# ---- sobel_gradient_engine ----
sobel_gradient_engine, the metal 3 layer:
The bar under the picture is 50 microns long.
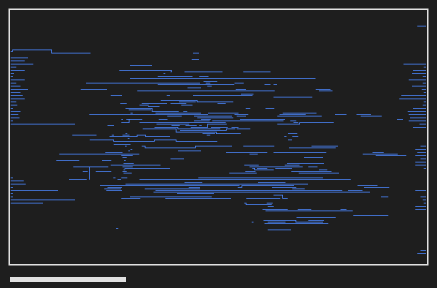

**config.mk**
```make
export PLATFORM = sky130hd
export DESIGN_NAME = sobel_gradient_engine
export DESIGN_NICKNAME = d
export VERILOG_FILES = /design/src/rtl/sobel_gradient_engine.sv
export SDC_FILE = /design/constraint.sdc
export NUM_CORES = 1
export LEC_CHECK = 0
export CAP_MARGIN = 20
export CORE_ASPECT_RATIO = 0.6
export CORE_MARGIN = 2
export CORE_UTILIZATION = 53
export DETAILED_ROUTE_END_ITERATION = 10
export PLACE_DENSITY = 0.9
export SETUP_SLACK_MARGIN = 0.15
export SYNTH_ARGS = -nofsm -noshare
export SYNTH_HDL_FRONTEND = slang
export SYNTH_SLANG_ARGS = --single-unit
```
**constraint.sdc**
```tcl
create_clock -name Clock -period 11.7 [get_ports Clock]
set_clock_uncertainty 0.1 [all_clocks]
set_input_delay 1.755 -clock Clock [delete_from_list [all_inputs] [get_ports Clock]]
set_output_delay 1.755 -clock Clock [all_outputs]
set_load 0.01 [all_outputs]
```
**src/rtl/sobel_gradient_engine.sv**
```systemverilog
// Serial 3x3 Sobel engine: Gx/Gy one tap per cycle, then a saturated magnitude by mode.
// Optional GRAD_THRESH_EN adds a registered double-threshold edge class.
module sobel_gradient_engine #(
  parameter int PIX_W  = 8,
  parameter int ELEM_W = 24,
  parameter int ACC_W  = PIX_W + 4
) (
  input  logic                    Clock,
  input  logic                    reset,
  input  logic                    Enable,
  input  logic [9*ELEM_W-1:0]     A,
  input  logic [1:0]              mode,
`ifdef GRAD_THRESH_EN
  input  logic [PIX_W-1:0]        thr_lo,
  input  logic [PIX_W-1:0]        thr_hi,
  output logic [1:0]              edge_class,
`endif
  output logic                    busy,
  output logic                    done,
  output logic [ELEM_W-1:0]       GM,
  output logic signed [ACC_W-1:0] GX,
  output logic signed [ACC_W-1:0] GY
);

  localparam logic [1:0] S_IDLE  = 2'd0;
  localparam logic [1:0] S_ACCUM = 2'd1;
  localparam logic [1:0] S_MAG   = 2'd2;
  localparam logic [1:0] S_DONE  = 2'd3;

  localparam logic [ACC_W+1:0] PIX_MAX = (ACC_W+2)'((1 << PIX_W) - 1);

  logic [1:0]              r_state;
  logic [3:0]              r_tap;
  logic [PIX_W-1:0]        r_win [0:8];
  logic [1:0]              r_mode;
  logic signed [ACC_W-1:0] r_gx_acc, r_gy_acc;
  logic                    r_busy, r_done;
  logic [ELEM_W-1:0]       r_gm;
  logic signed [ACC_W-1:0] r_gx, r_gy;
`ifdef GRAD_THRESH_EN
  logic [1:0]              r_edge_class;
`endif

  logic signed [ACC_W-1:0] w_p, w_p2, w_dx, w_dy;
  logic signed [ACC_W:0]   w_gxe, w_gye;
  logic [ACC_W:0]          w_ax, w_ay, w_max, w_min;
  logic [ACC_W+1:0]        w_mag;
  logic [PIX_W-1:0]        w_gm;
  logic                    w_unused;

  // Only the low PIX_W bits of each packed element carry pixel data.
  assign w_unused = ^A;

  assign w_p  = $signed(ACC_W'(r_win[r_tap]));
  assign w_p2 = w_p <<< 1;

  // Kernel weights per row-major tap, realised as shift/negate of the pixel.
  always_comb begin
    w_dx = '0;
    w_dy = '0;
    case (r_tap)
      4'd0: begin w_dx = -w_p;  w_dy = -w_p;  end
      4'd1: begin               w_dy = -w_p2; end
      4'd2: begin w_dx = w_p;   w_dy = -w_p;  end
      4'd3: begin w_dx = -w_p2;               end
      4'd5: begin w_dx = w_p2;                end
      4'd6: begin w_dx = -w_p;  w_dy = w_p;   end
      4'd7: begin               w_dy = w_p2;  end
      4'd8: begin w_dx = w_p;   w_dy = w_p;   end
      default: ;
    endcase
  end

  // One extra bit so |most negative| cannot wrap.
  assign w_gxe = {r_gx_acc[ACC_W-1], r_gx_acc};
  assign w_gye = {r_gy_acc[ACC_W-1], r_gy_acc};
  assign w_ax  = w_gxe[ACC_W] ? $unsigned(-w_gxe) : $unsigned(w_gxe);
  assign w_ay  = w_gye[ACC_W] ? $unsigned(-w_gye) : $unsigned(w_gye);
  assign w_max = (w_ax >= w_ay) ? w_ax : w_ay;
  assign w_min = (w_ax >= w_ay) ? w_ay : w_ax;

  always_comb begin
    w_mag = '0;
    case (r_mode)
      2'd1:    w_mag = {1'b0, w_max};
      2'd2:    w_mag = {1'b0, w_max} + {2'b00, w_min[ACC_W:1]};
      default: w_mag = {1'b0, w_ax} + {1'b0, w_ay};
    endcase
  end

  assign w_gm = (w_mag > PIX_MAX) ? {PIX_W{1'b1}} : w_mag[PIX_W-1:0];

  always_ff @(posedge Clock or posedge reset) begin
    if (reset) begin
      r_state  <= S_IDLE;
      r_tap    <= '0;
      r_mode   <= '0;
      r_gx_acc <= '0;
      r_gy_acc <= '0;
      r_busy   <= 1'b0;
      r_done   <= 1'b0;
      r_gm     <= '0;
      r_gx     <= '0;
      r_gy     <= '0;
      for (int k = 0; k < 9; k++) r_win[k] <= '0;
`ifdef GRAD_THRESH_EN
      r_edge_class <= '0;
`endif
    end else begin
      case (r_state)
        S_IDLE: begin
          if (Enable) begin
            for (int k = 0; k < 9; k++) r_win[k] <= A[k*ELEM_W +: PIX_W];
            r_mode   <= mode;
            r_gx_acc <= '0;
            r_gy_acc <= '0;
            r_tap    <= '0;
            r_busy   <= 1'b1;
            r_state  <= S_ACCUM;
          end
        end
        S_ACCUM: begin
          r_gx_acc <= r_gx_acc + w_dx;
          r_gy_acc <= r_gy_acc + w_dy;
          if (r_tap == 4'd8) begin
            r_tap   <= '0;
            r_state <= S_MAG;
          end else begin
            r_tap <= r_tap + 4'd1;
          end
        end
        S_MAG: begin
          r_gx    <= r_gx_acc;
          r_gy    <= r_gy_acc;
          r_gm    <= ELEM_W'(w_gm);
          r_done  <= 1'b1;
          r_busy  <= 1'b0;
          r_state <= S_DONE;
`ifdef GRAD_THRESH_EN
          if (w_gm >= thr_hi)      r_edge_class <= 2'd2;
          else if (w_gm >= thr_lo) r_edge_class <= 2'd1;
          else                     r_edge_class <= 2'd0;
`endif
        end
        default: begin
          // Leaving requires Enable low, so a held request cannot restart.
          if (!Enable) begin
            r_done  <= 1'b0;
            r_state <= S_IDLE;
          end
        end
      endcase
    end
  end

  assign busy = r_busy;
  assign done = r_done;
  assign GM   = r_gm;
  assign GX   = r_gx;
  assign GY   = r_gy;
`ifdef GRAD_THRESH_EN
  assign edge_class = r_edge_class;
`endif

endmodule
```
# ---- uart_rx ----
<file path="src/rtl/uart_pkg.sv">
// Shared UART definitions: receiver state encoding, frame constants and the
// baud-divisor helper used by both the receive and transmit sides.
package uart_pkg;

   localparam int unsigned OVERSAMPLE_DEFAULT = 16;
   localparam int unsigned DATA_BITS          = 8;

   typedef enum logic [2:0] {
      IDLE      = 3'd0,
      START     = 3'd1,
      DATA      = 3'd2,
      STOP      = 3'd3,
      WAIT_HIGH = 3'd4
   } rx_state_e;

   // Clock cycles per oversample tick, never less than one.
   function automatic int unsigned baud_div(input int unsigned clk_hz,
                                            input int unsigned baud,
                                            input int unsigned os);
      int unsigned d;
      d = clk_hz / (baud * os);
      return (d < 1) ? 1 : d;
   endfunction

endpackage

</file>
<file path="src/rtl/rx_tick_gen.sv">
// Oversample tick generator: pulses once every DIV cycles; clear realigns the
// phase so ticks count from the cycle after the clear.
module rx_tick_gen #(
   parameter int unsigned DIV = 4
) (
   input  logic clock,
   input  logic reset,
   input  logic clear,
   output logic tick
);

   localparam int unsigned    CW   = (DIV > 1) ? $clog2(DIV) : 1;
   localparam logic [CW-1:0]  LAST = CW'(DIV - 1);

   logic [CW-1:0] cnt_q;

   always_ff @(posedge clock) begin
      if (reset || clear) begin
         cnt_q <= '0;
      end else if (cnt_q == LAST) begin
         cnt_q <= '0;
      end else begin
         cnt_q <= cnt_q + CW'(1);
      end
   end

   assign tick = (cnt_q == LAST);

endmodule

</file>
<file path="src/rtl/uart_rx.sv">
// 8N1 UART receiver with 16x oversampling, start-bit glitch rejection, stop-bit
// check and a break guard that waits for the line to return high.
module uart_rx
   import uart_pkg::*;
#(
   parameter int unsigned CLK_HZ     = 50_000_000,
   parameter int unsigned BAUD       = 38_000,
   parameter int unsigned OVERSAMPLE = OVERSAMPLE_DEFAULT
) (
   input  logic                 clock,
   input  logic                 reset,
   input  logic                 rxPin,
   output logic [DATA_BITS-1:0] data,
   output logic                 valid,
   output logic                 frame_err,
   output logic                 busy
);

   localparam int unsigned     DIV      = baud_div(CLK_HZ, BAUD, OVERSAMPLE);
   localparam int unsigned     OS_W     = $clog2(OVERSAMPLE);
   localparam logic [OS_W-1:0] OS_LAST  = OS_W'(OVERSAMPLE - 1);
   localparam logic [OS_W-1:0] OS_HALF  = OS_W'(OVERSAMPLE / 2 - 1);
   localparam logic [3:0]      BIT_LAST = 4'(DATA_BITS - 1);

   logic [1:0]           sync_q;
   logic                 rx_s;
   logic                 tick;
   logic                 tick_clear;
   rx_state_e            state_q;
   logic [OS_W-1:0]      os_cnt_q;
   logic [3:0]           bit_cnt_q;
   logic [DATA_BITS-1:0] shift_q;

   // Two-flop synchronizer; idles high so reset cannot fake a start bit.
   always_ff @(posedge clock) begin
      if (reset) begin
         sync_q <= 2'b11;
      end else begin
         sync_q <= {sync_q[0], rxPin};
      end
   end

   assign rx_s       = sync_q[1];
   assign tick_clear = (state_q == IDLE) && !rx_s;

   rx_tick_gen #(.DIV(DIV)) u_tick (
      .clock (clock),
      .reset (reset),
      .clear (tick_clear),
      .tick  (tick)
   );

   always_ff @(posedge clock) begin
      if (reset) begin
         state_q   <= IDLE;
         os_cnt_q  <= '0;
         bit_cnt_q <= '0;
         shift_q   <= '0;
         data      <= '0;
         valid     <= 1'b0;
         frame_err <= 1'b0;
         busy      <= 1'b0;
      end else begin
         valid     <= 1'b0;
         frame_err <= 1'b0;
         case (state_q)
            IDLE: begin
               if (!rx_s) begin
                  state_q  <= START;
                  os_cnt_q <= '0;
                  busy     <= 1'b1;
               end
            end
            START: begin
               if (tick) begin
                  if (os_cnt_q == OS_HALF) begin
                     os_cnt_q <= '0;
                     if (rx_s) begin
                        state_q <= IDLE;
                        busy    <= 1'b0;
                     end else begin
                        state_q   <= DATA;
                        bit_cnt_q <= '0;
                     end
                  end else begin
                     os_cnt_q <= os_cnt_q + OS_W'(1);
                  end
               end
            end
            DATA: begin
               if (tick) begin
                  if (os_cnt_q == OS_LAST) begin
                     os_cnt_q  <= '0;
                     shift_q   <= {rx_s, shift_q[DATA_BITS-1:1]};
                     bit_cnt_q <= bit_cnt_q + 4'd1;
                     if (bit_cnt_q == BIT_LAST) begin
                        state_q <= STOP;
                     end
                  end else begin
                     os_cnt_q <= os_cnt_q + OS_W'(1);
                  end
               end
            end
            STOP: begin
               if (tick) begin
                  if (os_cnt_q == OS_LAST) begin
                     os_cnt_q <= '0;
                     if (rx_s) begin
                        data    <= shift_q;
                        valid   <= 1'b1;
                        state_q <= IDLE;
                        busy    <= 1'b0;
                     end else begin
                        frame_err <= 1'b1;
                        state_q   <= WAIT_HIGH;
                     end
                  end else begin
                     os_cnt_q <= os_cnt_q + OS_W'(1);
                  end
               end
            end
            WAIT_HIGH: begin
               // Hold off until a break releases, or it would look like a new start.
               if (rx_s) begin
                  state_q <= IDLE;
                  busy    <= 1'b0;
               end
            end
            default: begin
               state_q <= IDLE;
               busy    <= 1'b0;
            end
         endcase
      end
   end

endmodule

</file>
<file path="config.mk">
export PLATFORM = sky130hd
export DESIGN_NAME = uart_rx
export DESIGN_NICKNAME = d
export VERILOG_FILES = /design/src/rtl/uart_pkg.sv /design/src/rtl/rx_tick_gen.sv /design/src/rtl/uart_rx.sv
export SDC_FILE = /design/constraint.sdc
export NUM_CORES = 1
export LEC_CHECK = 0
export CAP_MARGIN = 20
export CORE_UTILIZATION = 35
export DETAILED_ROUTE_END_ITERATION = 10
export HOLD_SLACK_MARGIN = 0.03
export PLACE_DENSITY = 0.55
export SETUP_SLACK_MARGIN = 0.02
export SYNTH_ARGS = -nofsm -noshare
export SYNTH_HDL_FRONTEND = slang
export SYNTH_SLANG_ARGS = --single-unit
</file>
<file path="constraint.sdc">
create_clock -name clock -period 2.2 [get_ports clock]
set_clock_uncertainty 0.15 [all_clocks]
set_input_delay 0.22 -clock clock [delete_from_list [all_inputs] [get_ports clock]]
set_output_delay 0.22 -clock clock [all_outputs]
set_load 0.01 [all_outputs]
</file>
# ---- lvt_mem_initiator_flat ----
===== config.mk =====
export PLATFORM = sky130hd
export DESIGN_NAME = lvt_mem_initiator_flat
export DESIGN_NICKNAME = d
export VERILOG_FILES = /design/src/rtl/lvt_mem_initiator_if.sv /design/src/rtl/lvt_mem_initiator.sv /design/src/flat_wrapper.sv
export SDC_FILE = /design/constraint.sdc
export NUM_CORES = 1
export LEC_CHECK = 0
export CORE_ASPECT_RATIO = 0.6
export CORE_MARGIN = 2
export CORE_UTILIZATION = 58
export CTS_BUF_LIST = sky130_fd_sc_hd__clkbuf_16
export CTS_CLUSTER_DIAMETER = 50
export DETAILED_ROUTE_END_ITERATION = 10
export HOLD_SLACK_MARGIN = 0.15
export PLACE_DENSITY = 0.86
export SETUP_SLACK_MARGIN = 0.4
export SLEW_MARGIN = 20
export SYNTH_ARGS = -nofsm -noshare
export SYNTH_HDL_FRONTEND = slang
export SYNTH_SLANG_ARGS = --single-unit

===== constraint.sdc =====
create_clock -name clk -period 15.1 [get_ports clk]
set_clock_uncertainty 0.2 [all_clocks]
set_input_delay 3.02 -clock clk [delete_from_list [all_inputs] [get_ports clk]]
set_output_delay 3.02 -clock clk [all_outputs]
set_load 0.005 [all_outputs]

===== src/rtl/lvt_mem_initiator_if.sv =====
// Command, response and memory-port bundle for the LVT memory initiator.
// The master modport is the initiator's view; the slave modport is the requester/memory side.
interface lvt_mem_initiator_if #(
  parameter int ADDR_WIDTH = 7,
  parameter int DATA_WIDTH = 32
);
  logic                  cmd_valid;
  logic                  cmd_ready;
  logic                  cmd_write;
  logic [ADDR_WIDTH-1:0] cmd_addr;
  logic [DATA_WIDTH-1:0] cmd_wdata;

  logic                  rsp_valid;
  logic                  rsp_ready;
  logic [DATA_WIDTH-1:0] rsp_data;

  logic                  mem_wr0_en;
  logic [ADDR_WIDTH-1:0] mem_wr0_addr;
  logic [DATA_WIDTH-1:0] mem_wr0_data;
  logic                  mem_wr1_en;
  logic [ADDR_WIDTH-1:0] mem_wr1_addr;
  logic [DATA_WIDTH-1:0] mem_wr1_data;
  logic                  mem_rd0_en;
  logic [ADDR_WIDTH-1:0] mem_rd0_addr;
  logic [DATA_WIDTH-1:0] mem_rd0_data;

  logic                  busy;

  modport master (
    input  cmd_valid, cmd_write, cmd_addr, cmd_wdata, rsp_ready, mem_rd0_data,
    output cmd_ready, rsp_valid, rsp_data,
    output mem_wr0_en, mem_wr0_addr, mem_wr0_data,
    output mem_wr1_en, mem_wr1_addr, mem_wr1_data,
    output mem_rd0_en, mem_rd0_addr, busy
  );

  modport slave (
    output cmd_valid, cmd_write, cmd_addr, cmd_wdata, rsp_ready, mem_rd0_data,
    input  cmd_ready, rsp_valid, rsp_data,
    input  mem_wr0_en, mem_wr0_addr, mem_wr0_data,
    input  mem_wr1_en, mem_wr1_addr, mem_wr1_data,
    input  mem_rd0_en, mem_rd0_addr, busy
  );
endinterface


===== src/rtl/lvt_mem_initiator.sv =====
// Queues read/write commands and issues them to a 2-write/1-read LVT memory,
// pairing consecutive writes onto wr0/wr1 and returning read data in order.
module lvt_mem_initiator #(
  parameter int ADDR_WIDTH = 7,
  parameter int DATA_WIDTH = 32,
  parameter int CMD_DEPTH  = 4
) (
  input  logic                 clk,
  input  logic                 rst,
  lvt_mem_initiator_if.master  bus
);
  localparam int IW = $clog2(CMD_DEPTH);
  localparam int PW = IW + 1;
  localparam logic [PW-1:0] FULL_CNT = PW'(CMD_DEPTH);

  logic                  cmd_write_mem [CMD_DEPTH];
  logic [ADDR_WIDTH-1:0] cmd_addr_mem  [CMD_DEPTH];
  logic [DATA_WIDTH-1:0] cmd_wdata_mem [CMD_DEPTH];

  logic [PW-1:0] cmd_wp_q, cmd_wp_d, cmd_rp_q, cmd_rp_d, cmd_cnt;
  logic [IW-1:0] head_idx, next_idx;
  logic          push, h_valid, n_valid, h_write, n_write;
  logic [1:0]    pop_cnt;

  logic                  wr0_en_q, wr0_en_d, wr1_en_q, wr1_en_d, rd_en_q, rd_en_d;
  logic [ADDR_WIDTH-1:0] wr0_addr_q, wr0_addr_d, wr1_addr_q, wr1_addr_d, rd_addr_q, rd_addr_d;
  logic [DATA_WIDTH-1:0] wr0_data_q, wr0_data_d, wr1_data_q, wr1_data_d;
  logic                  cap_q, cap_d;

  logic [1:0]            rsp_wp_q, rsp_wp_d, rsp_rp_q, rsp_rp_d, rsp_cnt;
  logic [DATA_WIDTH-1:0] rsp_mem_q [2];
  logic                  rsp_pop;
  logic [2:0]            pending;
  logic                  slot_free;

  assign cmd_cnt       = cmd_wp_q - cmd_rp_q;
  assign bus.cmd_ready = !rst && (cmd_cnt != FULL_CNT);
  assign push          = bus.cmd_valid && bus.cmd_ready;
  assign head_idx      = cmd_rp_q[IW-1:0];
  assign next_idx      = head_idx + IW'(1);
  assign h_valid       = (cmd_cnt != '0);
  assign n_valid       = (cmd_cnt > PW'(1));
  assign h_write       = cmd_write_mem[head_idx];
  assign n_write       = cmd_write_mem[next_idx];

  // Slots are counted from registered state only, so a same-cycle pop frees nothing yet.
  assign rsp_cnt   = rsp_wp_q - rsp_rp_q;
  assign pending   = {1'b0, rsp_cnt} + {2'b00, rd_en_q} + {2'b00, cap_q};
  assign slot_free = (pending < 3'd2);
  assign rsp_pop   = bus.rsp_valid && bus.rsp_ready;

  always_comb begin
    wr0_en_d   = 1'b0;
    wr1_en_d   = 1'b0;
    rd_en_d    = 1'b0;
    wr0_addr_d = wr0_addr_q;
    wr0_data_d = wr0_data_q;
    wr1_addr_d = wr1_addr_q;
    wr1_data_d = wr1_data_q;
    rd_addr_d  = rd_addr_q;
    pop_cnt    = 2'd0;
    if (h_valid && h_write) begin
      wr0_en_d   = 1'b1;
      wr0_addr_d = cmd_addr_mem[head_idx];
      wr0_data_d = cmd_wdata_mem[head_idx];
      pop_cnt    = 2'd1;
      // The younger write goes on wr1 so the memory's wr1 priority keeps program order.
      if (n_valid && n_write) begin
        wr1_en_d   = 1'b1;
        wr1_addr_d = cmd_addr_mem[next_idx];
        wr1_data_d = cmd_wdata_mem[next_idx];
        pop_cnt    = 2'd2;
      end
    end else if (h_valid && slot_free) begin
      rd_en_d   = 1'b1;
      rd_addr_d = cmd_addr_mem[head_idx];
      pop_cnt   = 2'd1;
    end
    cmd_wp_d = cmd_wp_q + {{(PW-1){1'b0}}, push};
    cmd_rp_d = cmd_rp_q + PW'(pop_cnt);
    cap_d    = rd_en_q;
    rsp_wp_d = rsp_wp_q + {1'b0, cap_q};
    rsp_rp_d = rsp_rp_q + {1'b0, rsp_pop};
  end

  always_ff @(posedge clk) begin
    if (push) begin
      cmd_write_mem[cmd_wp_q[IW-1:0]] <= bus.cmd_write;
      cmd_addr_mem[cmd_wp_q[IW-1:0]]  <= bus.cmd_addr;
      cmd_wdata_mem[cmd_wp_q[IW-1:0]] <= bus.cmd_wdata;
    end
  end

  always_ff @(posedge clk or posedge rst) begin
    if (rst) begin
      cmd_wp_q     <= '0;
      cmd_rp_q     <= '0;
      wr0_en_q     <= 1'b0;
      wr1_en_q     <= 1'b0;
      rd_en_q      <= 1'b0;
      wr0_addr_q   <= '0;
      wr0_data_q   <= '0;
      wr1_addr_q   <= '0;
      wr1_data_q   <= '0;
      rd_addr_q    <= '0;
      cap_q        <= 1'b0;
      rsp_wp_q     <= '0;
      rsp_rp_q     <= '0;
      rsp_mem_q[0] <= '0;
      rsp_mem_q[1] <= '0;
    end else begin
      cmd_wp_q   <= cmd_wp_d;
      cmd_rp_q   <= cmd_rp_d;
      wr0_en_q   <= wr0_en_d;
      wr1_en_q   <= wr1_en_d;
      rd_en_q    <= rd_en_d;
      wr0_addr_q <= wr0_addr_d;
      wr0_data_q <= wr0_data_d;
      wr1_addr_q <= wr1_addr_d;
      wr1_data_q <= wr1_data_d;
      rd_addr_q  <= rd_addr_d;
      cap_q      <= cap_d;
      rsp_wp_q   <= rsp_wp_d;
      rsp_rp_q   <= rsp_rp_d;
      if (cap_q) rsp_mem_q[rsp_wp_q[0]] <= bus.mem_rd0_data;
    end
  end

  assign bus.mem_wr0_en   = wr0_en_q;
  assign bus.mem_wr0_addr = wr0_addr_q;
  assign bus.mem_wr0_data = wr0_data_q;
  assign bus.mem_wr1_en   = wr1_en_q;
  assign bus.mem_wr1_addr = wr1_addr_q;
  assign bus.mem_wr1_data = wr1_data_q;
  assign bus.mem_rd0_en   = rd_en_q;
  assign bus.mem_rd0_addr = rd_addr_q;
  assign bus.rsp_valid    = (rsp_cnt != 2'd0);
  assign bus.rsp_data     = rsp_mem_q[rsp_rp_q[0]];
  assign bus.busy         = (cmd_cnt != '0) || rd_en_q || cap_q || (rsp_cnt != 2'd0);
endmodule


===== src/flat_wrapper.sv =====
// flat-port wrapper written by rule: the top's interface ports become plain ports
module lvt_mem_initiator_flat 
#(
  parameter int ADDR_WIDTH = 7,
  parameter int DATA_WIDTH = 32,
  parameter int CMD_DEPTH  = 4
)
  (clk, rst, bus_cmd_valid, bus_cmd_write, bus_cmd_addr, bus_cmd_wdata, bus_rsp_ready, bus_mem_rd0_data, bus_cmd_ready, bus_rsp_valid, bus_rsp_data, bus_mem_wr0_en, bus_mem_wr0_addr, bus_mem_wr0_data, bus_mem_wr1_en, bus_mem_wr1_addr, bus_mem_wr1_data, bus_mem_rd0_en, bus_mem_rd0_addr, bus_busy);
  lvt_mem_initiator_if #(.ADDR_WIDTH(ADDR_WIDTH), .DATA_WIDTH(DATA_WIDTH)) bus_i ();
  input  logic clk;
  input  logic rst;
  input wire logic [$bits(bus_i.cmd_valid)-1:0] bus_cmd_valid;
  input wire logic [$bits(bus_i.cmd_write)-1:0] bus_cmd_write;
  input wire logic [$bits(bus_i.cmd_addr)-1:0] bus_cmd_addr;
  input wire logic [$bits(bus_i.cmd_wdata)-1:0] bus_cmd_wdata;
  input wire logic [$bits(bus_i.rsp_ready)-1:0] bus_rsp_ready;
  input wire logic [$bits(bus_i.mem_rd0_data)-1:0] bus_mem_rd0_data;
  output wire logic [$bits(bus_i.cmd_ready)-1:0] bus_cmd_ready;
  output wire logic [$bits(bus_i.rsp_valid)-1:0] bus_rsp_valid;
  output wire logic [$bits(bus_i.rsp_data)-1:0] bus_rsp_data;
  output wire logic [$bits(bus_i.mem_wr0_en)-1:0] bus_mem_wr0_en;
  output wire logic [$bits(bus_i.mem_wr0_addr)-1:0] bus_mem_wr0_addr;
  output wire logic [$bits(bus_i.mem_wr0_data)-1:0] bus_mem_wr0_data;
  output wire logic [$bits(bus_i.mem_wr1_en)-1:0] bus_mem_wr1_en;
  output wire logic [$bits(bus_i.mem_wr1_addr)-1:0] bus_mem_wr1_addr;
  output wire logic [$bits(bus_i.mem_wr1_data)-1:0] bus_mem_wr1_data;
  output wire logic [$bits(bus_i.mem_rd0_en)-1:0] bus_mem_rd0_en;
  output wire logic [$bits(bus_i.mem_rd0_addr)-1:0] bus_mem_rd0_addr;
  output wire logic [$bits(bus_i.busy)-1:0] bus_busy;
  assign bus_i.cmd_valid = bus_cmd_valid;
  assign bus_i.cmd_write = bus_cmd_write;
  assign bus_i.cmd_addr = bus_cmd_addr;
  assign bus_i.cmd_wdata = bus_cmd_wdata;
  assign bus_i.rsp_ready = bus_rsp_ready;
  assign bus_i.mem_rd0_data = bus_mem_rd0_data;
  assign bus_cmd_ready = bus_i.cmd_ready;
  assign bus_rsp_valid = bus_i.rsp_valid;
  assign bus_rsp_data = bus_i.rsp_data;
  assign bus_mem_wr0_en = bus_i.mem_wr0_en;
  assign bus_mem_wr0_addr = bus_i.mem_wr0_addr;
  assign bus_mem_wr0_data = bus_i.mem_wr0_data;
  assign bus_mem_wr1_en = bus_i.mem_wr1_en;
  assign bus_mem_wr1_addr = bus_i.mem_wr1_addr;
  assign bus_mem_wr1_data = bus_i.mem_wr1_data;
  assign bus_mem_rd0_en = bus_i.mem_rd0_en;
  assign bus_mem_rd0_addr = bus_i.mem_rd0_addr;
  assign bus_busy = bus_i.busy;
  lvt_mem_initiator #(.ADDR_WIDTH(ADDR_WIDTH), .DATA_WIDTH(DATA_WIDTH), .CMD_DEPTH(CMD_DEPTH)) u_core (.clk(clk), .rst(rst), .bus(bus_i));
endmodule

# ---- hdmi_period_sequencer ----
`config.mk`:
```
export PLATFORM = sky130hd
export DESIGN_NAME = hdmi_period_sequencer
export DESIGN_NICKNAME = d
export VERILOG_FILES = /design/src/rtl/hdmi_period_sequencer.sv
export SDC_FILE = /design/constraint.sdc
export NUM_CORES = 1
export LEC_CHECK = 0
export CAP_MARGIN = 10
export CORE_ASPECT_RATIO = 1.5
export CORE_MARGIN = 2
export CORE_UTILIZATION = 30
export DETAILED_ROUTE_END_ITERATION = 10
export HOLD_SLACK_MARGIN = 0.1
export PLACE_DENSITY = 0.59
export SYNTH_ARGS = -nofsm -noshare
export SYNTH_HDL_FRONTEND = slang
export SYNTH_SLANG_ARGS = --single-unit
export TNS_END_PERCENT = 10
```
`constraint.sdc`:
```
create_clock -name clk -period 1.8 [get_ports clk]
set_input_delay 0.45 -clock clk [delete_from_list [all_inputs] [get_ports clk]]
set_output_delay 0.45 -clock clk [all_outputs]
set_load 0.02 [all_outputs]
```
`src/rtl/hdmi_period_sequencer.sv`:
```
// TMDS period sequencer: raster counters, period classification, buffer rotation, registered syncs.
// Optional output port de is enabled by defining HDMI_DE_OUT_EN.
module hdmi_period_sequencer #(
   parameter int unsigned COL_BITS       = 10,
   parameter int unsigned ROW_BITS       = 10,
   parameter int unsigned H_TOTAL        = 800,
   parameter int unsigned V_TOTAL        = 525,
   parameter int unsigned HS_START       = 16,
   parameter int unsigned HS_END         = 111,
   parameter int unsigned VS_END         = 1,
   parameter int unsigned V_ACTIVE_START = 45,
   parameter int unsigned H_ACTIVE_START = 160,
   parameter int unsigned GUARD_LEN      = 2,
   parameter int unsigned NUM_BUF        = 2,
   localparam int unsigned SEL_W         = $clog2(NUM_BUF)
) (
   input  logic                clk,
   input  logic                n_rst,
   input  logic                run,
   input  logic                pixel_tick,
   output logic [COL_BITS-1:0] col,
   output logic [ROW_BITS-1:0] row,
   output logic [NUM_BUF-1:0]  shift_load,
   output logic [SEL_W-1:0]    shift_sel,
   output logic [1:0]          period_sel,
   output logic                n_hsync,
   output logic                n_vsync,
   output logic                frame_start,
   output logic                tick_overrun
`ifdef HDMI_DE_OUT_EN
   ,
   output logic                de
`endif
);

   localparam logic [0:0] S_WAIT = 1'b0;
   localparam logic [0:0] S_EMIT = 1'b1;

   localparam logic [COL_BITS-1:0] L_COL_LAST = COL_BITS'(H_TOTAL - 1);
   localparam logic [ROW_BITS-1:0] L_ROW_LAST = ROW_BITS'(V_TOTAL - 1);
   localparam logic [COL_BITS-1:0] L_HS_START = COL_BITS'(HS_START);
   localparam logic [COL_BITS-1:0] L_HS_END   = COL_BITS'(HS_END);
   localparam logic [ROW_BITS-1:0] L_VS_END   = ROW_BITS'(VS_END);
   localparam logic [ROW_BITS-1:0] L_V_ACT    = ROW_BITS'(V_ACTIVE_START);
   localparam logic [COL_BITS-1:0] L_H_ACT    = COL_BITS'(H_ACTIVE_START);
   localparam logic [COL_BITS-1:0] L_GUARD_LO = COL_BITS'(H_ACTIVE_START - GUARD_LEN);
   localparam logic [SEL_W-1:0]    L_BUF_LAST = SEL_W'(NUM_BUF - 1);

   logic [0:0]          r_state;
   logic [0:0]          w_state_nxt;
   logic                w_accept;
   logic                w_emit_done;
   logic [COL_BITS-1:0] r_col;
   logic [ROW_BITS-1:0] r_row;
   logic [COL_BITS-1:0] r_cur_col;
   logic [ROW_BITS-1:0] r_cur_row;
   logic [SEL_W-1:0]    r_buf_idx;
   logic [SEL_W-1:0]    w_buf_nxt;
   logic [NUM_BUF-1:0]  r_shift_load;
   logic [SEL_W-1:0]    r_shift_sel;
   logic [1:0]          r_period_sel;
   logic                r_n_hsync;
   logic                r_n_vsync;
   logic                r_frame_start;
   logic                r_tick_overrun;
   logic [1:0]          w_sync_snap;

   // Sync classes take priority; returns {n_hsync, n_vsync}.
   function automatic logic [1:0] f_sync(input logic [COL_BITS-1:0] c, input logic [ROW_BITS-1:0] r);
      logic hs_col;
      logic vs_row;
      hs_col = (c >= L_HS_START) && (c <= L_HS_END);
      vs_row = (r <= L_VS_END);
      return {~hs_col, ~vs_row};
   endfunction

   // Data-select for a pixel: 00 control/preamble, 01 guard, 10 video.
   function automatic logic [1:0] f_period(input logic [COL_BITS-1:0] c, input logic [ROW_BITS-1:0] r);
      logic [1:0] sel;
      sel = 2'b00;
      if (!((c >= L_HS_START) && (c <= L_HS_END)) && !(r <= L_VS_END) && (r >= L_V_ACT)) begin
         if ((c >= L_GUARD_LO) && (c < L_H_ACT)) begin
            sel = 2'b01;
         end else if (c >= L_H_ACT) begin
            sel = 2'b10;
         end
      end
      return sel;
   endfunction

   always_ff @(posedge clk or negedge n_rst) begin
      if (!n_rst) begin
         r_state <= S_WAIT;
      end else begin
         r_state <= w_state_nxt;
      end
   end

   always_comb begin
      w_state_nxt = r_state;
      w_accept    = 1'b0;
      w_emit_done = 1'b0;
      case (r_state)
         S_WAIT: begin
            if (pixel_tick && run) begin
               w_state_nxt = S_EMIT;
               w_accept    = 1'b1;
            end
         end
         S_EMIT: begin
            w_state_nxt = S_WAIT;
            w_emit_done = 1'b1;
         end
         default: w_state_nxt = S_WAIT;
      endcase
   end

   assign w_buf_nxt   = (r_buf_idx == L_BUF_LAST) ? '0 : r_buf_idx + SEL_W'(1);
   assign w_sync_snap = f_sync(r_cur_col, r_cur_row);

   // Counters advance when a pixel is accepted; outputs of that pixel appear during EMIT.
   always_ff @(posedge clk or negedge n_rst) begin
      if (!n_rst) begin
         r_col          <= '0;
         r_row          <= '0;
         r_cur_col      <= '0;
         r_cur_row      <= '0;
         r_buf_idx      <= '0;
         r_shift_load   <= NUM_BUF'(1);
         r_shift_sel    <= L_BUF_LAST;
         r_period_sel   <= 2'b00;
         r_n_hsync      <= 1'b1;
         r_n_vsync      <= 1'b1;
         r_frame_start  <= 1'b0;
         r_tick_overrun <= 1'b0;
      end else begin
         r_shift_sel <= (r_buf_idx == '0) ? L_BUF_LAST : r_buf_idx - SEL_W'(1);
         if (w_accept) begin
            r_cur_col     <= r_col;
            r_cur_row     <= r_row;
            r_period_sel  <= f_period(r_col, r_row);
            r_frame_start <= (r_col == '0) && (r_row == '0);
            if (r_col == L_COL_LAST) begin
               r_col <= '0;
               r_row <= (r_row == L_ROW_LAST) ? '0 : r_row + ROW_BITS'(1);
            end else begin
               r_col <= r_col + COL_BITS'(1);
            end
         end
         if (w_emit_done) begin
            r_period_sel  <= 2'b00;
            r_frame_start <= 1'b0;
            r_n_hsync     <= w_sync_snap[1];
            r_n_vsync     <= w_sync_snap[0];
            r_buf_idx     <= w_buf_nxt;
            r_shift_load  <= NUM_BUF'(1) << w_buf_nxt;
         end
         if ((r_state == S_EMIT) && pixel_tick) begin
            r_tick_overrun <= 1'b1;
         end
      end
   end

`ifdef HDMI_DE_OUT_EN
   logic r_de;

   always_ff @(posedge clk or negedge n_rst) begin
      if (!n_rst) begin
         r_de <= 1'b0;
      end else if (w_emit_done) begin
         r_de <= (f_period(r_cur_col, r_cur_row) == 2'b10);
      end
   end

   assign de = r_de;
`endif

   assign col          = r_col;
   assign row          = r_row;
   assign shift_load   = r_shift_load;
   assign shift_sel    = r_shift_sel;
   assign period_sel   = r_period_sel;
   assign n_hsync      = r_n_hsync;
   assign n_vsync      = r_n_vsync;
   assign frame_start  = r_frame_start;
   assign tick_overrun = r_tick_overrun;

endmodule
```
lvt_mem_initiator_flat, the metal 3 layer:
The bar under the picture is 50 microns long.
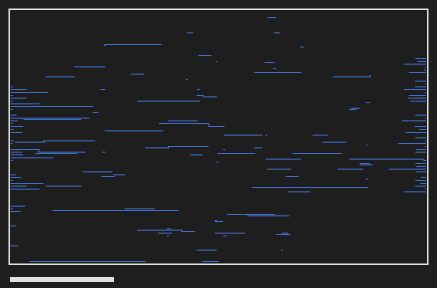
The layer holds 5.0% of the routed length. The wires run mostly horizontal. The layer carries 1380 microns of wire.

==> Slide: Implementation Results, lvt_mem_initiator_flat <==
Synthesis and Place & Route Summary

Yosys
  • Post-Syn Area per Cell: 18.4 sq um
  • Yosys warnings: 0
  • Post-Syn Instances: 725
  • Part of the Yosys area used for sequential elements: 0.666
  • Distinct lib cells used: 31
  • Share of the synthesized area in the top cell type: 0.360

Final layout
  • Post-layout nets: 1007
  • Signal inverters: 18
  • Area of all placed cells without fillers: 0.0165 sq mm
  • Flop count: 323
  • Clk tree area frac: 0.0533

Floorplanning
  • Die width: 200 microns
  • Floorplan core area: 0.0223 sq mm
  • Num ports: 199
  • Vertical die dimension: 121 microns

Clock network
  • Post-CTS Repair Setup Buffers: 0

Global route
  • Maximum number of pins on one net before global-route repair: 100
  • Met2 layer usage reported by global route: 0.372
  • Top Usage Layer GRT: met2

Job
  • Tool warnings: 27

Detailed routing
  • Total Wirelength: 27600 microns
  • Met1 Wirelength: 12500 microns
  • Top layer used by detailed routing: met4

Worst setup path
  • Total stage count of the critical path: 3
  • Critical path origin: rst
  • Kind of cell adding the most delay to the critical path: buffers and inverters
  • Reg-to-Reg Start: u_core.cmd_rp_q[0]$_DFF_PP0_
  • Critical Path Source Type: input port

Outcome
  • Outcome: completed
-- lvt_mem_initiator_flat: worst register-to-register path, stage by stage, from the launching register on --
cell                      delay, ps
sky130_fd_sc_hd__dfrtp_4        750
sky130_fd_sc_hd__ha_1           360
sky130_fd_sc_hd__fa_1           580
sky130_fd_sc_hd__nand2_1        140
sky130_fd_sc_hd__o21ai_4        150
sky130_fd_sc_hd__buf_4          590
sky130_fd_sc_hd__or2_2          230
sky130_fd_sc_hd__buf_4          540
sky130_fd_sc_hd__inv_1          190
sky130_fd_sc_hd__fa_1           470
sky130_fd_sc_hd__xor2_1         150
-- lvt_mem_initiator_flat: cell families after synthesis --
kind of cell | synth area share
flip-flops | 0.666
AND/OR/NAND/NOR | 0.0119
multiplexers | 0.274
XOR/XNOR | 0.00572
buffers and inverters | 0.0206
adder cells (fa/ha/maj) | 0.0114
AND-OR/OR-AND | 0.0102
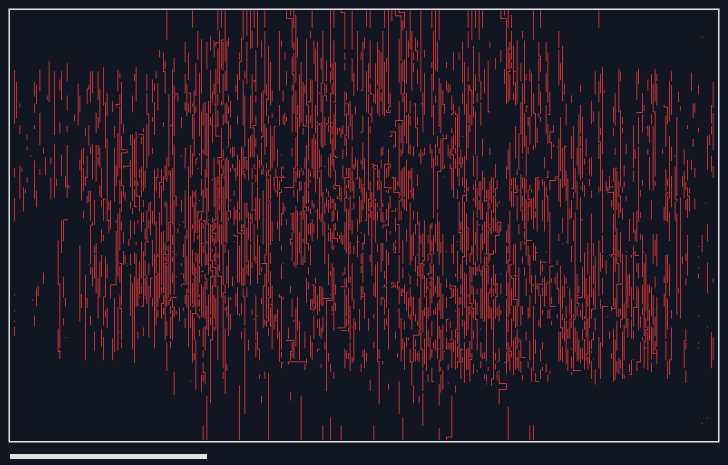
sobel_gradient_engine: signal wires on met2
The bar under the picture is 50 microns long.
The layer carries 10800 microns of wire. 1071 nets have wire on it. The wires run mostly vertical. The longest straight run is 32.0 microns. The layer holds 41% of the routed length.

Notes on 'the metal 3 layer' of sobel_gradient_engine above:
The wires run mostly horizontal. 202 nets have wire on it. The layer carries 2840 microns of wire. The longest straight run is 92.9 microns. The layer holds 11% of the routed length.

==> Slide: Implementation Results, sobel_gradient_engine <==
Synthesis and Place & Route Summary

Global route
  • Initial antenna violation count: 0
  • Vias in the first global route: 7714
  • First-pass GRT wire length: 41900 microns

Worst setup path
  • Critical path origin: r_gx_acc[0]$_DFFE_PP0P_
  • Critical path fanouts, max: 31
  • Critical Path Source Type: flip-flop
  • Bufs and invs on worst path: 4

Floorplanning
  • Floorplan core area: 0.0181 sq mm
  • Number of placement rows: 38
  • Vertical die dimension: 109 microns
  • Die width: 179 microns

Detailed routing
  • Detailed-route vias per instance: 6.25
  • # DRC: 0
  • Detailed-routing iteration count for the pre-antenna-repair pass: 5
  • Detailed-route wire length per cell: 20.0 microns
  • Total Wirelength: 26400 microns
  • Top layer used by detailed routing: met4

STA
  • Final tally of max-slew violations: 0

Yosys
  • Async set or reset register ratio after synthesis: 1.00
  • Main synth FF type: sky130_fd_sc_hd__dfrtp_1
  • Area of the mapped netlist: 0.00979 sq mm

Final layout
  • Syn-to-layout area delta: 18.3%
  • Top logic cell by instance count in the layout: sky130_fd_sc_hd__dfrtp_1
  • Multi-input gate area in the final layout: 0.00590 sq mm
  • Clk tree area frac: 0.0479

Outcome
  • Outcome: completed

Clock network
  • Number of gates given a new drive strength after cts: 0
## sobel_gradient_engine: per-stage QoR
stage                     utilization  hold WS (ps)
after floorplan                     -           379
after global placement          0.611           385
after detailed placement        0.611           392
after CTS                       0.641           407
after global routing            0.641           410
final                           0.641           406
## sobel_gradient_engine: cells by family (layout without fill, tap and decap cells)
kind of cell             count (synthesis)  after routing  synth area share
AND-OR/OR-AND                          252            252             0.181
XOR/XNOR                                47             47            0.0420
adder cells (fa/ha/maj)                 76             76             0.100
buffers and inverters                  114            205            0.0538
flip-flops                             138            138             0.353
multiplexers                           158            158             0.175
other                                    2             21          0.000767
AND/OR/NAND/NOR                        180            180            0.0953
## sobel_gradient_engine: worst reg2reg max path: cells and delay by family, from the launching register on
family | cells | cell delay [ps]
AOI/OAI and AO/OA | 11 | 2960
and+or+nand+nor | 2 | 820
adders and majority gates | 4 | 1280
muxes | 1 | 180
DFF | 1 | 540
buffers and inverters | 4 | 790
xor gates and xnor gates | 1 | 440
## sobel_gradient_engine: registers in the layout, indices dropped and copies added (netlist names)
register,count
r_mode,2
GY,12
busy,1
r_gy_acc,12
r_state,2
r_tap,4
GX,12
r_gx_acc,12
r_win,72
done,1
GM,8
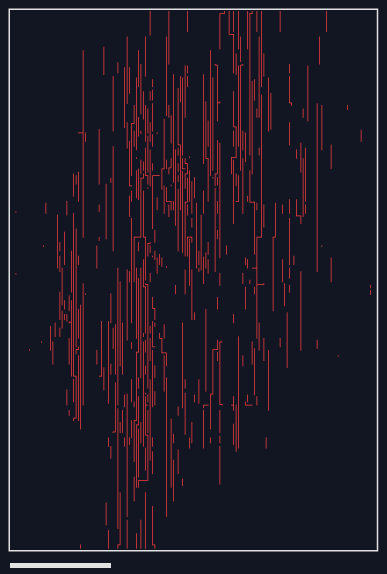
hdmi_period_sequencer: signal wires on met2
The bar under the picture is 20 microns long.
The layer holds 51% of the routed length. The wires run mostly vertical. The longest straight run is 37.1 microns. 226 nets have wire on it.

==> Slide: Implementation Results, hdmi_period_sequencer <==
Synthesis and Place & Route Summary

Yosys
  • Dominant cell type by area after synthesis: sky130_fd_sc_hd__dfrtp_1
  • Synth top cells by count: sky130_fd_sc_hd__nand2_1, sky130_fd_sc_hd__dfrtp_1, sky130_fd_sc_hd__o21ai_0
  • Yosys Instances: 219
  • Distinct lib cells used: 44
  • Post-Synth XOR/XNOR Area: 0.0453
  • Nets in the synthesized netlist: 228

Floorplanning
  • Number of placement rows: 37

Final layout
  • Layout cell share with drive strength beyond 1: 0.156
  • Final core area utilization: 0.402
  • Area of all placed cells without fillers: 0.00276 sq mm

Place
  • Cells after DPL: 340

Job
  • Max-cap viol count: 0

Worst setup path
  • Critical path fanouts, max: 3
  • Bufs and invs on worst path: 1
  • Cell chain of the critical path: clkdlybuf4s50_1
  • Critical path origin: col[7]$_DFFE_PN0P_

Clock network
  • Sink Count: 45
  • Hold bufs inserted after CTS: 0

STA
  • Max Clk Rate: 0.571 GHz
  • Unrepaired setup endpoints after global routing: false

Outcome
  • Outcome: completed

Global route
  • Maximum number of pins on one net before global-route repair: 46
-- hdmi_period_sequencer: final cells by class --
| cell class | instances | area, sq um |
|---|---|---|
| inverters | 11 | 41.3 |
| clock inverters | 2 | 35.0 |
| repair buffers | 55 | 489 |
| well taps | 78 | 97.6 |
| multi-input cells | 151 | 891 |
| flip-flops and latches | 45 | 1130 |
| clock buffers | 6 | 72.6 |
| fillers | 709 | 4090 |
-- hdmi_period_sequencer: metal layers --
metal | track usage | up-vias | part of all wire
met2 | 0.224 | 44 | 0.51
met4 | 0.0622 | 0 | 0.022
met3 | 0.0226 | 7 | 0.038
met1 | 0.177 | 816 | 0.43
met5 | 0 | - | 0
li1 | - | 842 | -
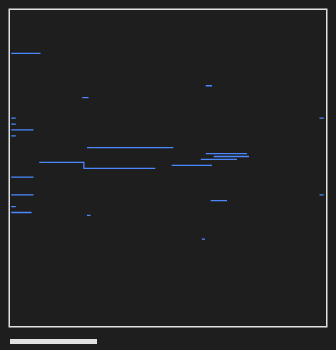
uart_rx: the metal 3 layer
The bar under the picture is 20 microns long.
The layer carries 117 microns of wire. The layer holds 3.3% of the routed length. The longest straight run is 19.5 microns. The wires run mostly horizontal. 15 nets have wire on it.

==> Slide: Implementation Results, uart_rx <==
Synthesis and Place & Route Summary

Yosys
  • Number of enable flip-flop cells: 0
  • Yosys warnings: 0
  • Synth top cells by count: sky130_fd_sc_hd__dfxtp_1, sky130_fd_sc_hd__nor2_1, sky130_fd_sc_hd__mux2i_1
  • Chip area line of the yosys report: 0.00176 sq mm
  • Post-Syn Area per Cell: 9.67 sq um

Outcome
  • Outcome: completed

Worst setup path
  • Max incr delay on CP: 400 ps
  • Critical path origin: u_tick.cnt_q[0]$_SDFF_PP0_
  • Reg2reg setup slack: 180 ps
  • Reg-to-Reg Start: u_tick.cnt_q[0]$_SDFF_PP0_

Floorplanning
  • Number of placement rows: 25
  • Num ports: 14

Clock network
  • Number of gates given a new drive strength after cts: 0

Detailed routing
  • Met1 Wirelength: 1720 microns

Final layout
  • Syn-to-layout area delta: 17.9%

Hold path
  • Hold WC Path Type: flip-flop to flip-flop

STA
  • Aggregate negative setup slack: 0 ps

Place
  • Cells after DPL: 258

Global route
  • Initial antenna violation count: 0
uart_rx: cells by family after synthesis:
logic type | after synthesis | share of synthesized area
muxes | 18 | 0.102
AOI/OAI and AO/OA | 26 | 0.103
xor gates and xnor gates | 7 | 0.0349
buffers and inverters | 15 | 0.0420
DFF | 39 | 0.444
adders and majority gates | 5 | 0.0341
and+or+nand+nor | 72 | 0.240
uart_rx: cell type report:
| cell class | instances | area, sq um |
|---|---|---|
| fill | 486 | 2710 |
| multi-input combinational | 128 | 905 |
| sequential | 39 | 781 |
| timing repair buffer | 19 | 188 |
| tap | 67 | 83.8 |
| clock buffer | 6 | 82.6 |
| inverter | 5 | 18.8 |
| clock inverter | 2 | 16.3 |
uart_rx: repair_timing:
action | 4_1_cts | 5_1_grt
endpoints found under the setup margin | 0 | 1
hold buffers | 0 | 0
setup buffers | 0 | 0
uart_rx: per-stage QoR:
stage,instance area (sq um),hold slack [ps],util,setup WS (ps)
after global placement,1980,247,0.413,271
final,2070,262,0.433,179
after detailed placement,1980,247,0.413,197
after CTS,2070,265,0.433,171
after floorplan,1760,174,-,304
after global routing,2070,280,0.433,7.99

==> notes/layouts.md <==
Pictures saved along the way, in no particular order.

Clock nets.
shot_01.png
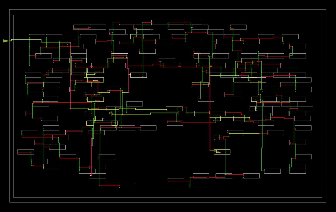
shot_02.png
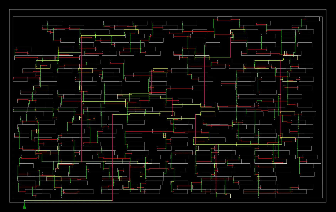
shot_03.png
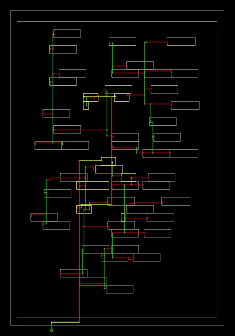
shot_04.png
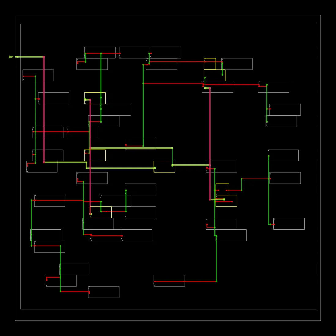
| picture | from |
|---|---|
| shot_03.png | hdmi_period_sequencer |
| shot_02.png | lvt_mem_initiator_flat |
| shot_01.png | sobel_gradient_engine |
| shot_04.png | uart_rx |
Of these, most sequential cells: shot_02.png
Of these, most clock buffers: shot_02.png


# ---- ext_stage_fifo ----
ext_stage_fifo, the metal 3 layer:
The bar under the picture is 20 microns long.
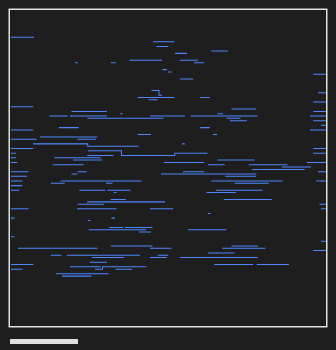

File: src/rtl/ext_stage_fifo.sv
// Immediate-extension stage with a DEPTH-entry output queue, sitting between decode and execute.
// Optional EXT_BAD_OP_EN: store a per-entry reserved-op flag and present it on out_bad.
module ext_stage_fifo #(
    parameter int IN_W  = 16,
    parameter int OUT_W = 32,
    parameter int DEPTH = 2
) (
    input  logic                       clk,
    input  logic                       reset,
    input  logic                       flush,
    input  logic                       in_valid,
    output logic                       in_ready,
    input  logic [IN_W-1:0]            in_imm,
    input  logic [2:0]                 in_op,
    output logic                       out_valid,
    input  logic                       out_ready,
    output logic [OUT_W-1:0]           out_data,
    output logic                       out_bad,
    output logic [$clog2(DEPTH):0]     out_count
);
    localparam int PW = $clog2(DEPTH);
    localparam int CW = PW + 1;

    logic [OUT_W-1:0] mem_reg [DEPTH];
    logic [PW-1:0]    wr_ptr_reg, rd_ptr_reg, last_ptr_reg;
    logic [CW-1:0]    count_reg;
    logic             full, empty, push, pop;
    logic [OUT_W-1:0] zext_data, sext_data, ext_data;
    logic [OUT_W-1:0] hi_mask;

    assign full      = (count_reg == CW'(DEPTH));
    assign empty     = (count_reg == '0);
    assign in_ready  = !full;
    assign out_valid = !empty;
    assign out_count = count_reg;
    assign push      = in_valid && !full;
    assign pop       = !empty && out_ready;

    // hi_mask covers bits [OUT_W-1:IN_W]; collapses to zero when OUT_W == IN_W.
    assign hi_mask   = ~((OUT_W'(1) << IN_W) - OUT_W'(1));
    assign zext_data = OUT_W'(in_imm);
    assign sext_data = zext_data | (in_imm[IN_W-1] ? hi_mask : '0);

    always_comb begin
        ext_data = '0;
        case (in_op)
            3'd0:    ext_data = zext_data;
            3'd1:    ext_data = sext_data;
            3'd2:    ext_data = zext_data << (OUT_W - IN_W);
            3'd3:    ext_data = sext_data << 2;
            default: ext_data = '0;
        endcase
    end

    always_ff @(posedge clk or posedge reset) begin
        if (reset) begin
            wr_ptr_reg   <= '0;
            rd_ptr_reg   <= '0;
            last_ptr_reg <= '0;
            count_reg    <= '0;
        end else if (flush) begin
            wr_ptr_reg <= '0;
            rd_ptr_reg <= '0;
            count_reg  <= '0;
        end else begin
            if (push) begin
                wr_ptr_reg   <= wr_ptr_reg + PW'(1);
                last_ptr_reg <= wr_ptr_reg;
            end
            if (pop)
                rd_ptr_reg <= rd_ptr_reg + PW'(1);
            case ({push, pop})
                2'b10:   count_reg <= count_reg + CW'(1);
                2'b01:   count_reg <= count_reg - CW'(1);
                default: count_reg <= count_reg;
            endcase
        end
    end

    generate
        for (genvar gi = 0; gi < DEPTH; gi++) begin : g_entry
            always_ff @(posedge clk or posedge reset) begin
                if (reset)
                    mem_reg[gi] <= '0;
                else if (push && !flush && (wr_ptr_reg == PW'(gi)))
                    mem_reg[gi] <= ext_data;
            end
        end
    endgenerate

    // When empty, show the most recently written slot rather than a stale one.
    assign out_data = empty ? mem_reg[last_ptr_reg] : mem_reg[rd_ptr_reg];

`ifdef EXT_BAD_OP_EN
    logic bad_reg [DEPTH];

    generate
        for (genvar gi = 0; gi < DEPTH; gi++) begin : g_bad
            always_ff @(posedge clk or posedge reset) begin
                if (reset)
                    bad_reg[gi] <= 1'b0;
                else if (push && !flush && (wr_ptr_reg == PW'(gi)))
                    bad_reg[gi] <= in_op[2];
            end
        end
    endgenerate

    assign out_bad = empty ? bad_reg[last_ptr_reg] : bad_reg[rd_ptr_reg];
`else
    assign out_bad = 1'b0;
`endif

endmodule

File: config.mk
export PLATFORM = sky130hd
export DESIGN_NAME = ext_stage_fifo
export DESIGN_NICKNAME = d
export VERILOG_FILES = /design/src/rtl/ext_stage_fifo.sv
export SDC_FILE = /design/constraint.sdc
export NUM_CORES = 1
export LEC_CHECK = 0
export ABC_AREA = 1
export CAP_MARGIN = 10
export CORE_UTILIZATION = 48
export CTS_CLUSTER_DIAMETER = 50
export DETAILED_ROUTE_END_ITERATION = 8
export GPL_TIMING_DRIVEN = 0
export PLACE_DENSITY = 0.78
export SLEW_MARGIN = 20
export SYNTH_ARGS = -nofsm -noshare
export SYNTH_HDL_FRONTEND = slang
export SYNTH_SLANG_ARGS = --single-unit
File: constraint.sdc
create_clock -name clk -period 3.6 [get_ports clk]
set_input_delay 0.72 -clock clk [delete_from_list [all_inputs] [get_ports clk]]
set_output_delay 0.72 -clock clk [all_outputs]
set_load 0.05 [all_outputs]
# ---- multicycle_control ----
<file path="src/rtl/multicycle_control.sv">
// Multicycle controller: fetch/decode/exec/mem/writeback sequencing for a
// small ARM-like ISA. Decoded datapath controls are latched when the fetch
// completes and stay stable until the next fetch completes. Phase strobes
// are decoded from the state register plus the ready inputs.
module multicycle_control #(
  parameter int unsigned INSTR_W = 32,
  parameter int unsigned ALUOP_W = 4,
  parameter int unsigned TIMEOUT = 15,
  parameter int unsigned CNT_W   = 16
) (
  input  logic               clk,
  input  logic               rst_n,
  input  logic [INSTR_W-1:0] instr_in,
  input  logic               imem_ready,
  input  logic               dmem_ready,
  input  logic               zero,
  output logic               imem_req,
  output logic               ir_write,
  output logic               Reg2Loc,
  output logic               Uncondbranch,
  output logic               Branch,
  output logic               MemtoReg,
  output logic               ALUSrc,
  output logic               MOVKop,
  output logic               MemRead,
  output logic               MemWrite,
  output logic               RegWrite,
  output logic [ALUOP_W-1:0] ALUOp,
  output logic               pc_write,
  output logic               illegal,
  output logic               bus_err,
  output logic [CNT_W-1:0]   retired_count,
  output logic [2:0]         state
);

  localparam int unsigned OP_W   = 11;
  localparam int unsigned WAIT_W = 8;

  typedef enum logic [2:0] {
    FETCH  = 3'd0,
    DECODE = 3'd1,
    EXEC   = 3'd2,
    MEM    = 3'd3,
    WB     = 3'd4
  } state_t;

  // Instruction class selects the path through EXEC/MEM/WB.
  typedef enum logic [2:0] {
    K_ILL = 3'd0,
    K_ALU = 3'd1,
    K_BR  = 3'd2,
    K_LD  = 3'd3,
    K_ST  = 3'd4
  } kind_t;

  typedef struct packed {
    kind_t              kind;
    logic               reg2loc;
    logic               uncond;
    logic               branch;
    logic               memtoreg;
    logic               alusrc;
    logic               movkop;
    logic [ALUOP_W-1:0] aluop;
  } ctrl_t;

  state_t             state_q, state_d;
  ctrl_t              ctrl_q, ctrl_d;
  logic [WAIT_W-1:0]  wait_q, wait_d;
  logic [CNT_W-1:0]   retired_q, retired_d;
  logic               wait_hit_c;
  logic               unused_instr;

  // Only the opcode field steers control; operand bits belong to the datapath.
  assign unused_instr = ^instr_in[INSTR_W-OP_W-1:0];

  // Opcode decode into the registered control bundle.
  function automatic ctrl_t decode(input logic [OP_W-1:0] op);
    ctrl_t c;
    c = '0;
    c.kind = K_ILL;
    casez (op)
      11'b000101?????: begin c.kind = K_BR;  c.uncond = 1'b1; c.aluop = ALUOP_W'(4'b0000); end
      11'b10001010000: begin c.kind = K_ALU; c.aluop = ALUOP_W'(4'b0000); end
      11'b10001011000: begin c.kind = K_ALU; c.aluop = ALUOP_W'(4'b0010); end
      11'b10101010000: begin c.kind = K_ALU; c.aluop = ALUOP_W'(4'b0001); end
      11'b10110100???: begin c.kind = K_BR;  c.branch = 1'b1; c.reg2loc = 1'b1;
                             c.aluop = ALUOP_W'(4'b0111); end
      11'b11001011000: begin c.kind = K_ALU; c.aluop = ALUOP_W'(4'b0110); end
      11'b111100101??: begin c.kind = K_ALU; c.movkop = 1'b1; c.alusrc = 1'b1;
                             c.aluop = ALUOP_W'(4'b1000); end
      11'b11111000000: begin c.kind = K_ST;  c.reg2loc = 1'b1; c.alusrc = 1'b1;
                             c.aluop = ALUOP_W'(4'b0010); end
      11'b11111000010: begin c.kind = K_LD;  c.memtoreg = 1'b1; c.alusrc = 1'b1;
                             c.aluop = ALUOP_W'(4'b0010); end
      default: c = '0;
    endcase
    return c;
  endfunction

  assign wait_hit_c = (wait_q == WAIT_W'(TIMEOUT));

  // Next state, strobes, wait counter and retire counter.
  always_comb begin
    state_d   = state_q;
    ctrl_d    = ctrl_q;
    wait_d    = '0;
    imem_req  = 1'b0;
    ir_write  = 1'b0;
    MemRead   = 1'b0;
    MemWrite  = 1'b0;
    RegWrite  = 1'b0;
    pc_write  = 1'b0;
    illegal   = 1'b0;
    bus_err   = 1'b0;
    case (state_q)
      DECODE: begin
        if (ctrl_q.kind == K_ILL) begin
          illegal = 1'b1;
          state_d = FETCH;
        end else begin
          state_d = EXEC;
        end
      end
      EXEC: begin
        case (ctrl_q.kind)
          K_LD, K_ST: state_d = MEM;
          K_BR: begin
            pc_write = 1'b1;
            state_d  = FETCH;
          end
          default: state_d = WB;
        endcase
      end
      MEM: begin
        if (dmem_ready) begin
          if (ctrl_q.kind == K_LD) begin
            MemRead = 1'b1;
            state_d = WB;
          end else begin
            MemWrite = 1'b1;
            pc_write = 1'b1;
            state_d  = FETCH;
          end
        end else if (wait_hit_c) begin
          bus_err = 1'b1;
          state_d = FETCH;
        end else begin
          MemRead  = (ctrl_q.kind == K_LD);
          MemWrite = (ctrl_q.kind != K_LD);
          wait_d   = WAIT_W'(wait_q + 1'b1);
        end
      end
      WB: begin
        RegWrite = 1'b1;
        pc_write = 1'b1;
        state_d  = FETCH;
      end
      default: begin
        // FETCH, and any unreachable encoding behaves as FETCH.
        state_d = FETCH;
        if (imem_ready) begin
          imem_req = 1'b1;
          ir_write = 1'b1;
          ctrl_d   = decode(instr_in[INSTR_W-1 -: OP_W]);
          state_d  = DECODE;
        end else if (wait_hit_c) begin
          bus_err = 1'b1;
        end else begin
          imem_req = 1'b1;
          wait_d   = WAIT_W'(wait_q + 1'b1);
        end
      end
    endcase
    // Reset holds the fetch handshake quiet while state is forced to FETCH.
    if (!rst_n) begin
      imem_req = 1'b0;
      ir_write = 1'b0;
      bus_err  = 1'b0;
    end
    retired_d = CNT_W'(retired_q + CNT_W'(pc_write));
  end

  // State, control, wait and retire registers.
  always_ff @(posedge clk or negedge rst_n) begin
    if (!rst_n) begin
      state_q   <= FETCH;
      ctrl_q    <= '0;
      wait_q    <= '0;
      retired_q <= '0;
    end else begin
      state_q   <= state_d;
      ctrl_q    <= ctrl_d;
      wait_q    <= wait_d;
      retired_q <= retired_d;
    end
  end

  assign state         = state_q;
  assign retired_count = retired_q;
  assign Reg2Loc       = ctrl_q.reg2loc;
  assign Uncondbranch  = ctrl_q.uncond;
  assign Branch        = ctrl_q.branch;
  assign MemtoReg      = ctrl_q.memtoreg;
  assign ALUSrc        = ctrl_q.alusrc;
  assign MOVKop        = ctrl_q.movkop;
  assign ALUOp         = ctrl_q.aluop;

endmodule

</file>
<file path="config.mk">
export PLATFORM = sky130hd
export DESIGN_NAME = multicycle_control
export DESIGN_NICKNAME = d
export VERILOG_FILES = /design/src/rtl/multicycle_control.sv
export SDC_FILE = /design/constraint.sdc
export NUM_CORES = 1
export LEC_CHECK = 0
export CAP_MARGIN = 20
export CORE_UTILIZATION = 30
export DETAILED_ROUTE_END_ITERATION = 16
export SYNTH_ARGS = -nofsm -noshare
export SYNTH_HDL_FRONTEND = slang
export SYNTH_SLANG_ARGS = --single-unit
</file>
<file path="constraint.sdc">
create_clock -name clk -period 4.5 [get_ports clk]
set_input_delay 1.125 -clock clk [delete_from_list [all_inputs] [get_ports clk]]
set_output_delay 1.125 -clock clk [all_outputs]
set_load 0.02 [all_outputs]
</file>
# ---- axi_apb_bridge_ms ----
--- config.mk ---
export PLATFORM = sky130hd
export DESIGN_NAME = axi_apb_bridge_ms
export DESIGN_NICKNAME = d
export VERILOG_FILES = /design/src/rtl/axi_apb_bridge_ms.sv
export SDC_FILE = /design/constraint.sdc
export NUM_CORES = 1
export LEC_CHECK = 0
export ABC_AREA = 1
export CAP_MARGIN = 20
export CORE_AREA = 5 5 138 140
export CTS_CLUSTER_SIZE = 14
export DETAILED_ROUTE_END_ITERATION = 16
export DIE_AREA = 0 0 143 145
export PLACE_DENSITY = 0.8
export SYNTH_ARGS = -nofsm -noshare
export SYNTH_HDL_FRONTEND = slang
export SYNTH_SLANG_ARGS = --single-unit
--- constraint.sdc ---
create_clock -name aclk -period 3.11 [get_ports aclk]
set_clock_uncertainty 0.05 [all_clocks]
set_input_delay 0.933 -clock aclk [delete_from_list [all_inputs] [get_ports aclk]]
set_output_delay 0.933 -clock aclk [all_outputs]
set_load 0.005 [all_outputs]
--- src/rtl/axi_apb_bridge_ms.sv ---
// AXI4-lite slave to multi-slave APB bridge, one outstanding transaction, round-robin read/write grant.
// Optional ACCESS-phase abort counter enabled by defining AXI_APB_BRIDGE_TIMEOUT_EN.
module axi_apb_bridge_ms #(
    parameter int ADDR_W      = 32,
    parameter int DATA_W      = 32,
    parameter int NUM_SLV     = 4,
    parameter int SEL_LSB     = 12,
    parameter int TIMEOUT_CYC = 16
) (
    input  logic                      aclk,
    input  logic                      areset,
    input  logic [ADDR_W-1:0]         awaddr,
    input  logic                      awvalid,
    output logic                      awready,
    input  logic [DATA_W-1:0]         wdata,
    input  logic [DATA_W/8-1:0]       wstrb,
    input  logic                      wvalid,
    output logic                      wready,
    output logic [1:0]                bresp,
    output logic                      bvalid,
    input  logic                      bready,
    input  logic [ADDR_W-1:0]         araddr,
    input  logic                      arvalid,
    output logic                      arready,
    output logic [DATA_W-1:0]         rdata,
    output logic [1:0]                rresp,
    output logic                      rvalid,
    input  logic                      rready,
    output logic [NUM_SLV-1:0]        PSEL,
    output logic                      PENABLE,
    output logic                      PWRITE,
    output logic [ADDR_W-1:0]         PADDR,
    output logic [DATA_W-1:0]         PWDATA,
    output logic [DATA_W/8-1:0]       PSTRB,
    input  logic [NUM_SLV*DATA_W-1:0] PRDATA,
    input  logic [NUM_SLV-1:0]        PREADY,
    input  logic [NUM_SLV-1:0]        PSLVERR,
    output logic [2:0]                state
);

    typedef enum logic [2:0] {
        IDLE   = 3'd0,
        SETUP  = 3'd1,
        ACCESS = 3'd2,
        WRESP  = 3'd3,
        RRESP  = 3'd4
    } state_t;

    state_t              st;
    logic                rd_prio;
    logic                wr_req, rd_req, wr_grant, rd_grant;
    logic [3:0]          aw_idx, ar_idx;
    logic                sel_ready, sel_err, acc_done, acc_err;
    logic [DATA_W-1:0]   sel_rdata;

`ifdef AXI_APB_BRIDGE_TIMEOUT_EN
    localparam int TCNT_W = $clog2(TIMEOUT_CYC + 1);
    logic [TCNT_W-1:0]   tcnt;
`endif

    function automatic logic [1:0] resp_code(input logic err);
        return err ? 2'b10 : 2'b00;
    endfunction

    function automatic logic in_range(input logic [3:0] idx);
        return {1'b0, idx} < 5'(NUM_SLV);
    endfunction

    function automatic logic [NUM_SLV-1:0] decode(input logic [3:0] idx);
        logic [NUM_SLV-1:0] oh;
        oh = '0;
        for (int i = 0; i < NUM_SLV; i++) begin
            if (idx == 4'(i)) oh[i] = 1'b1;
        end
        return oh;
    endfunction

    assign aw_idx = awaddr[SEL_LSB+3:SEL_LSB];
    assign ar_idx = araddr[SEL_LSB+3:SEL_LSB];
    assign state  = st;

    // Ready is a decode of the registered state so the grant lands in the same cycle it is offered.
    assign wr_req   = awvalid && wvalid;
    assign rd_req   = arvalid;
    assign wr_grant = !areset && (st == IDLE) && wr_req && (!rd_req || !rd_prio);
    assign rd_grant = !areset && (st == IDLE) && rd_req && (!wr_req || rd_prio);
    assign awready  = wr_grant;
    assign wready   = wr_grant;
    assign arready  = rd_grant;

    // PSEL is one-hot and registered, so masking with it ignores every unselected slave.
    always_comb begin
        sel_ready = |(PREADY & PSEL);
        sel_err   = |(PSLVERR & PSEL);
        sel_rdata = '0;
        for (int i = 0; i < NUM_SLV; i++) begin
            if (PSEL[i]) sel_rdata = sel_rdata | PRDATA[i*DATA_W +: DATA_W];
        end
        acc_done  = sel_ready;
        acc_err   = sel_err;
`ifdef AXI_APB_BRIDGE_TIMEOUT_EN
        if (!sel_ready && tcnt == TCNT_W'(TIMEOUT_CYC - 1)) begin
            acc_done = 1'b1;
            acc_err  = 1'b1;
        end
`endif
    end

    always_ff @(posedge aclk) begin
        if (areset) begin
            st      <= IDLE;
            rd_prio <= 1'b0;
            PSEL    <= '0;
            PENABLE <= 1'b0;
            PWRITE  <= 1'b0;
            PADDR   <= '0;
            PWDATA  <= '0;
            PSTRB   <= '0;
            bvalid  <= 1'b0;
            bresp   <= 2'b00;
            rvalid  <= 1'b0;
            rresp   <= 2'b00;
            rdata   <= '0;
`ifdef AXI_APB_BRIDGE_TIMEOUT_EN
            tcnt    <= '0;
`endif
        end else begin
            case (st)
                IDLE: begin
                    if (wr_grant) begin
                        rd_prio <= 1'b1;
                        if (in_range(aw_idx)) begin
                            st     <= SETUP;
                            PSEL   <= decode(aw_idx);
                            PWRITE <= 1'b1;
                            PADDR  <= awaddr;
                            PWDATA <= wdata;
                            PSTRB  <= wstrb;
                        end else begin
                            st     <= WRESP;
                            bvalid <= 1'b1;
                            bresp  <= 2'b11;
                        end
                    end else if (rd_grant) begin
                        rd_prio <= 1'b0;
                        if (in_range(ar_idx)) begin
                            st     <= SETUP;
                            PSEL   <= decode(ar_idx);
                            PWRITE <= 1'b0;
                            PADDR  <= araddr;
                            PWDATA <= '0;
                            PSTRB  <= '0;
                        end else begin
                            st     <= RRESP;
                            rvalid <= 1'b1;
                            rresp  <= 2'b11;
                            rdata  <= '0;
                        end
                    end
                end
                SETUP: begin
                    st      <= ACCESS;
                    PENABLE <= 1'b1;
`ifdef AXI_APB_BRIDGE_TIMEOUT_EN
                    tcnt    <= '0;
`endif
                end
                ACCESS: begin
                    if (acc_done) begin
                        PSEL    <= '0;
                        PENABLE <= 1'b0;
                        if (PWRITE) begin
                            st     <= WRESP;
                            bvalid <= 1'b1;
                            bresp  <= resp_code(acc_err);
                        end else begin
                            st     <= RRESP;
                            rvalid <= 1'b1;
                            rresp  <= resp_code(acc_err);
                            rdata  <= acc_err ? '0 : sel_rdata;
                        end
                    end
`ifdef AXI_APB_BRIDGE_TIMEOUT_EN
                    else begin
                        tcnt <= tcnt + TCNT_W'(1);
                    end
`endif
                end
                WRESP: begin
                    if (bready) begin
                        bvalid <= 1'b0;
                        st     <= IDLE;
                    end
                end
                RRESP: begin
                    if (rready) begin
                        rvalid <= 1'b0;
                        st     <= IDLE;
                    end
                end
                default: st <= IDLE;
            endcase
        end
    end

endmodule

# ---- store_unit_ctrl_flat ----
<file path="config.mk">
export PLATFORM = sky130hd
export DESIGN_NAME = store_unit_ctrl_flat
export DESIGN_NICKNAME = d
export VERILOG_FILES = /design/src/rtl/store_unit_ctrl_pkg.sv /design/src/rtl/store_unit_ctrl_if.sv /design/src/rtl/store_unit_ctrl_lane_align.sv /design/src/rtl/store_unit_ctrl.sv /design/src/flat_wrapper.sv
export SDC_FILE = /design/constraint.sdc
export NUM_CORES = 1
export LEC_CHECK = 0
export CORE_MARGIN = 4
export CORE_UTILIZATION = 41
export DETAILED_ROUTE_END_ITERATION = 10
export PLACE_DENSITY = 0.83
export SLEW_MARGIN = 20
export SYNTH_ARGS = -nofsm -noshare
export SYNTH_HDL_FRONTEND = slang
export SYNTH_SLANG_ARGS = --single-unit
</file>
<file path="constraint.sdc">
create_clock -name clk -period 3.33 [get_ports clk]
set_input_delay 0.666 -clock clk [delete_from_list [all_inputs] [get_ports clk]]
set_output_delay 0.666 -clock clk [all_outputs]
set_load 0.01 [all_outputs]
</file>
<file path="src/rtl/store_unit_ctrl_pkg.sv">
// Shared RISC-V store definitions: store-control encodings, controller states
// and byte-lane size masks.
package riscv_pkg;

  localparam logic [2:0] SB = 3'd0;
  localparam logic [2:0] SH = 3'd1;
  localparam logic [2:0] SW = 3'd2;

  localparam logic [3:0] MASK_B = 4'b0001;
  localparam logic [3:0] MASK_H = 4'b0011;
  localparam logic [3:0] MASK_W = 4'b1111;

  typedef enum logic [1:0] {
    IDLE  = 2'd0,
    BEAT0 = 2'd1,
    BEAT1 = 2'd2
  } state_t;

  // Unknown encodings fall back to a byte store.
  function automatic logic [3:0] size_mask(input logic [2:0] ctrl);
    case (ctrl)
      SH:      size_mask = MASK_H;
      SW:      size_mask = MASK_W;
      default: size_mask = MASK_B;
    endcase
  endfunction

endpackage

</file>
<file path="src/rtl/store_unit_ctrl_if.sv">
// Store request and memory write-port bundle. misalign_err exists only when
// MISALIGNED_SPLIT_EN is undefined.
interface store_unit_ctrl_if #(
  parameter int ADDR_W = 32,
  parameter int DATA_W = 32
);
  logic                  req_valid;
  logic                  req_ready;
  logic [ADDR_W-1:0]     req_addr;
  logic [DATA_W-1:0]     req_data;
  logic [2:0]            req_ctrl;
  logic                  mem_valid;
  logic                  mem_ready;
  logic [ADDR_W-1:0]     mem_addr;
  logic [DATA_W-1:0]     mem_wdata;
  logic [DATA_W/8-1:0]   mem_wstrb;
  logic                  done;
  logic                  busy;
`ifndef MISALIGNED_SPLIT_EN
  logic                  misalign_err;
`endif

  modport master (
    output req_valid, req_addr, req_data, req_ctrl, mem_ready,
    input  req_ready, mem_valid, mem_addr, mem_wdata, mem_wstrb, done, busy
`ifndef MISALIGNED_SPLIT_EN
    , input misalign_err
`endif
  );

  modport slave (
    input  req_valid, req_addr, req_data, req_ctrl, mem_ready,
    output req_ready, mem_valid, mem_addr, mem_wdata, mem_wstrb, done, busy
`ifndef MISALIGNED_SPLIT_EN
    , output misalign_err
`endif
  );

endinterface

</file>
<file path="src/rtl/store_unit_ctrl_lane_align.sv">
// Combinational byte-lane alignment: places store data and strobes into an
// 8-byte window starting at the word-aligned address.
module store_lane_align
  import riscv_pkg::*;
#(
  parameter int DATA_W = 32
) (
  input  logic [1:0]          off,
  input  logic [DATA_W-1:0]   data,
  input  logic [2:0]          ctrl,
  output logic [7:0]          strb8,
  output logic [2*DATA_W-1:0] data64,
  output logic                split
);

  always_comb begin
    strb8  = {4'b0000, size_mask(ctrl)} << off;
    data64 = {{DATA_W{1'b0}}, data} << {off, 3'b000};
    split  = |strb8[7:4];
  end

endmodule

</file>
<file path="src/rtl/store_unit_ctrl.sv">
// Store sequencer: drives one or two word-aligned write beats per store.
// MISALIGNED_SPLIT_EN enables two-beat word-crossing stores; otherwise they are rejected.
module store_unit_ctrl
  import riscv_pkg::*;
#(
  parameter int ADDR_W = 32,
  parameter int DATA_W = 32
) (
  input  logic               clk,
  input  logic               reset,
  store_unit_ctrl_if.slave   bus
);

  state_t                state, state_nxt;
  logic [7:0]            strb8;
  logic [2*DATA_W-1:0]   data64;
  logic                  split;
  logic                  accept;
  logic                  last_hs;
  logic                  split_p0;
  logic [ADDR_W-1:0]     addr_p0;
  logic [2*DATA_W-1:0]   data64_p0;
  logic [7:0]            strb8_p0;
  logic                  done_p1;

  store_lane_align #(.DATA_W(DATA_W)) u_align (
    .off    (bus.req_addr[1:0]),
    .data   (bus.req_data),
    .ctrl   (bus.req_ctrl),
    .strb8  (strb8),
    .data64 (data64),
    .split  (split)
  );

  assign accept   = bus.req_valid & (state == IDLE);
  assign split_p0 = |strb8_p0[7:4];
  assign last_hs  = bus.mem_ready &
                    (((state == BEAT0) & ~split_p0) | (state == BEAT1));

  // p0: request captured at acceptance, held for the whole store
  always_ff @(posedge clk) begin
    if (accept) begin
      addr_p0   <= {bus.req_addr[ADDR_W-1:2], 2'b00};
      data64_p0 <= data64;
      strb8_p0  <= strb8;
    end
  end

  always_ff @(posedge clk) begin
    if (reset) state <= IDLE;
    else       state <= state_nxt;
  end

  always_comb begin
    state_nxt = state;
    case (state)
      IDLE: begin
`ifdef MISALIGNED_SPLIT_EN
        if (accept) state_nxt = BEAT0;
`else
        if (accept && !split) state_nxt = BEAT0;
`endif
      end
      BEAT0:   if (bus.mem_ready) state_nxt = split_p0 ? BEAT1 : IDLE;
      BEAT1:   if (bus.mem_ready) state_nxt = IDLE;
      default: state_nxt = IDLE;
    endcase
  end

  always_comb begin
    bus.mem_valid = 1'b0;
    bus.mem_addr  = '0;
    bus.mem_wdata = '0;
    bus.mem_wstrb = '0;
    bus.req_ready = (state == IDLE);
    bus.busy      = (state != IDLE);
    case (state)
      BEAT0: begin
        bus.mem_valid = 1'b1;
        bus.mem_addr  = addr_p0;
        bus.mem_wdata = data64_p0[DATA_W-1:0];
        bus.mem_wstrb = strb8_p0[3:0];
      end
      BEAT1: begin
        bus.mem_valid = 1'b1;
        bus.mem_addr  = addr_p0 + ADDR_W'(4);
        bus.mem_wdata = data64_p0[2*DATA_W-1:DATA_W];
        bus.mem_wstrb = strb8_p0[7:4];
      end
      default: ;
    endcase
  end

  // p1: completion pulse, one cycle after the final beat handshake
  always_ff @(posedge clk) begin
    if (reset) done_p1 <= 1'b0;
    else       done_p1 <= last_hs;
  end
  assign bus.done = done_p1;

`ifndef MISALIGNED_SPLIT_EN
  logic err_p1;
  always_ff @(posedge clk) begin
    if (reset) err_p1 <= 1'b0;
    else       err_p1 <= accept & split;
  end
  assign bus.misalign_err = err_p1;
`endif

endmodule

</file>
<file path="src/flat_wrapper.sv">
// flat-port wrapper written by rule: the top's interface ports become plain ports
module store_unit_ctrl_flat import riscv_pkg::*;
#(
  parameter int ADDR_W = 32,
  parameter int DATA_W = 32
)
  (clk, reset, bus_req_valid, bus_req_addr, bus_req_data, bus_req_ctrl, bus_mem_ready, bus_req_ready, bus_mem_valid, bus_mem_addr, bus_mem_wdata, bus_mem_wstrb, bus_done, bus_busy, bus_misalign_err);
  store_unit_ctrl_if #(.ADDR_W(ADDR_W), .DATA_W(DATA_W)) bus_i ();
  input  logic clk;
  input  logic reset;
  input wire logic [$bits(bus_i.req_valid)-1:0] bus_req_valid;
  input wire logic [$bits(bus_i.req_addr)-1:0] bus_req_addr;
  input wire logic [$bits(bus_i.req_data)-1:0] bus_req_data;
  input wire logic [$bits(bus_i.req_ctrl)-1:0] bus_req_ctrl;
  input wire logic [$bits(bus_i.mem_ready)-1:0] bus_mem_ready;
  output wire logic [$bits(bus_i.req_ready)-1:0] bus_req_ready;
  output wire logic [$bits(bus_i.mem_valid)-1:0] bus_mem_valid;
  output wire logic [$bits(bus_i.mem_addr)-1:0] bus_mem_addr;
  output wire logic [$bits(bus_i.mem_wdata)-1:0] bus_mem_wdata;
  output wire logic [$bits(bus_i.mem_wstrb)-1:0] bus_mem_wstrb;
  output wire logic [$bits(bus_i.done)-1:0] bus_done;
  output wire logic [$bits(bus_i.busy)-1:0] bus_busy;
  output wire logic [$bits(bus_i.misalign_err)-1:0] bus_misalign_err;
  assign bus_i.req_valid = bus_req_valid;
  assign bus_i.req_addr = bus_req_addr;
  assign bus_i.req_data = bus_req_data;
  assign bus_i.req_ctrl = bus_req_ctrl;
  assign bus_i.mem_ready = bus_mem_ready;
  assign bus_req_ready = bus_i.req_ready;
  assign bus_mem_valid = bus_i.mem_valid;
  assign bus_mem_addr = bus_i.mem_addr;
  assign bus_mem_wdata = bus_i.mem_wdata;
  assign bus_mem_wstrb = bus_i.mem_wstrb;
  assign bus_done = bus_i.done;
  assign bus_busy = bus_i.busy;
  assign bus_misalign_err = bus_i.misalign_err;
  store_unit_ctrl #(.ADDR_W(ADDR_W), .DATA_W(DATA_W)) u_core (.clk(clk), .reset(reset), .bus(bus_i));
endmodule
</file>

==> notes/layouts.md <==
Pictures saved along the way, in no particular order.

Signal wires on met2.
(a)
The bar under the picture is 20 microns long.
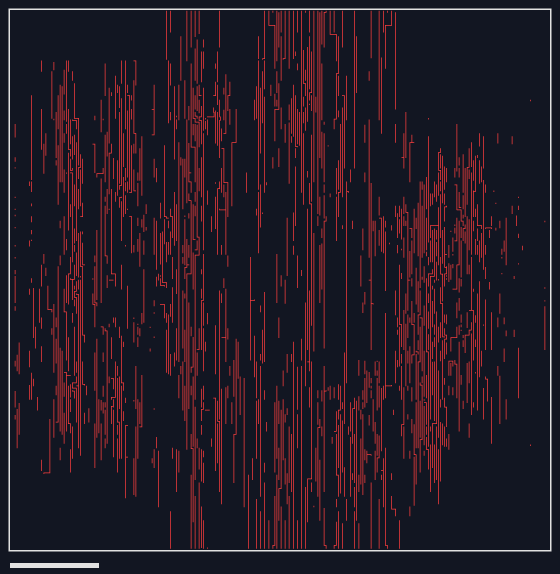
(b)
The bar under the picture is 20 microns long.
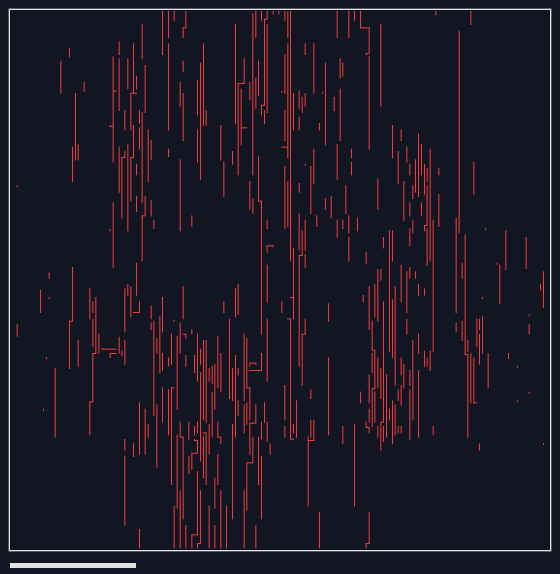
(c)
The bar under the picture is 20 microns long.
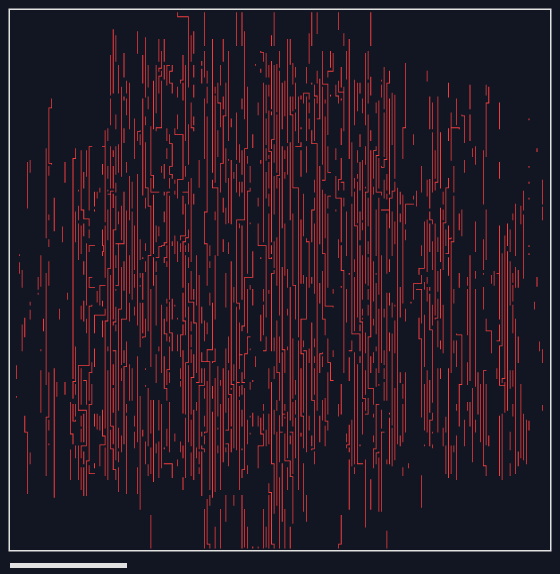
(d)
The bar under the picture is 50 microns long.
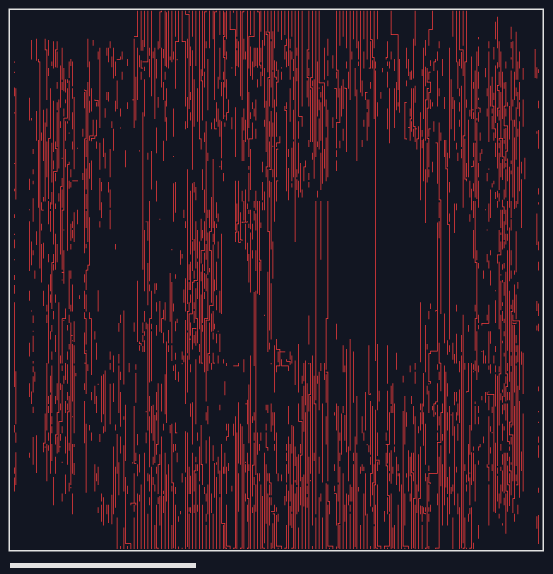
- largest die: (d)
- smallest die: (b)
store_unit_ctrl_flat: (a)
ext_stage_fifo: (c)
multicycle_control: (b)
axi_apb_bridge_ms: (d)

Key to (c):
The layer carries 5600 microns of wire. The longest straight run is 45.7 microns. The wires run mostly vertical.

ext_stage_fifo, clock nets:
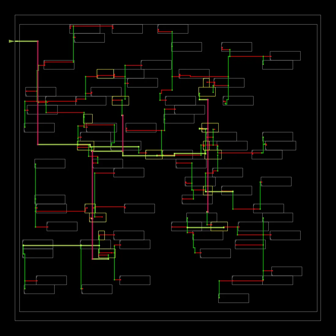
worst-case clock skew: 6.44 ps
clock latency reported for the late side of the worst-skew pair: 350 ps
number of buffers inserted during clock tree synthesis: 9
Clock Buffer Count: 10

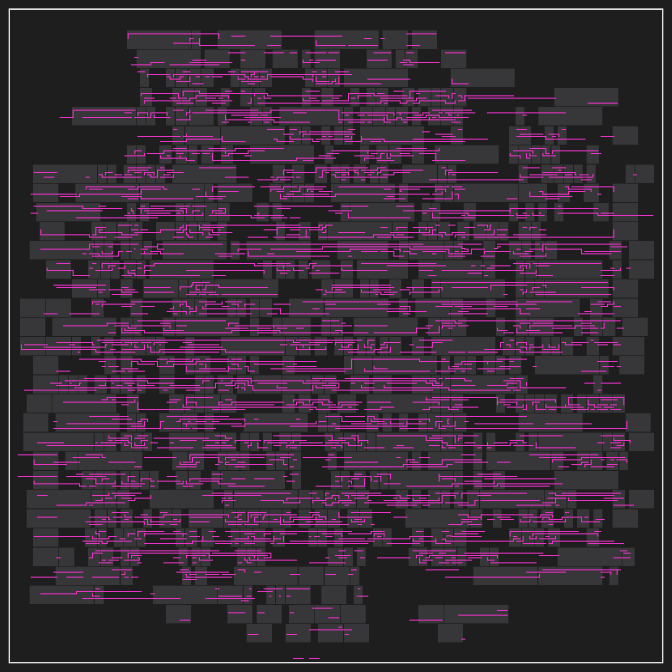
ext_stage_fifo: M1 wires
The layer carries 4950 microns of wire. The wires run mostly horizontal. 587 nets have wire on it. The longest straight run is 30.4 microns.

Notes on 'the metal 3 layer' of ext_stage_fifo above:
The layer holds 7.9% of the routed length. 101 nets have wire on it.

==> Slide: Implementation Results, ext_stage_fifo <==
Synthesis and Place & Route Summary

Pwr
  • Leakage power summed over all cells: 2.32 nW
  • Sequential cell fraction of total power: 0.260
  • Power density over cell area: 993 mW/mm^2
  • Max rail drop VDD: 580 uV

Yosys
  • Synthesized-area fraction occupied by ao, oa, aoi and oai cells: 0.249
  • Nets in the synthesized netlist: 582

Worst setup path
  • Bufs and invs on worst path: 4
  • Kind of cell adding the most delay to the critical path: buffers and inverters
  • Worst setup path class: flip-flop to output port

Place
  • Cells after DPL: 720
  • Number of I/O port buffers: 59

Global route
  • Maximum number of pins on one net before global-route repair: 45

STA
  • Period minus WS final: 3480 ps
  • Final tally of max-slew violations: 0

Floorplanning
  • Floorplan Utilization: 0.502
  • Tap Cells: 102

Outcome
  • Outcome: completed

Final layout
  • Number of non-filler instances in the completed layout: 736

Hold path
  • Hold WC Path Type: flip-flop to flip-flop
-- ext_stage_fifo: worst max-delay path by stage --
stage / start / end / slack, ps / cells after the start
2_1_floorplan: out_count[1]$_DFFE_PP0P_ / out_data[16] / 640 / 5
3_3_place_gp: reset / out_count[0]$_DFFE_PP0P_ / -70 / 2
3_5_place_dp: out_count[1]$_DFFE_PP0P_ / out_data[16] / 390 / 6
4_1_cts: out_count[1]$_DFFE_PP0P_ / out_data[16] / 10 / 6
5_1_grt: last_ptr_reg$_DFFE_PP0P_ / out_data[11] / 30 / 6
6_report: rd_ptr_reg$_DFFE_PP0P_ / out_data[11] / 120 / 6
-- ext_stage_fifo: power groups by stage --
stage / registers [mW] / logic (mW) / clock network, mW
detailed placement: 1.26 / 2.97 / 0
floorplan: 1.24 / 2.05 / 0
CTS: 1.25 / 2.98 / 0.577
global route: 1.29 / 3.21 / 0.614
global placement: 1.24 / 2.93 / 0
finish: 1.26 / 3.00 / 0.580
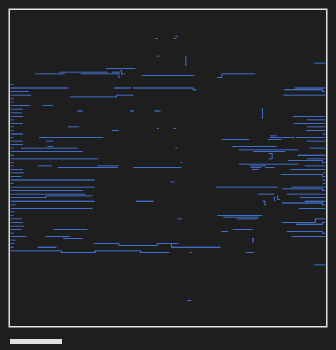
store_unit_ctrl_flat: the metal 3 layer
The bar under the picture is 20 microns long.
The layer carries 1390 microns of wire. The layer holds 9.6% of the routed length. The wires run mostly horizontal. 129 nets have wire on it. The longest straight run is 33.4 microns.

==> Slide: Implementation Results, store_unit_ctrl_flat <==
Synthesis and Place & Route Summary

Outcome
  • Outcome: completed

Global route
  • Vias in the first global route: 4392
  • Total global-route track usage: 0.196
  • Met1 demand-to-capacity share in global routing: 0.236

Worst setup path
  • Max incr delay on CP: 540 ps
  • Standard cell with the maximum stage delay on the critical path: sky130_fd_sc_hd__or4b_1
  • Sort of element at the end of the critical path: output port

Yosys
  • Post-Syn Area per Cell: 11.2 sq um
  • Async set or reset register ratio after synthesis: 0

Final layout
  • Multi-input combinational gate total: 329
  • Number of buffers outside the clock class in the layout: 160
  • Multi-input gate area in the final layout: 0.00225 sq mm
  • Area of all placed cells without fillers: 0.00723 sq mm

Pwr
  • Power density over cell area: 436 mW/mm^2
  • Sequential cell fraction of total power: 0.495

Job
  • Max-cap viol count: 0

Clock network
  • H-tree depth: 3
  • Clock Pin Slew Worst Setup and Hold Paths: 70 ps
  • Root buffer cell: sky130_fd_sc_hd__clkbuf_16

Detailed routing
  • Detailed-routing iteration count for the pre-antenna-repair pass: 5
  • Met2 layer wire length in the routed design: 7220 microns
  • Remaining antenna violation count: 0

Place
  • Total cell area at the placement stage: 0.00686 sq mm
  • DP Worst Slack: 234 ps

STA
  • Worst slew margin: 0.330
  • Worst-case clock skew: 4.44 ps
  • Hold Vio Cnt, Final: 0

Floorplanning
  • Num ports: 144
-- store_unit_ctrl_flat: per-stage QoR --
stage	TNS, ps	hold WS, ps	utilization
after global routing	-5.62	610	0.573
final	0	566	0.573
after CTS	0	571	0.566
after global placement	0	546	0.543
after detailed placement	0	561	0.543
after floorplan	0	514	-
-- store_unit_ctrl_flat: repair_timing --
action                                  in CTS  in global routing
buffers inserted                             0                  3
endpoints found under the setup margin      49                 51
resized                                     10                 23
hold buffers                                 0                  0
-- store_unit_ctrl_flat: state kept, by name (all words and copies together), names as in the netlist --
register                 cells
u_core.addr_p0              30
u_core.bus.misalign_err      1
u_core.bus.done              1
u_core.state                 2
u_core.strb8_p0              7
u_core.data64_p0            56
-- store_unit_ctrl_flat: final timing paths --
check | startpoint | endpoint | slack (ps)
worst max-delay path | u_core.addr_p0[2]$_DFFE_PP_ | bus_mem_addr[26] | 110
worst min-delay path | u_core.state[0]$_SDFFE_PP0P_ | u_core.state[0]$_SDFFE_PP0P_ | 570
worst max register to register | u_core.state[1]$_SDFFE_PP0P_ | u_core.state[1]$_SDFFE_PP0P_ | 1460
worst min register to register | u_core.state[0]$_SDFFE_PP0P_ | u_core.state[0]$_SDFFE_PP0P_ | 570
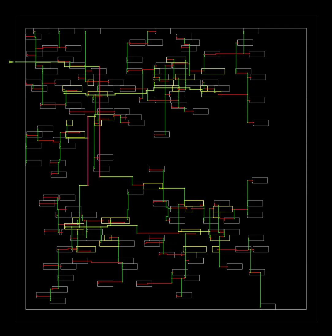
axi_apb_bridge_ms: clock nets
Sink Count: 116
flop count: 116

==> Slide: Implementation Results, axi_apb_bridge_ms <==
Synthesis and Place & Route Summary

Final layout
  • Antenna diode count: 0
  • Syn-to-layout area delta: 76.3%

Pwr
  • Design Power: 5.58 mW
  • Leakage power summed over all cells: 4.19 nW

STA
  • Aggregate negative setup slack: 0 ps
  • Hold Vio Cnt, Final: 0
  • WHS: 391 ps
  • Final period util: 0.973
  • Max Clk Rate: 0.330 GHz

Outcome
  • Outcome: completed

Detailed routing
  • Total Wirelength: 24100 microns
  • Top layer used by detailed routing: met4

Hold path
  • Endpoint of the worst hold path: rdata[4]$_SDFFE_PP0P_

Worst setup path
  • Kind of cell adding the most delay to the critical path: buffers and inverters
  • Capture point of the critical path: awready

Clock network
  • Number of buffers inserted during clock tree synthesis: 17

Place
  • Global placer's final weighted congestion: 0.810

Global route
  • Met1 demand-to-capacity share in global routing: 0.233
## axi_apb_bridge_ms: kinds of logic after synthesis
family          synth area share
flops                      0.396
simple gates               0.407
compound gates             0.111
buf+inv                   0.0857
## axi_apb_bridge_ms: cell type report
type,count,share of cell area
Sequential cell,116,0.225
Inverter,56,0.0204
Multi-Input combinational cell,700,0.294
Clock inverter,15,0.0166
Tap cell,229,0.0277
Timing Repair Buffer,394,0.375
Clock buffer,17,0.0412
## axi_apb_bridge_ms: power by group
group,internal (mW),total (mW),switching (mW)
sequential,1.68,1.78,0.107
clock,1.20,1.96,0.768
combinational,0.927,1.83,0.907
total,3.80,5.58,1.78
## axi_apb_bridge_ms: synthesized netlist by cell type (all sizes together)
cell | count | share of area
inv | 56 | 0.036
nor3 | 3 | 0.0026
o21ai | 41 | 0.036
nand3 | 52 | 0.047
nand4 | 47 | 0.050
a21oi | 87 | 0.074
dfxtp | 116 | 0.40
a31oi | 1 | 0.0011
buf | 27 | 0.025
nand2 | 367 | 0.24
clkbuf | 38 | 0.024
nor2 | 102 | 0.070
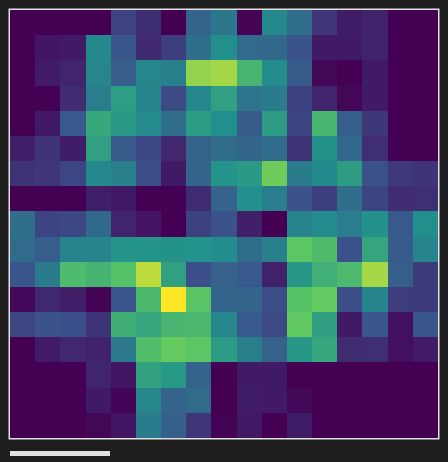
multicycle_control: routed metal per tile
The bar under the picture is 20 microns long. 17 x 17 tiles, from dark purple (low) to yellow (high), scaled to the fullest tile. Values are wire area over tile area, all layers added.
The fullest tile reaches 0.37. The mean over all tiles is 0.096. The emptiest ninth of the die: upper right. 23% of the tiles are nearly empty. 18% of the tiles are over half the peak.

==> Slide: Implementation Results, multicycle_control <==
Synthesis and Place & Route Summary

Final layout
  • Number of non-filler instances in the completed layout: 340
  • Multi-input combinational area share: 0.369

Job
  • Tool warnings: 48

Outcome
  • Outcome: completed

Pwr
  • Part of the total power dissipated in the clock network: 0.190
  • Sequential cell fraction of total power: 0.414
  • Net switching power: 475 uW
  • Switching part of the total: 0.374

Floorplanning
  • Die width: 85.4 microns

Worst setup path
  • Critical path origin: dmem_ready

Clock network
  • H-tree depth: 2
  • Number of gates given a new drive strength after cts: 0

STA
  • WHS: 477 ps

Yosys
  • Yosys Instances: 209

Place
  • Number of I/O port buffers: 51
  • DPL Wire Length: 3390 microns
==> multicycle_control: per-layer routing <==
layer,track usage,share of wire
met1,0.182,0.50
met2,0.199,0.45
met4,0.0455,0.0080
met5,0,0
met3,0.0360,0.039
==> multicycle_control: cell families after synthesis <==
kind of cell,synth area share
multiplexers,0.00539
AND/OR/NAND/NOR,0.268
XOR/XNOR,0.0839
buffers and inverters,0.0389
adder cells (fa/ha/maj),0.0180
flip-flops,0.479
AND-OR/OR-AND,0.106
==> multicycle_control: cells in the final DEF, fill, tap and decap left out, types with 4 or more instances in the layout <==
master	n
sky130_fd_sc_hd__a21oi_1	4
sky130_fd_sc_hd__a31oi_1	4
sky130_fd_sc_hd__clkbuf_8	6
sky130_fd_sc_hd__clkdlybuf4s50_1	50
sky130_fd_sc_hd__dfrtp_1	40
sky130_fd_sc_hd__inv_1	4
sky130_fd_sc_hd__nand2_1	22
sky130_fd_sc_hd__nand2b_1	5
sky130_fd_sc_hd__nand3_1	11
sky130_fd_sc_hd__nand4_1	4
sky130_fd_sc_hd__nor2_1	25
sky130_fd_sc_hd__o21ai_0	5
sky130_fd_sc_hd__xnor2_1	12
sky130_fd_sc_hd__xor2_1	8

# ---- wptr_full_3 ----
wptr_full_3, clock nets:
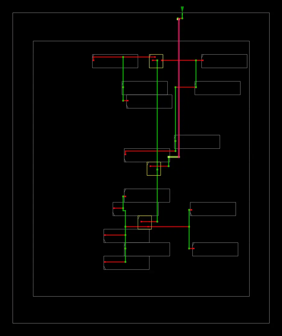

==> src/rtl/fifo_pkg.sv <==
// Shared definitions for the 8-entry asynchronous FIFO pointer controllers.
// Both the write-side (wptr_full_3) and read-side (rptr_empty_3) controllers
// import this package so the Gray encoding is identical on both sides.
package fifo_pkg;

    // RAM address width of the FIFO; pointers carry one extra wrap bit.
    localparam int FIFO_ADDR_W = 3;
    localparam int FIFO_PTR_W  = FIFO_ADDR_W + 1;

    // Conversion helpers operate on a fixed wide vector. Callers zero-extend
    // their pointer into it and truncate the result back. Zero upper bits do
    // not disturb either conversion, so one function serves any width.
    localparam int GRAY_MAX_W = 16;

    // Binary to reflected Gray code.
    function automatic logic [GRAY_MAX_W-1:0] bin2gray(input logic [GRAY_MAX_W-1:0] b);
        return b ^ (b >> 1);
    endfunction

    // Gray to binary: each binary bit is the XOR of all Gray bits at or above it.
    function automatic logic [GRAY_MAX_W-1:0] gray2bin(input logic [GRAY_MAX_W-1:0] g);
        logic [GRAY_MAX_W-1:0] b;
        b = '0;
        for (int i = 0; i < GRAY_MAX_W; i++) begin
            b[i] = ^(g >> i);
        end
        return b;
    endfunction

endpackage

==> src/rtl/wptr_full_3.sv <==
// Write-side pointer controller for the 8-entry asynchronous FIFO.
// Counts accepted pushes, drives the RAM write address, and publishes a
// registered Gray write pointer to the read-domain synchronizer. Full,
// almost-full and occupancy are computed against the already-synchronized
// Gray read pointer, so they may overstate occupancy but never understate it.
//
// Handshake: push is the producer's request; a word is written into the RAM
// at waddr in exactly the cycles where w_ack = push & ~wfull is high. A push
// seen while wfull=1 is dropped (no pointer movement) and sets overflow.
module wptr_full_3
    import fifo_pkg::*;
#(
    parameter int ADDR_W       = FIFO_ADDR_W,
    parameter int AFULL_THRESH = 6
) (
    input  logic              clk,
    input  logic              rst,
    input  logic              push,
    input  logic [ADDR_W:0]   wq2_rptr,
    output logic              w_ack,
    output logic [ADDR_W-1:0] waddr,
    output logic [ADDR_W:0]   wptr,
    output logic              wfull,
    output logic              walmost_full,
    output logic [ADDR_W:0]   wcount,
    output logic              overflow
);

    localparam int PTR_W = ADDR_W + 1;

    logic [PTR_W-1:0] wbin_q,   wbin_d;
    logic [PTR_W-1:0] wptr_q,   wptr_d;
    logic [PTR_W-1:0] wcount_q, wcount_d;
    logic             wfull_q,  wfull_d;
    logic             afull_q,  afull_d;
    logic             ovf_q,    ovf_d;

    logic             ack;
    logic [PTR_W-1:0] rbin;
    logic [PTR_W-1:0] full_pattern;

    // Next-state: advance on accepted push, re-derive flags from the next pointer
    // and the current synchronized read pointer in the same cycle.
    always_comb begin
        ack          = push & ~wfull_q;
        wbin_d       = wbin_q + PTR_W'(ack);
        wptr_d       = PTR_W'(bin2gray(GRAY_MAX_W'(wbin_d)));
        rbin         = PTR_W'(gray2bin(GRAY_MAX_W'(wq2_rptr)));
        // Full when the write pointer is exactly one lap ahead of the read
        // pointer; in Gray code that means the top two bits differ and the
        // rest match.
        full_pattern = {~wq2_rptr[ADDR_W:ADDR_W-1], wq2_rptr[ADDR_W-2:0]};
        wfull_d      = (wptr_d == full_pattern);
        wcount_d     = wbin_d - rbin;
        afull_d      = (wcount_d >= PTR_W'(AFULL_THRESH));
        ovf_d        = ovf_q | (push & wfull_q);
    end

    // State registers, cleared asynchronously together with the read side.
    always_ff @(posedge clk or posedge rst) begin
        if (rst) begin
            wbin_q   <= '0;
            wptr_q   <= '0;
            wcount_q <= '0;
            wfull_q  <= 1'b0;
            afull_q  <= 1'b0;
            ovf_q    <= 1'b0;
        end else begin
            wbin_q   <= wbin_d;
            wptr_q   <= wptr_d;
            wcount_q <= wcount_d;
            wfull_q  <= wfull_d;
            afull_q  <= afull_d;
            ovf_q    <= ovf_d;
        end
    end

    assign w_ack        = ack;
    assign waddr        = wbin_q[ADDR_W-1:0];
    assign wptr         = wptr_q;
    assign wfull        = wfull_q;
    assign walmost_full = afull_q;
    assign wcount       = wcount_q;
    assign overflow     = ovf_q;

endmodule
==> config.mk <==
export PLATFORM = sky130hd
export DESIGN_NAME = wptr_full_3
export DESIGN_NICKNAME = d
export VERILOG_FILES = /design/src/rtl/fifo_pkg.sv /design/src/rtl/wptr_full_3.sv
export SDC_FILE = /design/constraint.sdc
export NUM_CORES = 1
export LEC_CHECK = 0
export CORE_ASPECT_RATIO = 1.25
export CORE_MARGIN = 4
export CORE_UTILIZATION = 30
export CTS_BUF_LIST = sky130_fd_sc_hd__clkbuf_4 sky130_fd_sc_hd__clkbuf_8
export CTS_CLUSTER_DIAMETER = 30
export CTS_CLUSTER_SIZE = 40
export DETAILED_ROUTE_END_ITERATION = 7
export PLACE_DENSITY = 0.55
export SLEW_MARGIN = 40
export SYNTH_ARGS = -nofsm -noshare
export SYNTH_HDL_FRONTEND = slang
export SYNTH_SLANG_ARGS = --single-unit
==> constraint.sdc <==
create_clock -name clk -period 3.4 [get_ports clk]
set_clock_uncertainty 0.2 [all_clocks]
set_input_delay 0.68 -clock clk [delete_from_list [all_inputs] [get_ports clk]]
set_output_delay 0.68 -clock clk [all_outputs]
set_load 0.05 [all_outputs]
# ---- pipe_stage_chain ----
<file path="config.mk">
export PLATFORM = sky130hd
export DESIGN_NAME = pipe_stage_chain
export DESIGN_NICKNAME = d
export VERILOG_FILES = /design/src/rtl/pipe_stage_chain.sv
export SDC_FILE = /design/constraint.sdc
export NUM_CORES = 1
export LEC_CHECK = 0
export CAP_MARGIN = 20
export CORE_AREA = 5 5 104 106
export CTS_BUF_LIST = sky130_fd_sc_hd__clkbuf_16
export DETAILED_ROUTE_END_ITERATION = 16
export DIE_AREA = 0 0 109 111
export PLACE_DENSITY = 0.86
export SYNTH_ARGS = -nofsm -noshare
export SYNTH_HDL_FRONTEND = slang
export SYNTH_SLANG_ARGS = --single-unit
</file>
<file path="constraint.sdc">
create_clock -name clk -period 1.7 [get_ports clk]
set_input_delay 0.255 -clock clk [delete_from_list [all_inputs] [get_ports clk]]
set_output_delay 0.255 -clock clk [all_outputs]
set_load 0.05 [all_outputs]
</file>
<file path="src/rtl/pipe_stage_chain.sv">
// Bubble-collapsing valid/ready register pipeline of DEPTH stages.
// An optional one-entry skid register at the front makes rdy_a a registered signal.
module pipe_stage_chain #(
  parameter int unsigned WIDTH = 32,
  parameter int unsigned DEPTH = 2,
  parameter int unsigned SKID  = 1
) (
  input  logic                        clk,
  input  logic                        rst,
  input  logic                        flush,
  input  logic [WIDTH-1:0]            data_a,
  input  logic                        vld_a,
  output logic                        rdy_a,
  output logic [WIDTH-1:0]            data_b,
  output logic                        vld_b,
  input  logic                        rdy_b,
  output logic [$clog2(DEPTH+2)-1:0]  count
);

  localparam int unsigned CW = $clog2(DEPTH+2);
  localparam int unsigned DW = DEPTH * WIDTH;

  logic [DEPTH-1:0][WIDTH-1:0] data_q, data_d, up_data;
  logic [DEPTH-1:0]            vld_q, vld_d, up_vld, rdy_s;
  logic                        skid_vld_q, skid_vld_d;
  logic [WIDTH-1:0]            skid_data_q, skid_data_d;
  logic                        src_vld;
  logic [WIDTH-1:0]            src_data;
  logic [CW-1:0]               count_q, count_d;

  // A stage can advance if any stage at or after it is empty, or the sink takes the head.
  for (genvar g = 0; g < DEPTH; g++) begin : g_rdy
    assign rdy_s[g]  = rdy_b | ~(&vld_q[DEPTH-1:g]);
    assign data_d[g] = (rdy_s[g] && up_vld[g]) ? up_data[g] : data_q[g];
  end

  // Each stage's upstream is the previous stage; stage 0 sees the source mux.
  assign up_vld  = DEPTH'({vld_q, src_vld});
  assign up_data = DW'({data_q, src_data});

  always_comb begin
    src_vld     = vld_a;
    src_data    = data_a;
    rdy_a       = rdy_s[0] & ~flush;
    skid_vld_d  = 1'b0;
    skid_data_d = skid_data_q;
    if (SKID != 0) begin
      rdy_a    = ~skid_vld_q & ~flush;
      src_vld  = skid_vld_q | vld_a;
      src_data = skid_vld_q ? skid_data_q : data_a;
      if (skid_vld_q) begin
        skid_vld_d = ~rdy_s[0];
      end else if (vld_a && rdy_a && !rdy_s[0]) begin
        skid_vld_d  = 1'b1;
        skid_data_d = data_a;
      end
      if (flush) begin
        skid_vld_d = 1'b0;
      end
    end
    vld_d = (rdy_s & up_vld) | (~rdy_s & vld_q);
    if (flush) begin
      vld_d = '0;
    end
    count_d = CW'($countones(vld_d)) + CW'(skid_vld_d);
  end

  always_ff @(posedge clk) begin
    if (rst) begin
      vld_q       <= '0;
      data_q      <= '0;
      skid_vld_q  <= 1'b0;
      skid_data_q <= '0;
      count_q     <= '0;
    end else begin
      vld_q       <= vld_d;
      data_q      <= data_d;
      skid_vld_q  <= skid_vld_d;
      skid_data_q <= skid_data_d;
      count_q     <= count_d;
    end
  end

  assign data_b = data_q[DEPTH-1];
  assign vld_b  = vld_q[DEPTH-1];
  assign count  = count_q;

endmodule

</file>
# ---- nibble_serial_adder ----
$ cat src/rtl/nibble_serial_adder_pkg.sv
// Shared types and constants for the nibble-serial adder.
// Optional signed-overflow output: NIBBLE_SERIAL_ADDER_OVF_EN.
package nibble_serial_adder_pkg;

    localparam int NIB_W = 4;

    typedef logic [1:0] state_t;

    localparam state_t IDLE = 2'd0;
    localparam state_t RUN  = 2'd1;
    localparam state_t DONE = 2'd2;

endpackage

$ cat src/rtl/nibble_add_ci.sv
// Combinational 4-bit adder with carry-in and carry-out.
// One nibble slice of the serial adder datapath.
module nibble_add_ci
    import nibble_serial_adder_pkg::*;
(
    input  logic [NIB_W-1:0] a_i,
    input  logic [NIB_W-1:0] b_i,
    input  logic             c_i,
    output logic [NIB_W-1:0] s_o,
    output logic             c_o
);

    logic [NIB_W:0] sum;

    assign sum = (NIB_W+1)'(a_i)
               + (NIB_W+1)'(b_i)
               + (NIB_W+1)'(c_i);

    assign s_o = sum[NIB_W-1:0];
    assign c_o = sum[NIB_W];

endmodule

$ cat src/rtl/nibble_serial_adder.sv
// WIDTH-bit adder, one nibble per clock, LS nibble first.
// Define NIBBLE_SERIAL_ADDER_OVF_EN to add the ovf_o port.
module nibble_serial_adder
    import nibble_serial_adder_pkg::*;
#(
    parameter int WIDTH = 16
) (
    input  logic             clk_i,
    input  logic             rst_n_i,
    input  logic             in_valid_i,
    output logic             in_ready_o,
    input  logic [WIDTH-1:0] a_i,
    input  logic [WIDTH-1:0] b_i,
    output logic             out_valid_o,
    input  logic             out_ready_i,
    output logic [WIDTH-1:0] s_o,
    output logic             c_o
`ifdef NIBBLE_SERIAL_ADDER_OVF_EN
    ,
    output logic             ovf_o
`endif
);

    localparam int NIB = WIDTH / NIB_W;
    localparam int CW  = (NIB > 1) ? $clog2(NIB) : 1;
    localparam logic [CW-1:0] LAST = CW'(NIB - 1);

    state_t           state;
    logic [WIDTH-1:0] a_sh;
    logic [WIDTH-1:0] b_sh;
    logic [WIDTH-1:0] s_q;
    logic             cy;
    logic [CW-1:0]    cnt;

    logic [NIB_W-1:0] nsum;
    logic             ncy;

    nibble_add_ci u_add (
        .a_i (a_sh[NIB_W-1:0]),
        .b_i (b_sh[NIB_W-1:0]),
        .c_i (cy),
        .s_o (nsum),
        .c_o (ncy)
    );

`ifdef NIBBLE_SERIAL_ADDER_OVF_EN
    logic a_msb;
    logic b_msb;

    always_ff @(posedge clk_i or negedge rst_n_i) begin
        if (!rst_n_i) begin
            a_msb <= 1'b0;
            b_msb <= 1'b0;
        end else if (state == IDLE && in_valid_i) begin
            a_msb <= a_i[WIDTH-1];
            b_msb <= b_i[WIDTH-1];
        end
    end

    // Operand signs are frozen until the next accept, so this holds with s_o.
    assign ovf_o = (a_msb == b_msb) & (s_q[WIDTH-1] != a_msb);
`endif

    always_ff @(posedge clk_i or negedge rst_n_i) begin
        if (!rst_n_i) begin
            state <= IDLE;
            a_sh  <= '0;
            b_sh  <= '0;
            s_q   <= '0;
            cy    <= 1'b0;
            cnt   <= '0;
        end else begin
            unique case (state)
                IDLE: begin
                    if (in_valid_i) begin
                        a_sh  <= a_i;
                        b_sh  <= b_i;
                        cy    <= 1'b0;
                        cnt   <= '0;
                        state <= RUN;
                    end
                end
                RUN: begin
                    a_sh <= a_sh >> NIB_W;
                    b_sh <= b_sh >> NIB_W;
                    s_q  <= {nsum, s_q[WIDTH-1:NIB_W]};
                    cy   <= ncy;
                    cnt  <= cnt + CW'(1);
                    if (cnt == LAST) begin
                        state <= DONE;
                    end
                end
                DONE: begin
                    if (out_ready_i) begin
                        state <= IDLE;
                    end
                end
                default: state <= IDLE;
            endcase
        end
    end

    assign in_ready_o  = (state == IDLE);
    assign out_valid_o = (state == DONE);
    assign s_o         = s_q;
    assign c_o         = cy;

endmodule

$ cat config.mk
export PLATFORM = sky130hd
export DESIGN_NAME = nibble_serial_adder
export DESIGN_NICKNAME = d
export VERILOG_FILES = /design/src/rtl/nibble_serial_adder_pkg.sv /design/src/rtl/nibble_add_ci.sv /design/src/rtl/nibble_serial_adder.sv
export SDC_FILE = /design/constraint.sdc
export NUM_CORES = 1
export LEC_CHECK = 0
export CORE_MARGIN = 2
export CORE_UTILIZATION = 30
export DETAILED_ROUTE_END_ITERATION = 8
export GPL_TIMING_DRIVEN = 0
export PLACE_DENSITY = 0.58
export SYNTH_ARGS = -nofsm -noshare
export SYNTH_HDL_FRONTEND = slang
export SYNTH_HIERARCHICAL = 1
export SYNTH_SLANG_ARGS = --single-unit
$ cat constraint.sdc
create_clock -name clk_i -period 3.1 [get_ports clk_i]
set_input_delay 0.775 -clock clk_i [delete_from_list [all_inputs] [get_ports clk_i]]
set_output_delay 0.775 -clock clk_i [all_outputs]
set_load 0.03 [all_outputs]
pipe_stage_chain, metal 4:
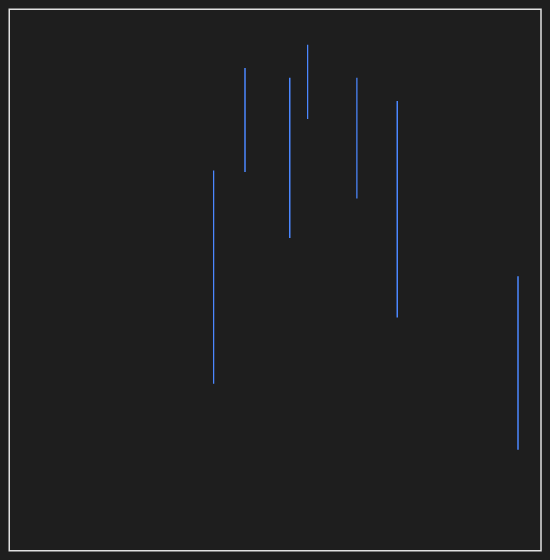
The layer carries 216 microns of wire. 5 nets have wire on it.

==> Slide: Implementation Results, pipe_stage_chain <==
Synthesis and Place & Route Summary

Outcome
  • Outcome: completed

Detailed routing
  • Met1 Wirelength: 4340 microns
  • Via total after detailed routing: 3424
  • Detailed-route vias per instance: 5.26

Clock network
  • Clock tree from TritonCTS: built

Worst setup path
  • Max incr delay on CP: 500 ps
  • Critical path fanouts, max: 33
  • Data arrival time of the critical path: 1750 ps
  • Data required time at the worst endpoint: 1900 ps
  • Standard cell with the maximum stage delay on the critical path: sky130_fd_sc_hd__clkdlybuf4s50_1
  • Most common cell type on the critical path: sky130_fd_sc_hd__buf_4

Place
  • Total cell area at the placement stage: 0.00513 sq mm
  • Number of I/O port buffers: 72

Hold path
  • Endpoint of the worst hold path: count[0]$_SDFF_PP0_

Global route
  • Met1 demand-to-capacity share in global routing: 0.207
  • Initial antenna violation count: 0

Yosys
  • Post-Syn Area per Cell: 9.35 sq um

STA
  • Slew at the pin with the worst max-slew slack: 590 ps

Final layout
  • Top cells excl fill/tap: sky130_fd_sc_hd__dfxtp_1, sky130_fd_sc_hd__a21oi_1, sky130_fd_sc_hd__nand2b_1
-- pipe_stage_chain: metrics by stage --
stage | std cells | setup WS (ps) | hold slack, ps | TNS [ps]
global placement | 634 | -139 | 451 | -4510
finish | 651 | 150 | 429 | 0
global route | 651 | 61.0 | 478 | 0
floorplan | 485 | 14.9 | 410 | 0
CTS | 650 | 61.3 | 411 | 0
detailed placement | 634 | -167 | 455 | -7290
-- pipe_stage_chain: layout make-up --
| cell class | instances | share of cell area |
|---|---|---|
| Inverter | 1 | 0.00138 |
| Tap cell | 133 | 0.0305 |
| Timing Repair Buffer | 93 | 0.158 |
| Multi-Input combinational cell | 306 | 0.379 |
| Clock inverter | 7 | 0.0167 |
| Clock buffer | 9 | 0.0413 |
| Timing Repair inverter | 1 | 0.00138 |
| Sequential cell | 101 | 0.371 |
-- pipe_stage_chain: state kept, by name, summed over array words and instances, names as in the netlist --
register	cells
data_q	32
skid_vld_q	1
skid_data_q	32
vld_q	2
data_b	32
count	2
-- pipe_stage_chain: what timing repair did --
action,4_1_cts,5_1_grt
gates resized,2,2
setup endpoints to repair,2,30
cloned,0,1
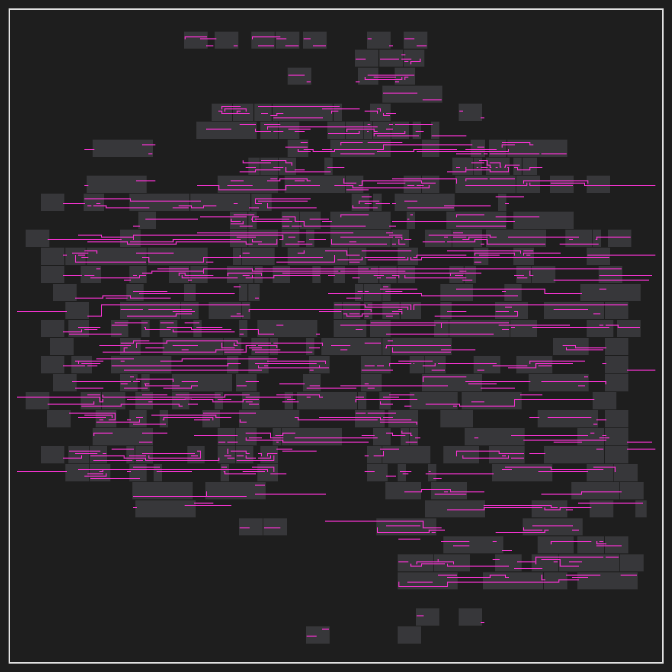
nibble_serial_adder: M1 wires
285 nets have wire on it. The layer holds 49% of the routed length. The wires run mostly horizontal.

==> Slide: Implementation Results, nibble_serial_adder <==
Synthesis and Place & Route Summary

Outcome
  • Outcome: completed

STA
  • WHS: 391 ps
  • Hold Vio Cnt, Final: 0
  • Slew at the pin with the worst max-slew slack: 521 ps

Hold path
  • Hold WC Path Type: input port to async pin

Place
  • Total cell area at the placement stage: 0.00336 sq mm
  • DPL Wire Length: 4550 microns

Yosys
  • Nets in the synthesized netlist: 268
  • Chip area line of the yosys report: 0.00267 sq mm
  • Share of the synthesized area in the top cell type: 0.496
  • Synthesized-area fraction occupied by ao, oa, aoi and oai cells: 0.119
  • Synth top area cells: sky130_fd_sc_hd__dfrtp_1, sky130_fd_sc_hd__nor4b_1, sky130_fd_sc_hd__nor3b_1, sky130_fd_sc_hd__a211oi_1, sky130_fd_sc_hd__mux2_4

Final layout
  • Syn-to-layout area delta: 28.9%
  • Antenna diode count: 0

Clock network
  • Root buffer cell: sky130_fd_sc_hd__clkbuf_8
  • Number of gates given a new drive strength after cts: 0
  • Clock tree from TritonCTS: built

Detailed routing
  • Total Wirelength: 6170 microns
  • # DRC: 0

Worst setup path
  • Worst r2r path cells: 7
  • Cell chain of the critical path: buf_4, buf_4, nor2_1, clkdlybuf4s50_1
  • Worst setup path class: flip-flop to output port

Floorplanning
  • Num ports: 55
  • Floorplan core area: 0.00868 sq mm
nibble_serial_adder: layout make-up:
class,count,area (sq um),area share
timing repair buffer,55,556,0.161
clock inverter,2,10.0,0.00290
inverter,30,113,0.0327
sequential,53,1330,0.385
tap,108,135,0.0392
buffer,20,118,0.0341
clock buffer,6,72.6,0.0211
multi-input combinational,123,1120,0.324
nibble_serial_adder: registers in the layout, indices dropped and copies added (netlist names):
signal	cells
a_sh	16
b_sh	16
s_o	16
cnt	2
state	2
c_o	1
nibble_serial_adder: layer usage:
layer  wire length [microns]  up-vias  GRT usage
met5                       0        -          0
met4                      99        0     0.0358
met3                     298        9     0.0243
met2                    2720       58      0.194
met1                    3050      958      0.197
li1                        -      928          -
nibble_serial_adder: worst max-delay path: cells and delay by family (launching register included):
family / cells / cell delay (ps)
flops: 1 / 380
buf+inv: 3 / 1060
simple gates: 1 / 190
nibble_serial_adder: logic make-up after synthesis:
kind of cell,count (synthesis)
flip-flops,53
AND/OR/NAND/NOR,58
buffers and inverters,50
adder cells (fa/ha/maj),6
AND-OR/OR-AND,40
multiplexers,17
XOR/XNOR,2
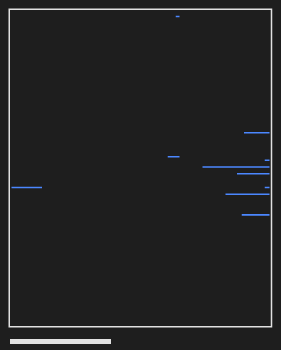
wptr_full_3: the metal 3 layer
The bar under the picture is 20 microns long.
The layer carries 47.1 microns of wire. 9 nets have wire on it.

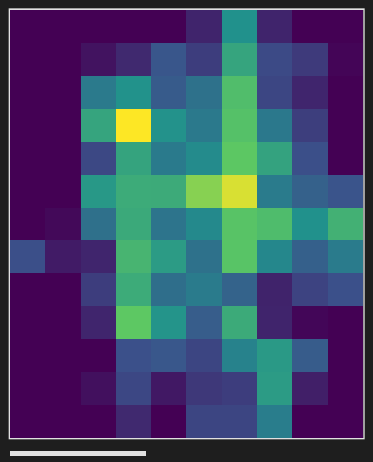
wptr_full_3: routed metal per tile
The bar under the picture is 20 microns long. 10 x 13 tiles, from dark purple (low) to yellow (high), scaled to the fullest tile. Values are wire area over tile area, all layers added.
22% of the tiles are over half the peak. The fullest tile reaches 0.24. The mean over all tiles is 0.063.

## Picture notes: 'clock nets' of wptr_full_3
clock latency reported for the late side of the worst-skew pair: 270 ps
Clock Buffer Count: 3
Sink Count: 14

==> Slide: Implementation Results, wptr_full_3 <==
Synthesis and Place & Route Summary

Floorplanning
  • Die width: 51.9 microns
  • Vertical die dimension: 62.8 microns
  • Floorplan Utilization: 0.320

Worst setup path
  • Data arrival time of the critical path: 2920 ps
  • Standard cell with the maximum stage delay on the critical path: sky130_fd_sc_hd__fa_1
  • Critical path fanouts, max: 6
  • Total stage count of the critical path: 9

STA
  • Final tally of max-slew violations: 0
  • Period minus WS final: 2960 ps

Outcome
  • Outcome: completed

Place
  • Total cell area at the placement stage: 976 sq um

Yosys
  • Number of enable flip-flop cells: 0
  • Synth top area cells: sky130_fd_sc_hd__dfrtp_1, sky130_fd_sc_hd__ha_1, sky130_fd_sc_hd__xnor2_1, sky130_fd_sc_hd__xor2_1, sky130_fd_sc_hd__inv_1

Final layout
  • Final core area utilization: 0.442

Global route
  • GRT overflow: 0
-- wptr_full_3: kinds of logic (layout without fill, tap and decap cells) --
kind of cell    Yosys count  in the layout  synth area share
fa+ha+maj                 6              6             0.114
xor+xnor                 16             16             0.215
compound gates            9              9            0.0988
simple gates              5              5            0.0451
buf+inv                   8             33            0.0416
flops                    14             14             0.485
-- wptr_full_3: layout make-up --
cell class	instances	area, sq um	area share
clock buffer	3	22.5	0.0226
inverter	8	30.0	0.0301
multi-input combinational	36	342	0.342
sequential	14	350	0.351
tap	31	38.8	0.0388
timing repair buffer	22	215	0.216
-- wptr_full_3: layer usage --
metal | up-vias | track usage | routed length [microns]
li1 | 239 | - | -
met1 | 238 | 0.109 | 551
met2 | 10 | 0.154 | 692
met3 | 2 | 0.0167 | 47
met4 | 0 | 0.0885 | 27
met5 | - | 0 | 0
-- wptr_full_3: sequential cells by signal, summed over array words and instances, names as in the netlist --
register,count
wcount,4
walmost_full,1
wfull,1
wbin_q,4
overflow,1
wptr,3


==> screenshots <==
M1 wires.
panel A
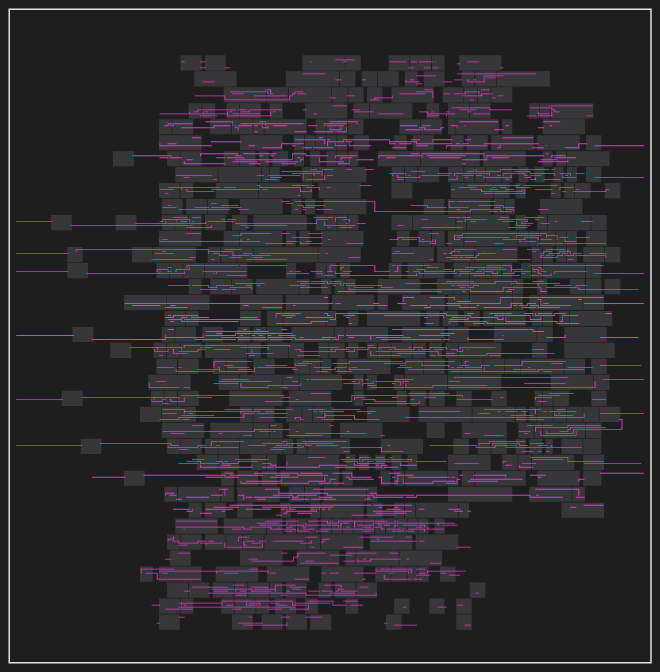
panel B
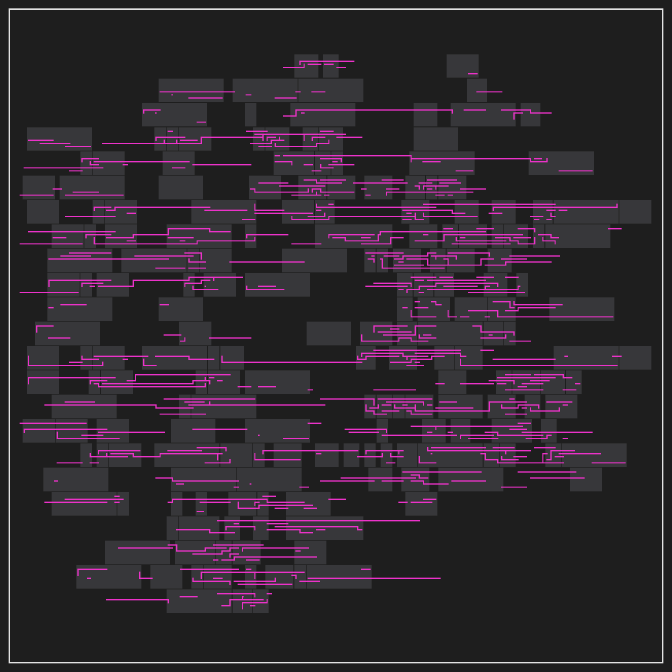
panel C
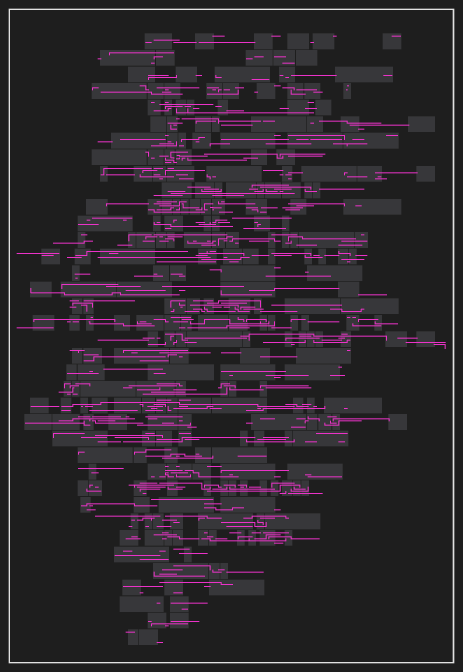
panel D
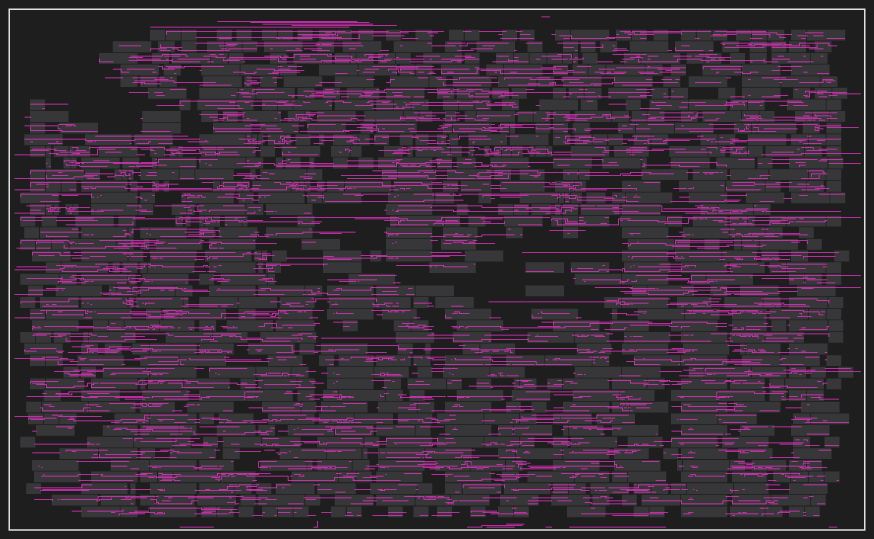
panel E
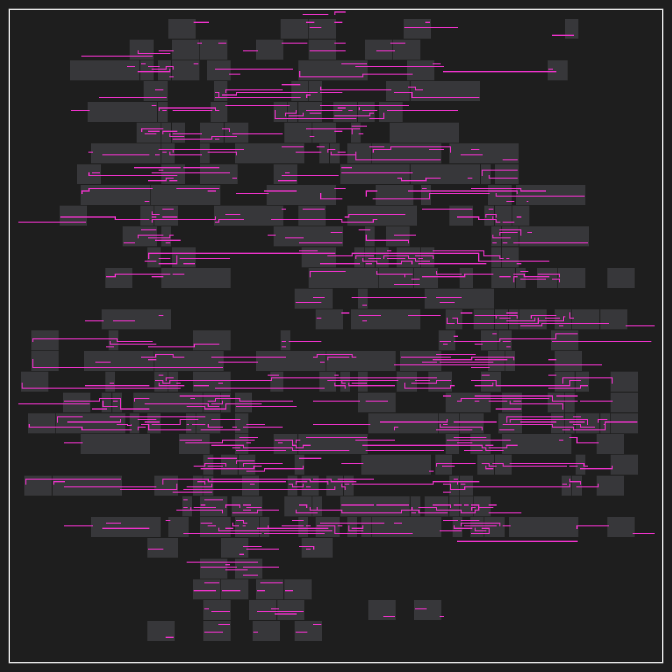
panel F
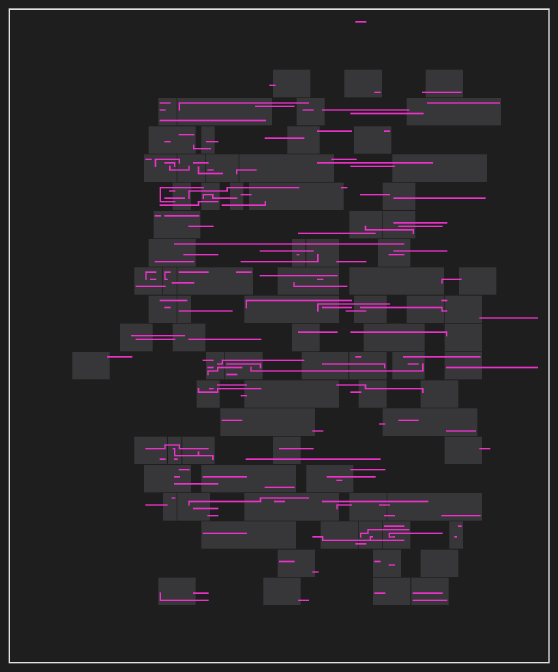
Panel B is uart_rx.
Panel A is pipe_stage_chain.
Panel D is lvt_mem_initiator_flat.
Panel F is wptr_full_3.
Panel E is multicycle_control.
Panel C is hdmi_period_sequencer.


==> screenshots <==
The metal 3 layer.
image #1
The bar under the picture is 20 microns long.
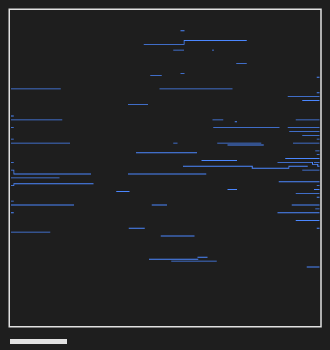
image #2
The bar under the picture is 20 microns long.
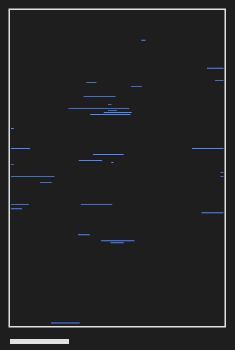
image #3
The bar under the picture is 20 microns long.
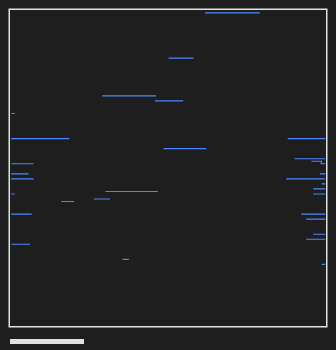
image #4
The bar under the picture is 50 microns long.
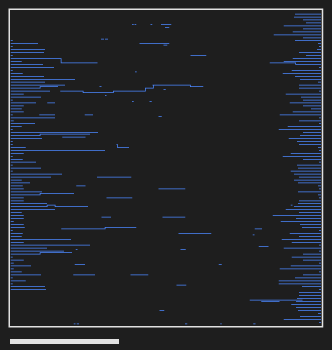
| picture | from |
|---|---|
| image #2 | hdmi_period_sequencer |
| image #1 | pipe_stage_chain |
| image #3 | multicycle_control |
| image #4 | axi_apb_bridge_ms |

Key to image #1:
The layer carries 642 microns of wire. 57 nets have wire on it. The wires run mostly horizontal. The longest straight run is 27.8 microns. The layer holds 6.6% of the routed length.

Power is estimated from default activity; no workload was simulated.
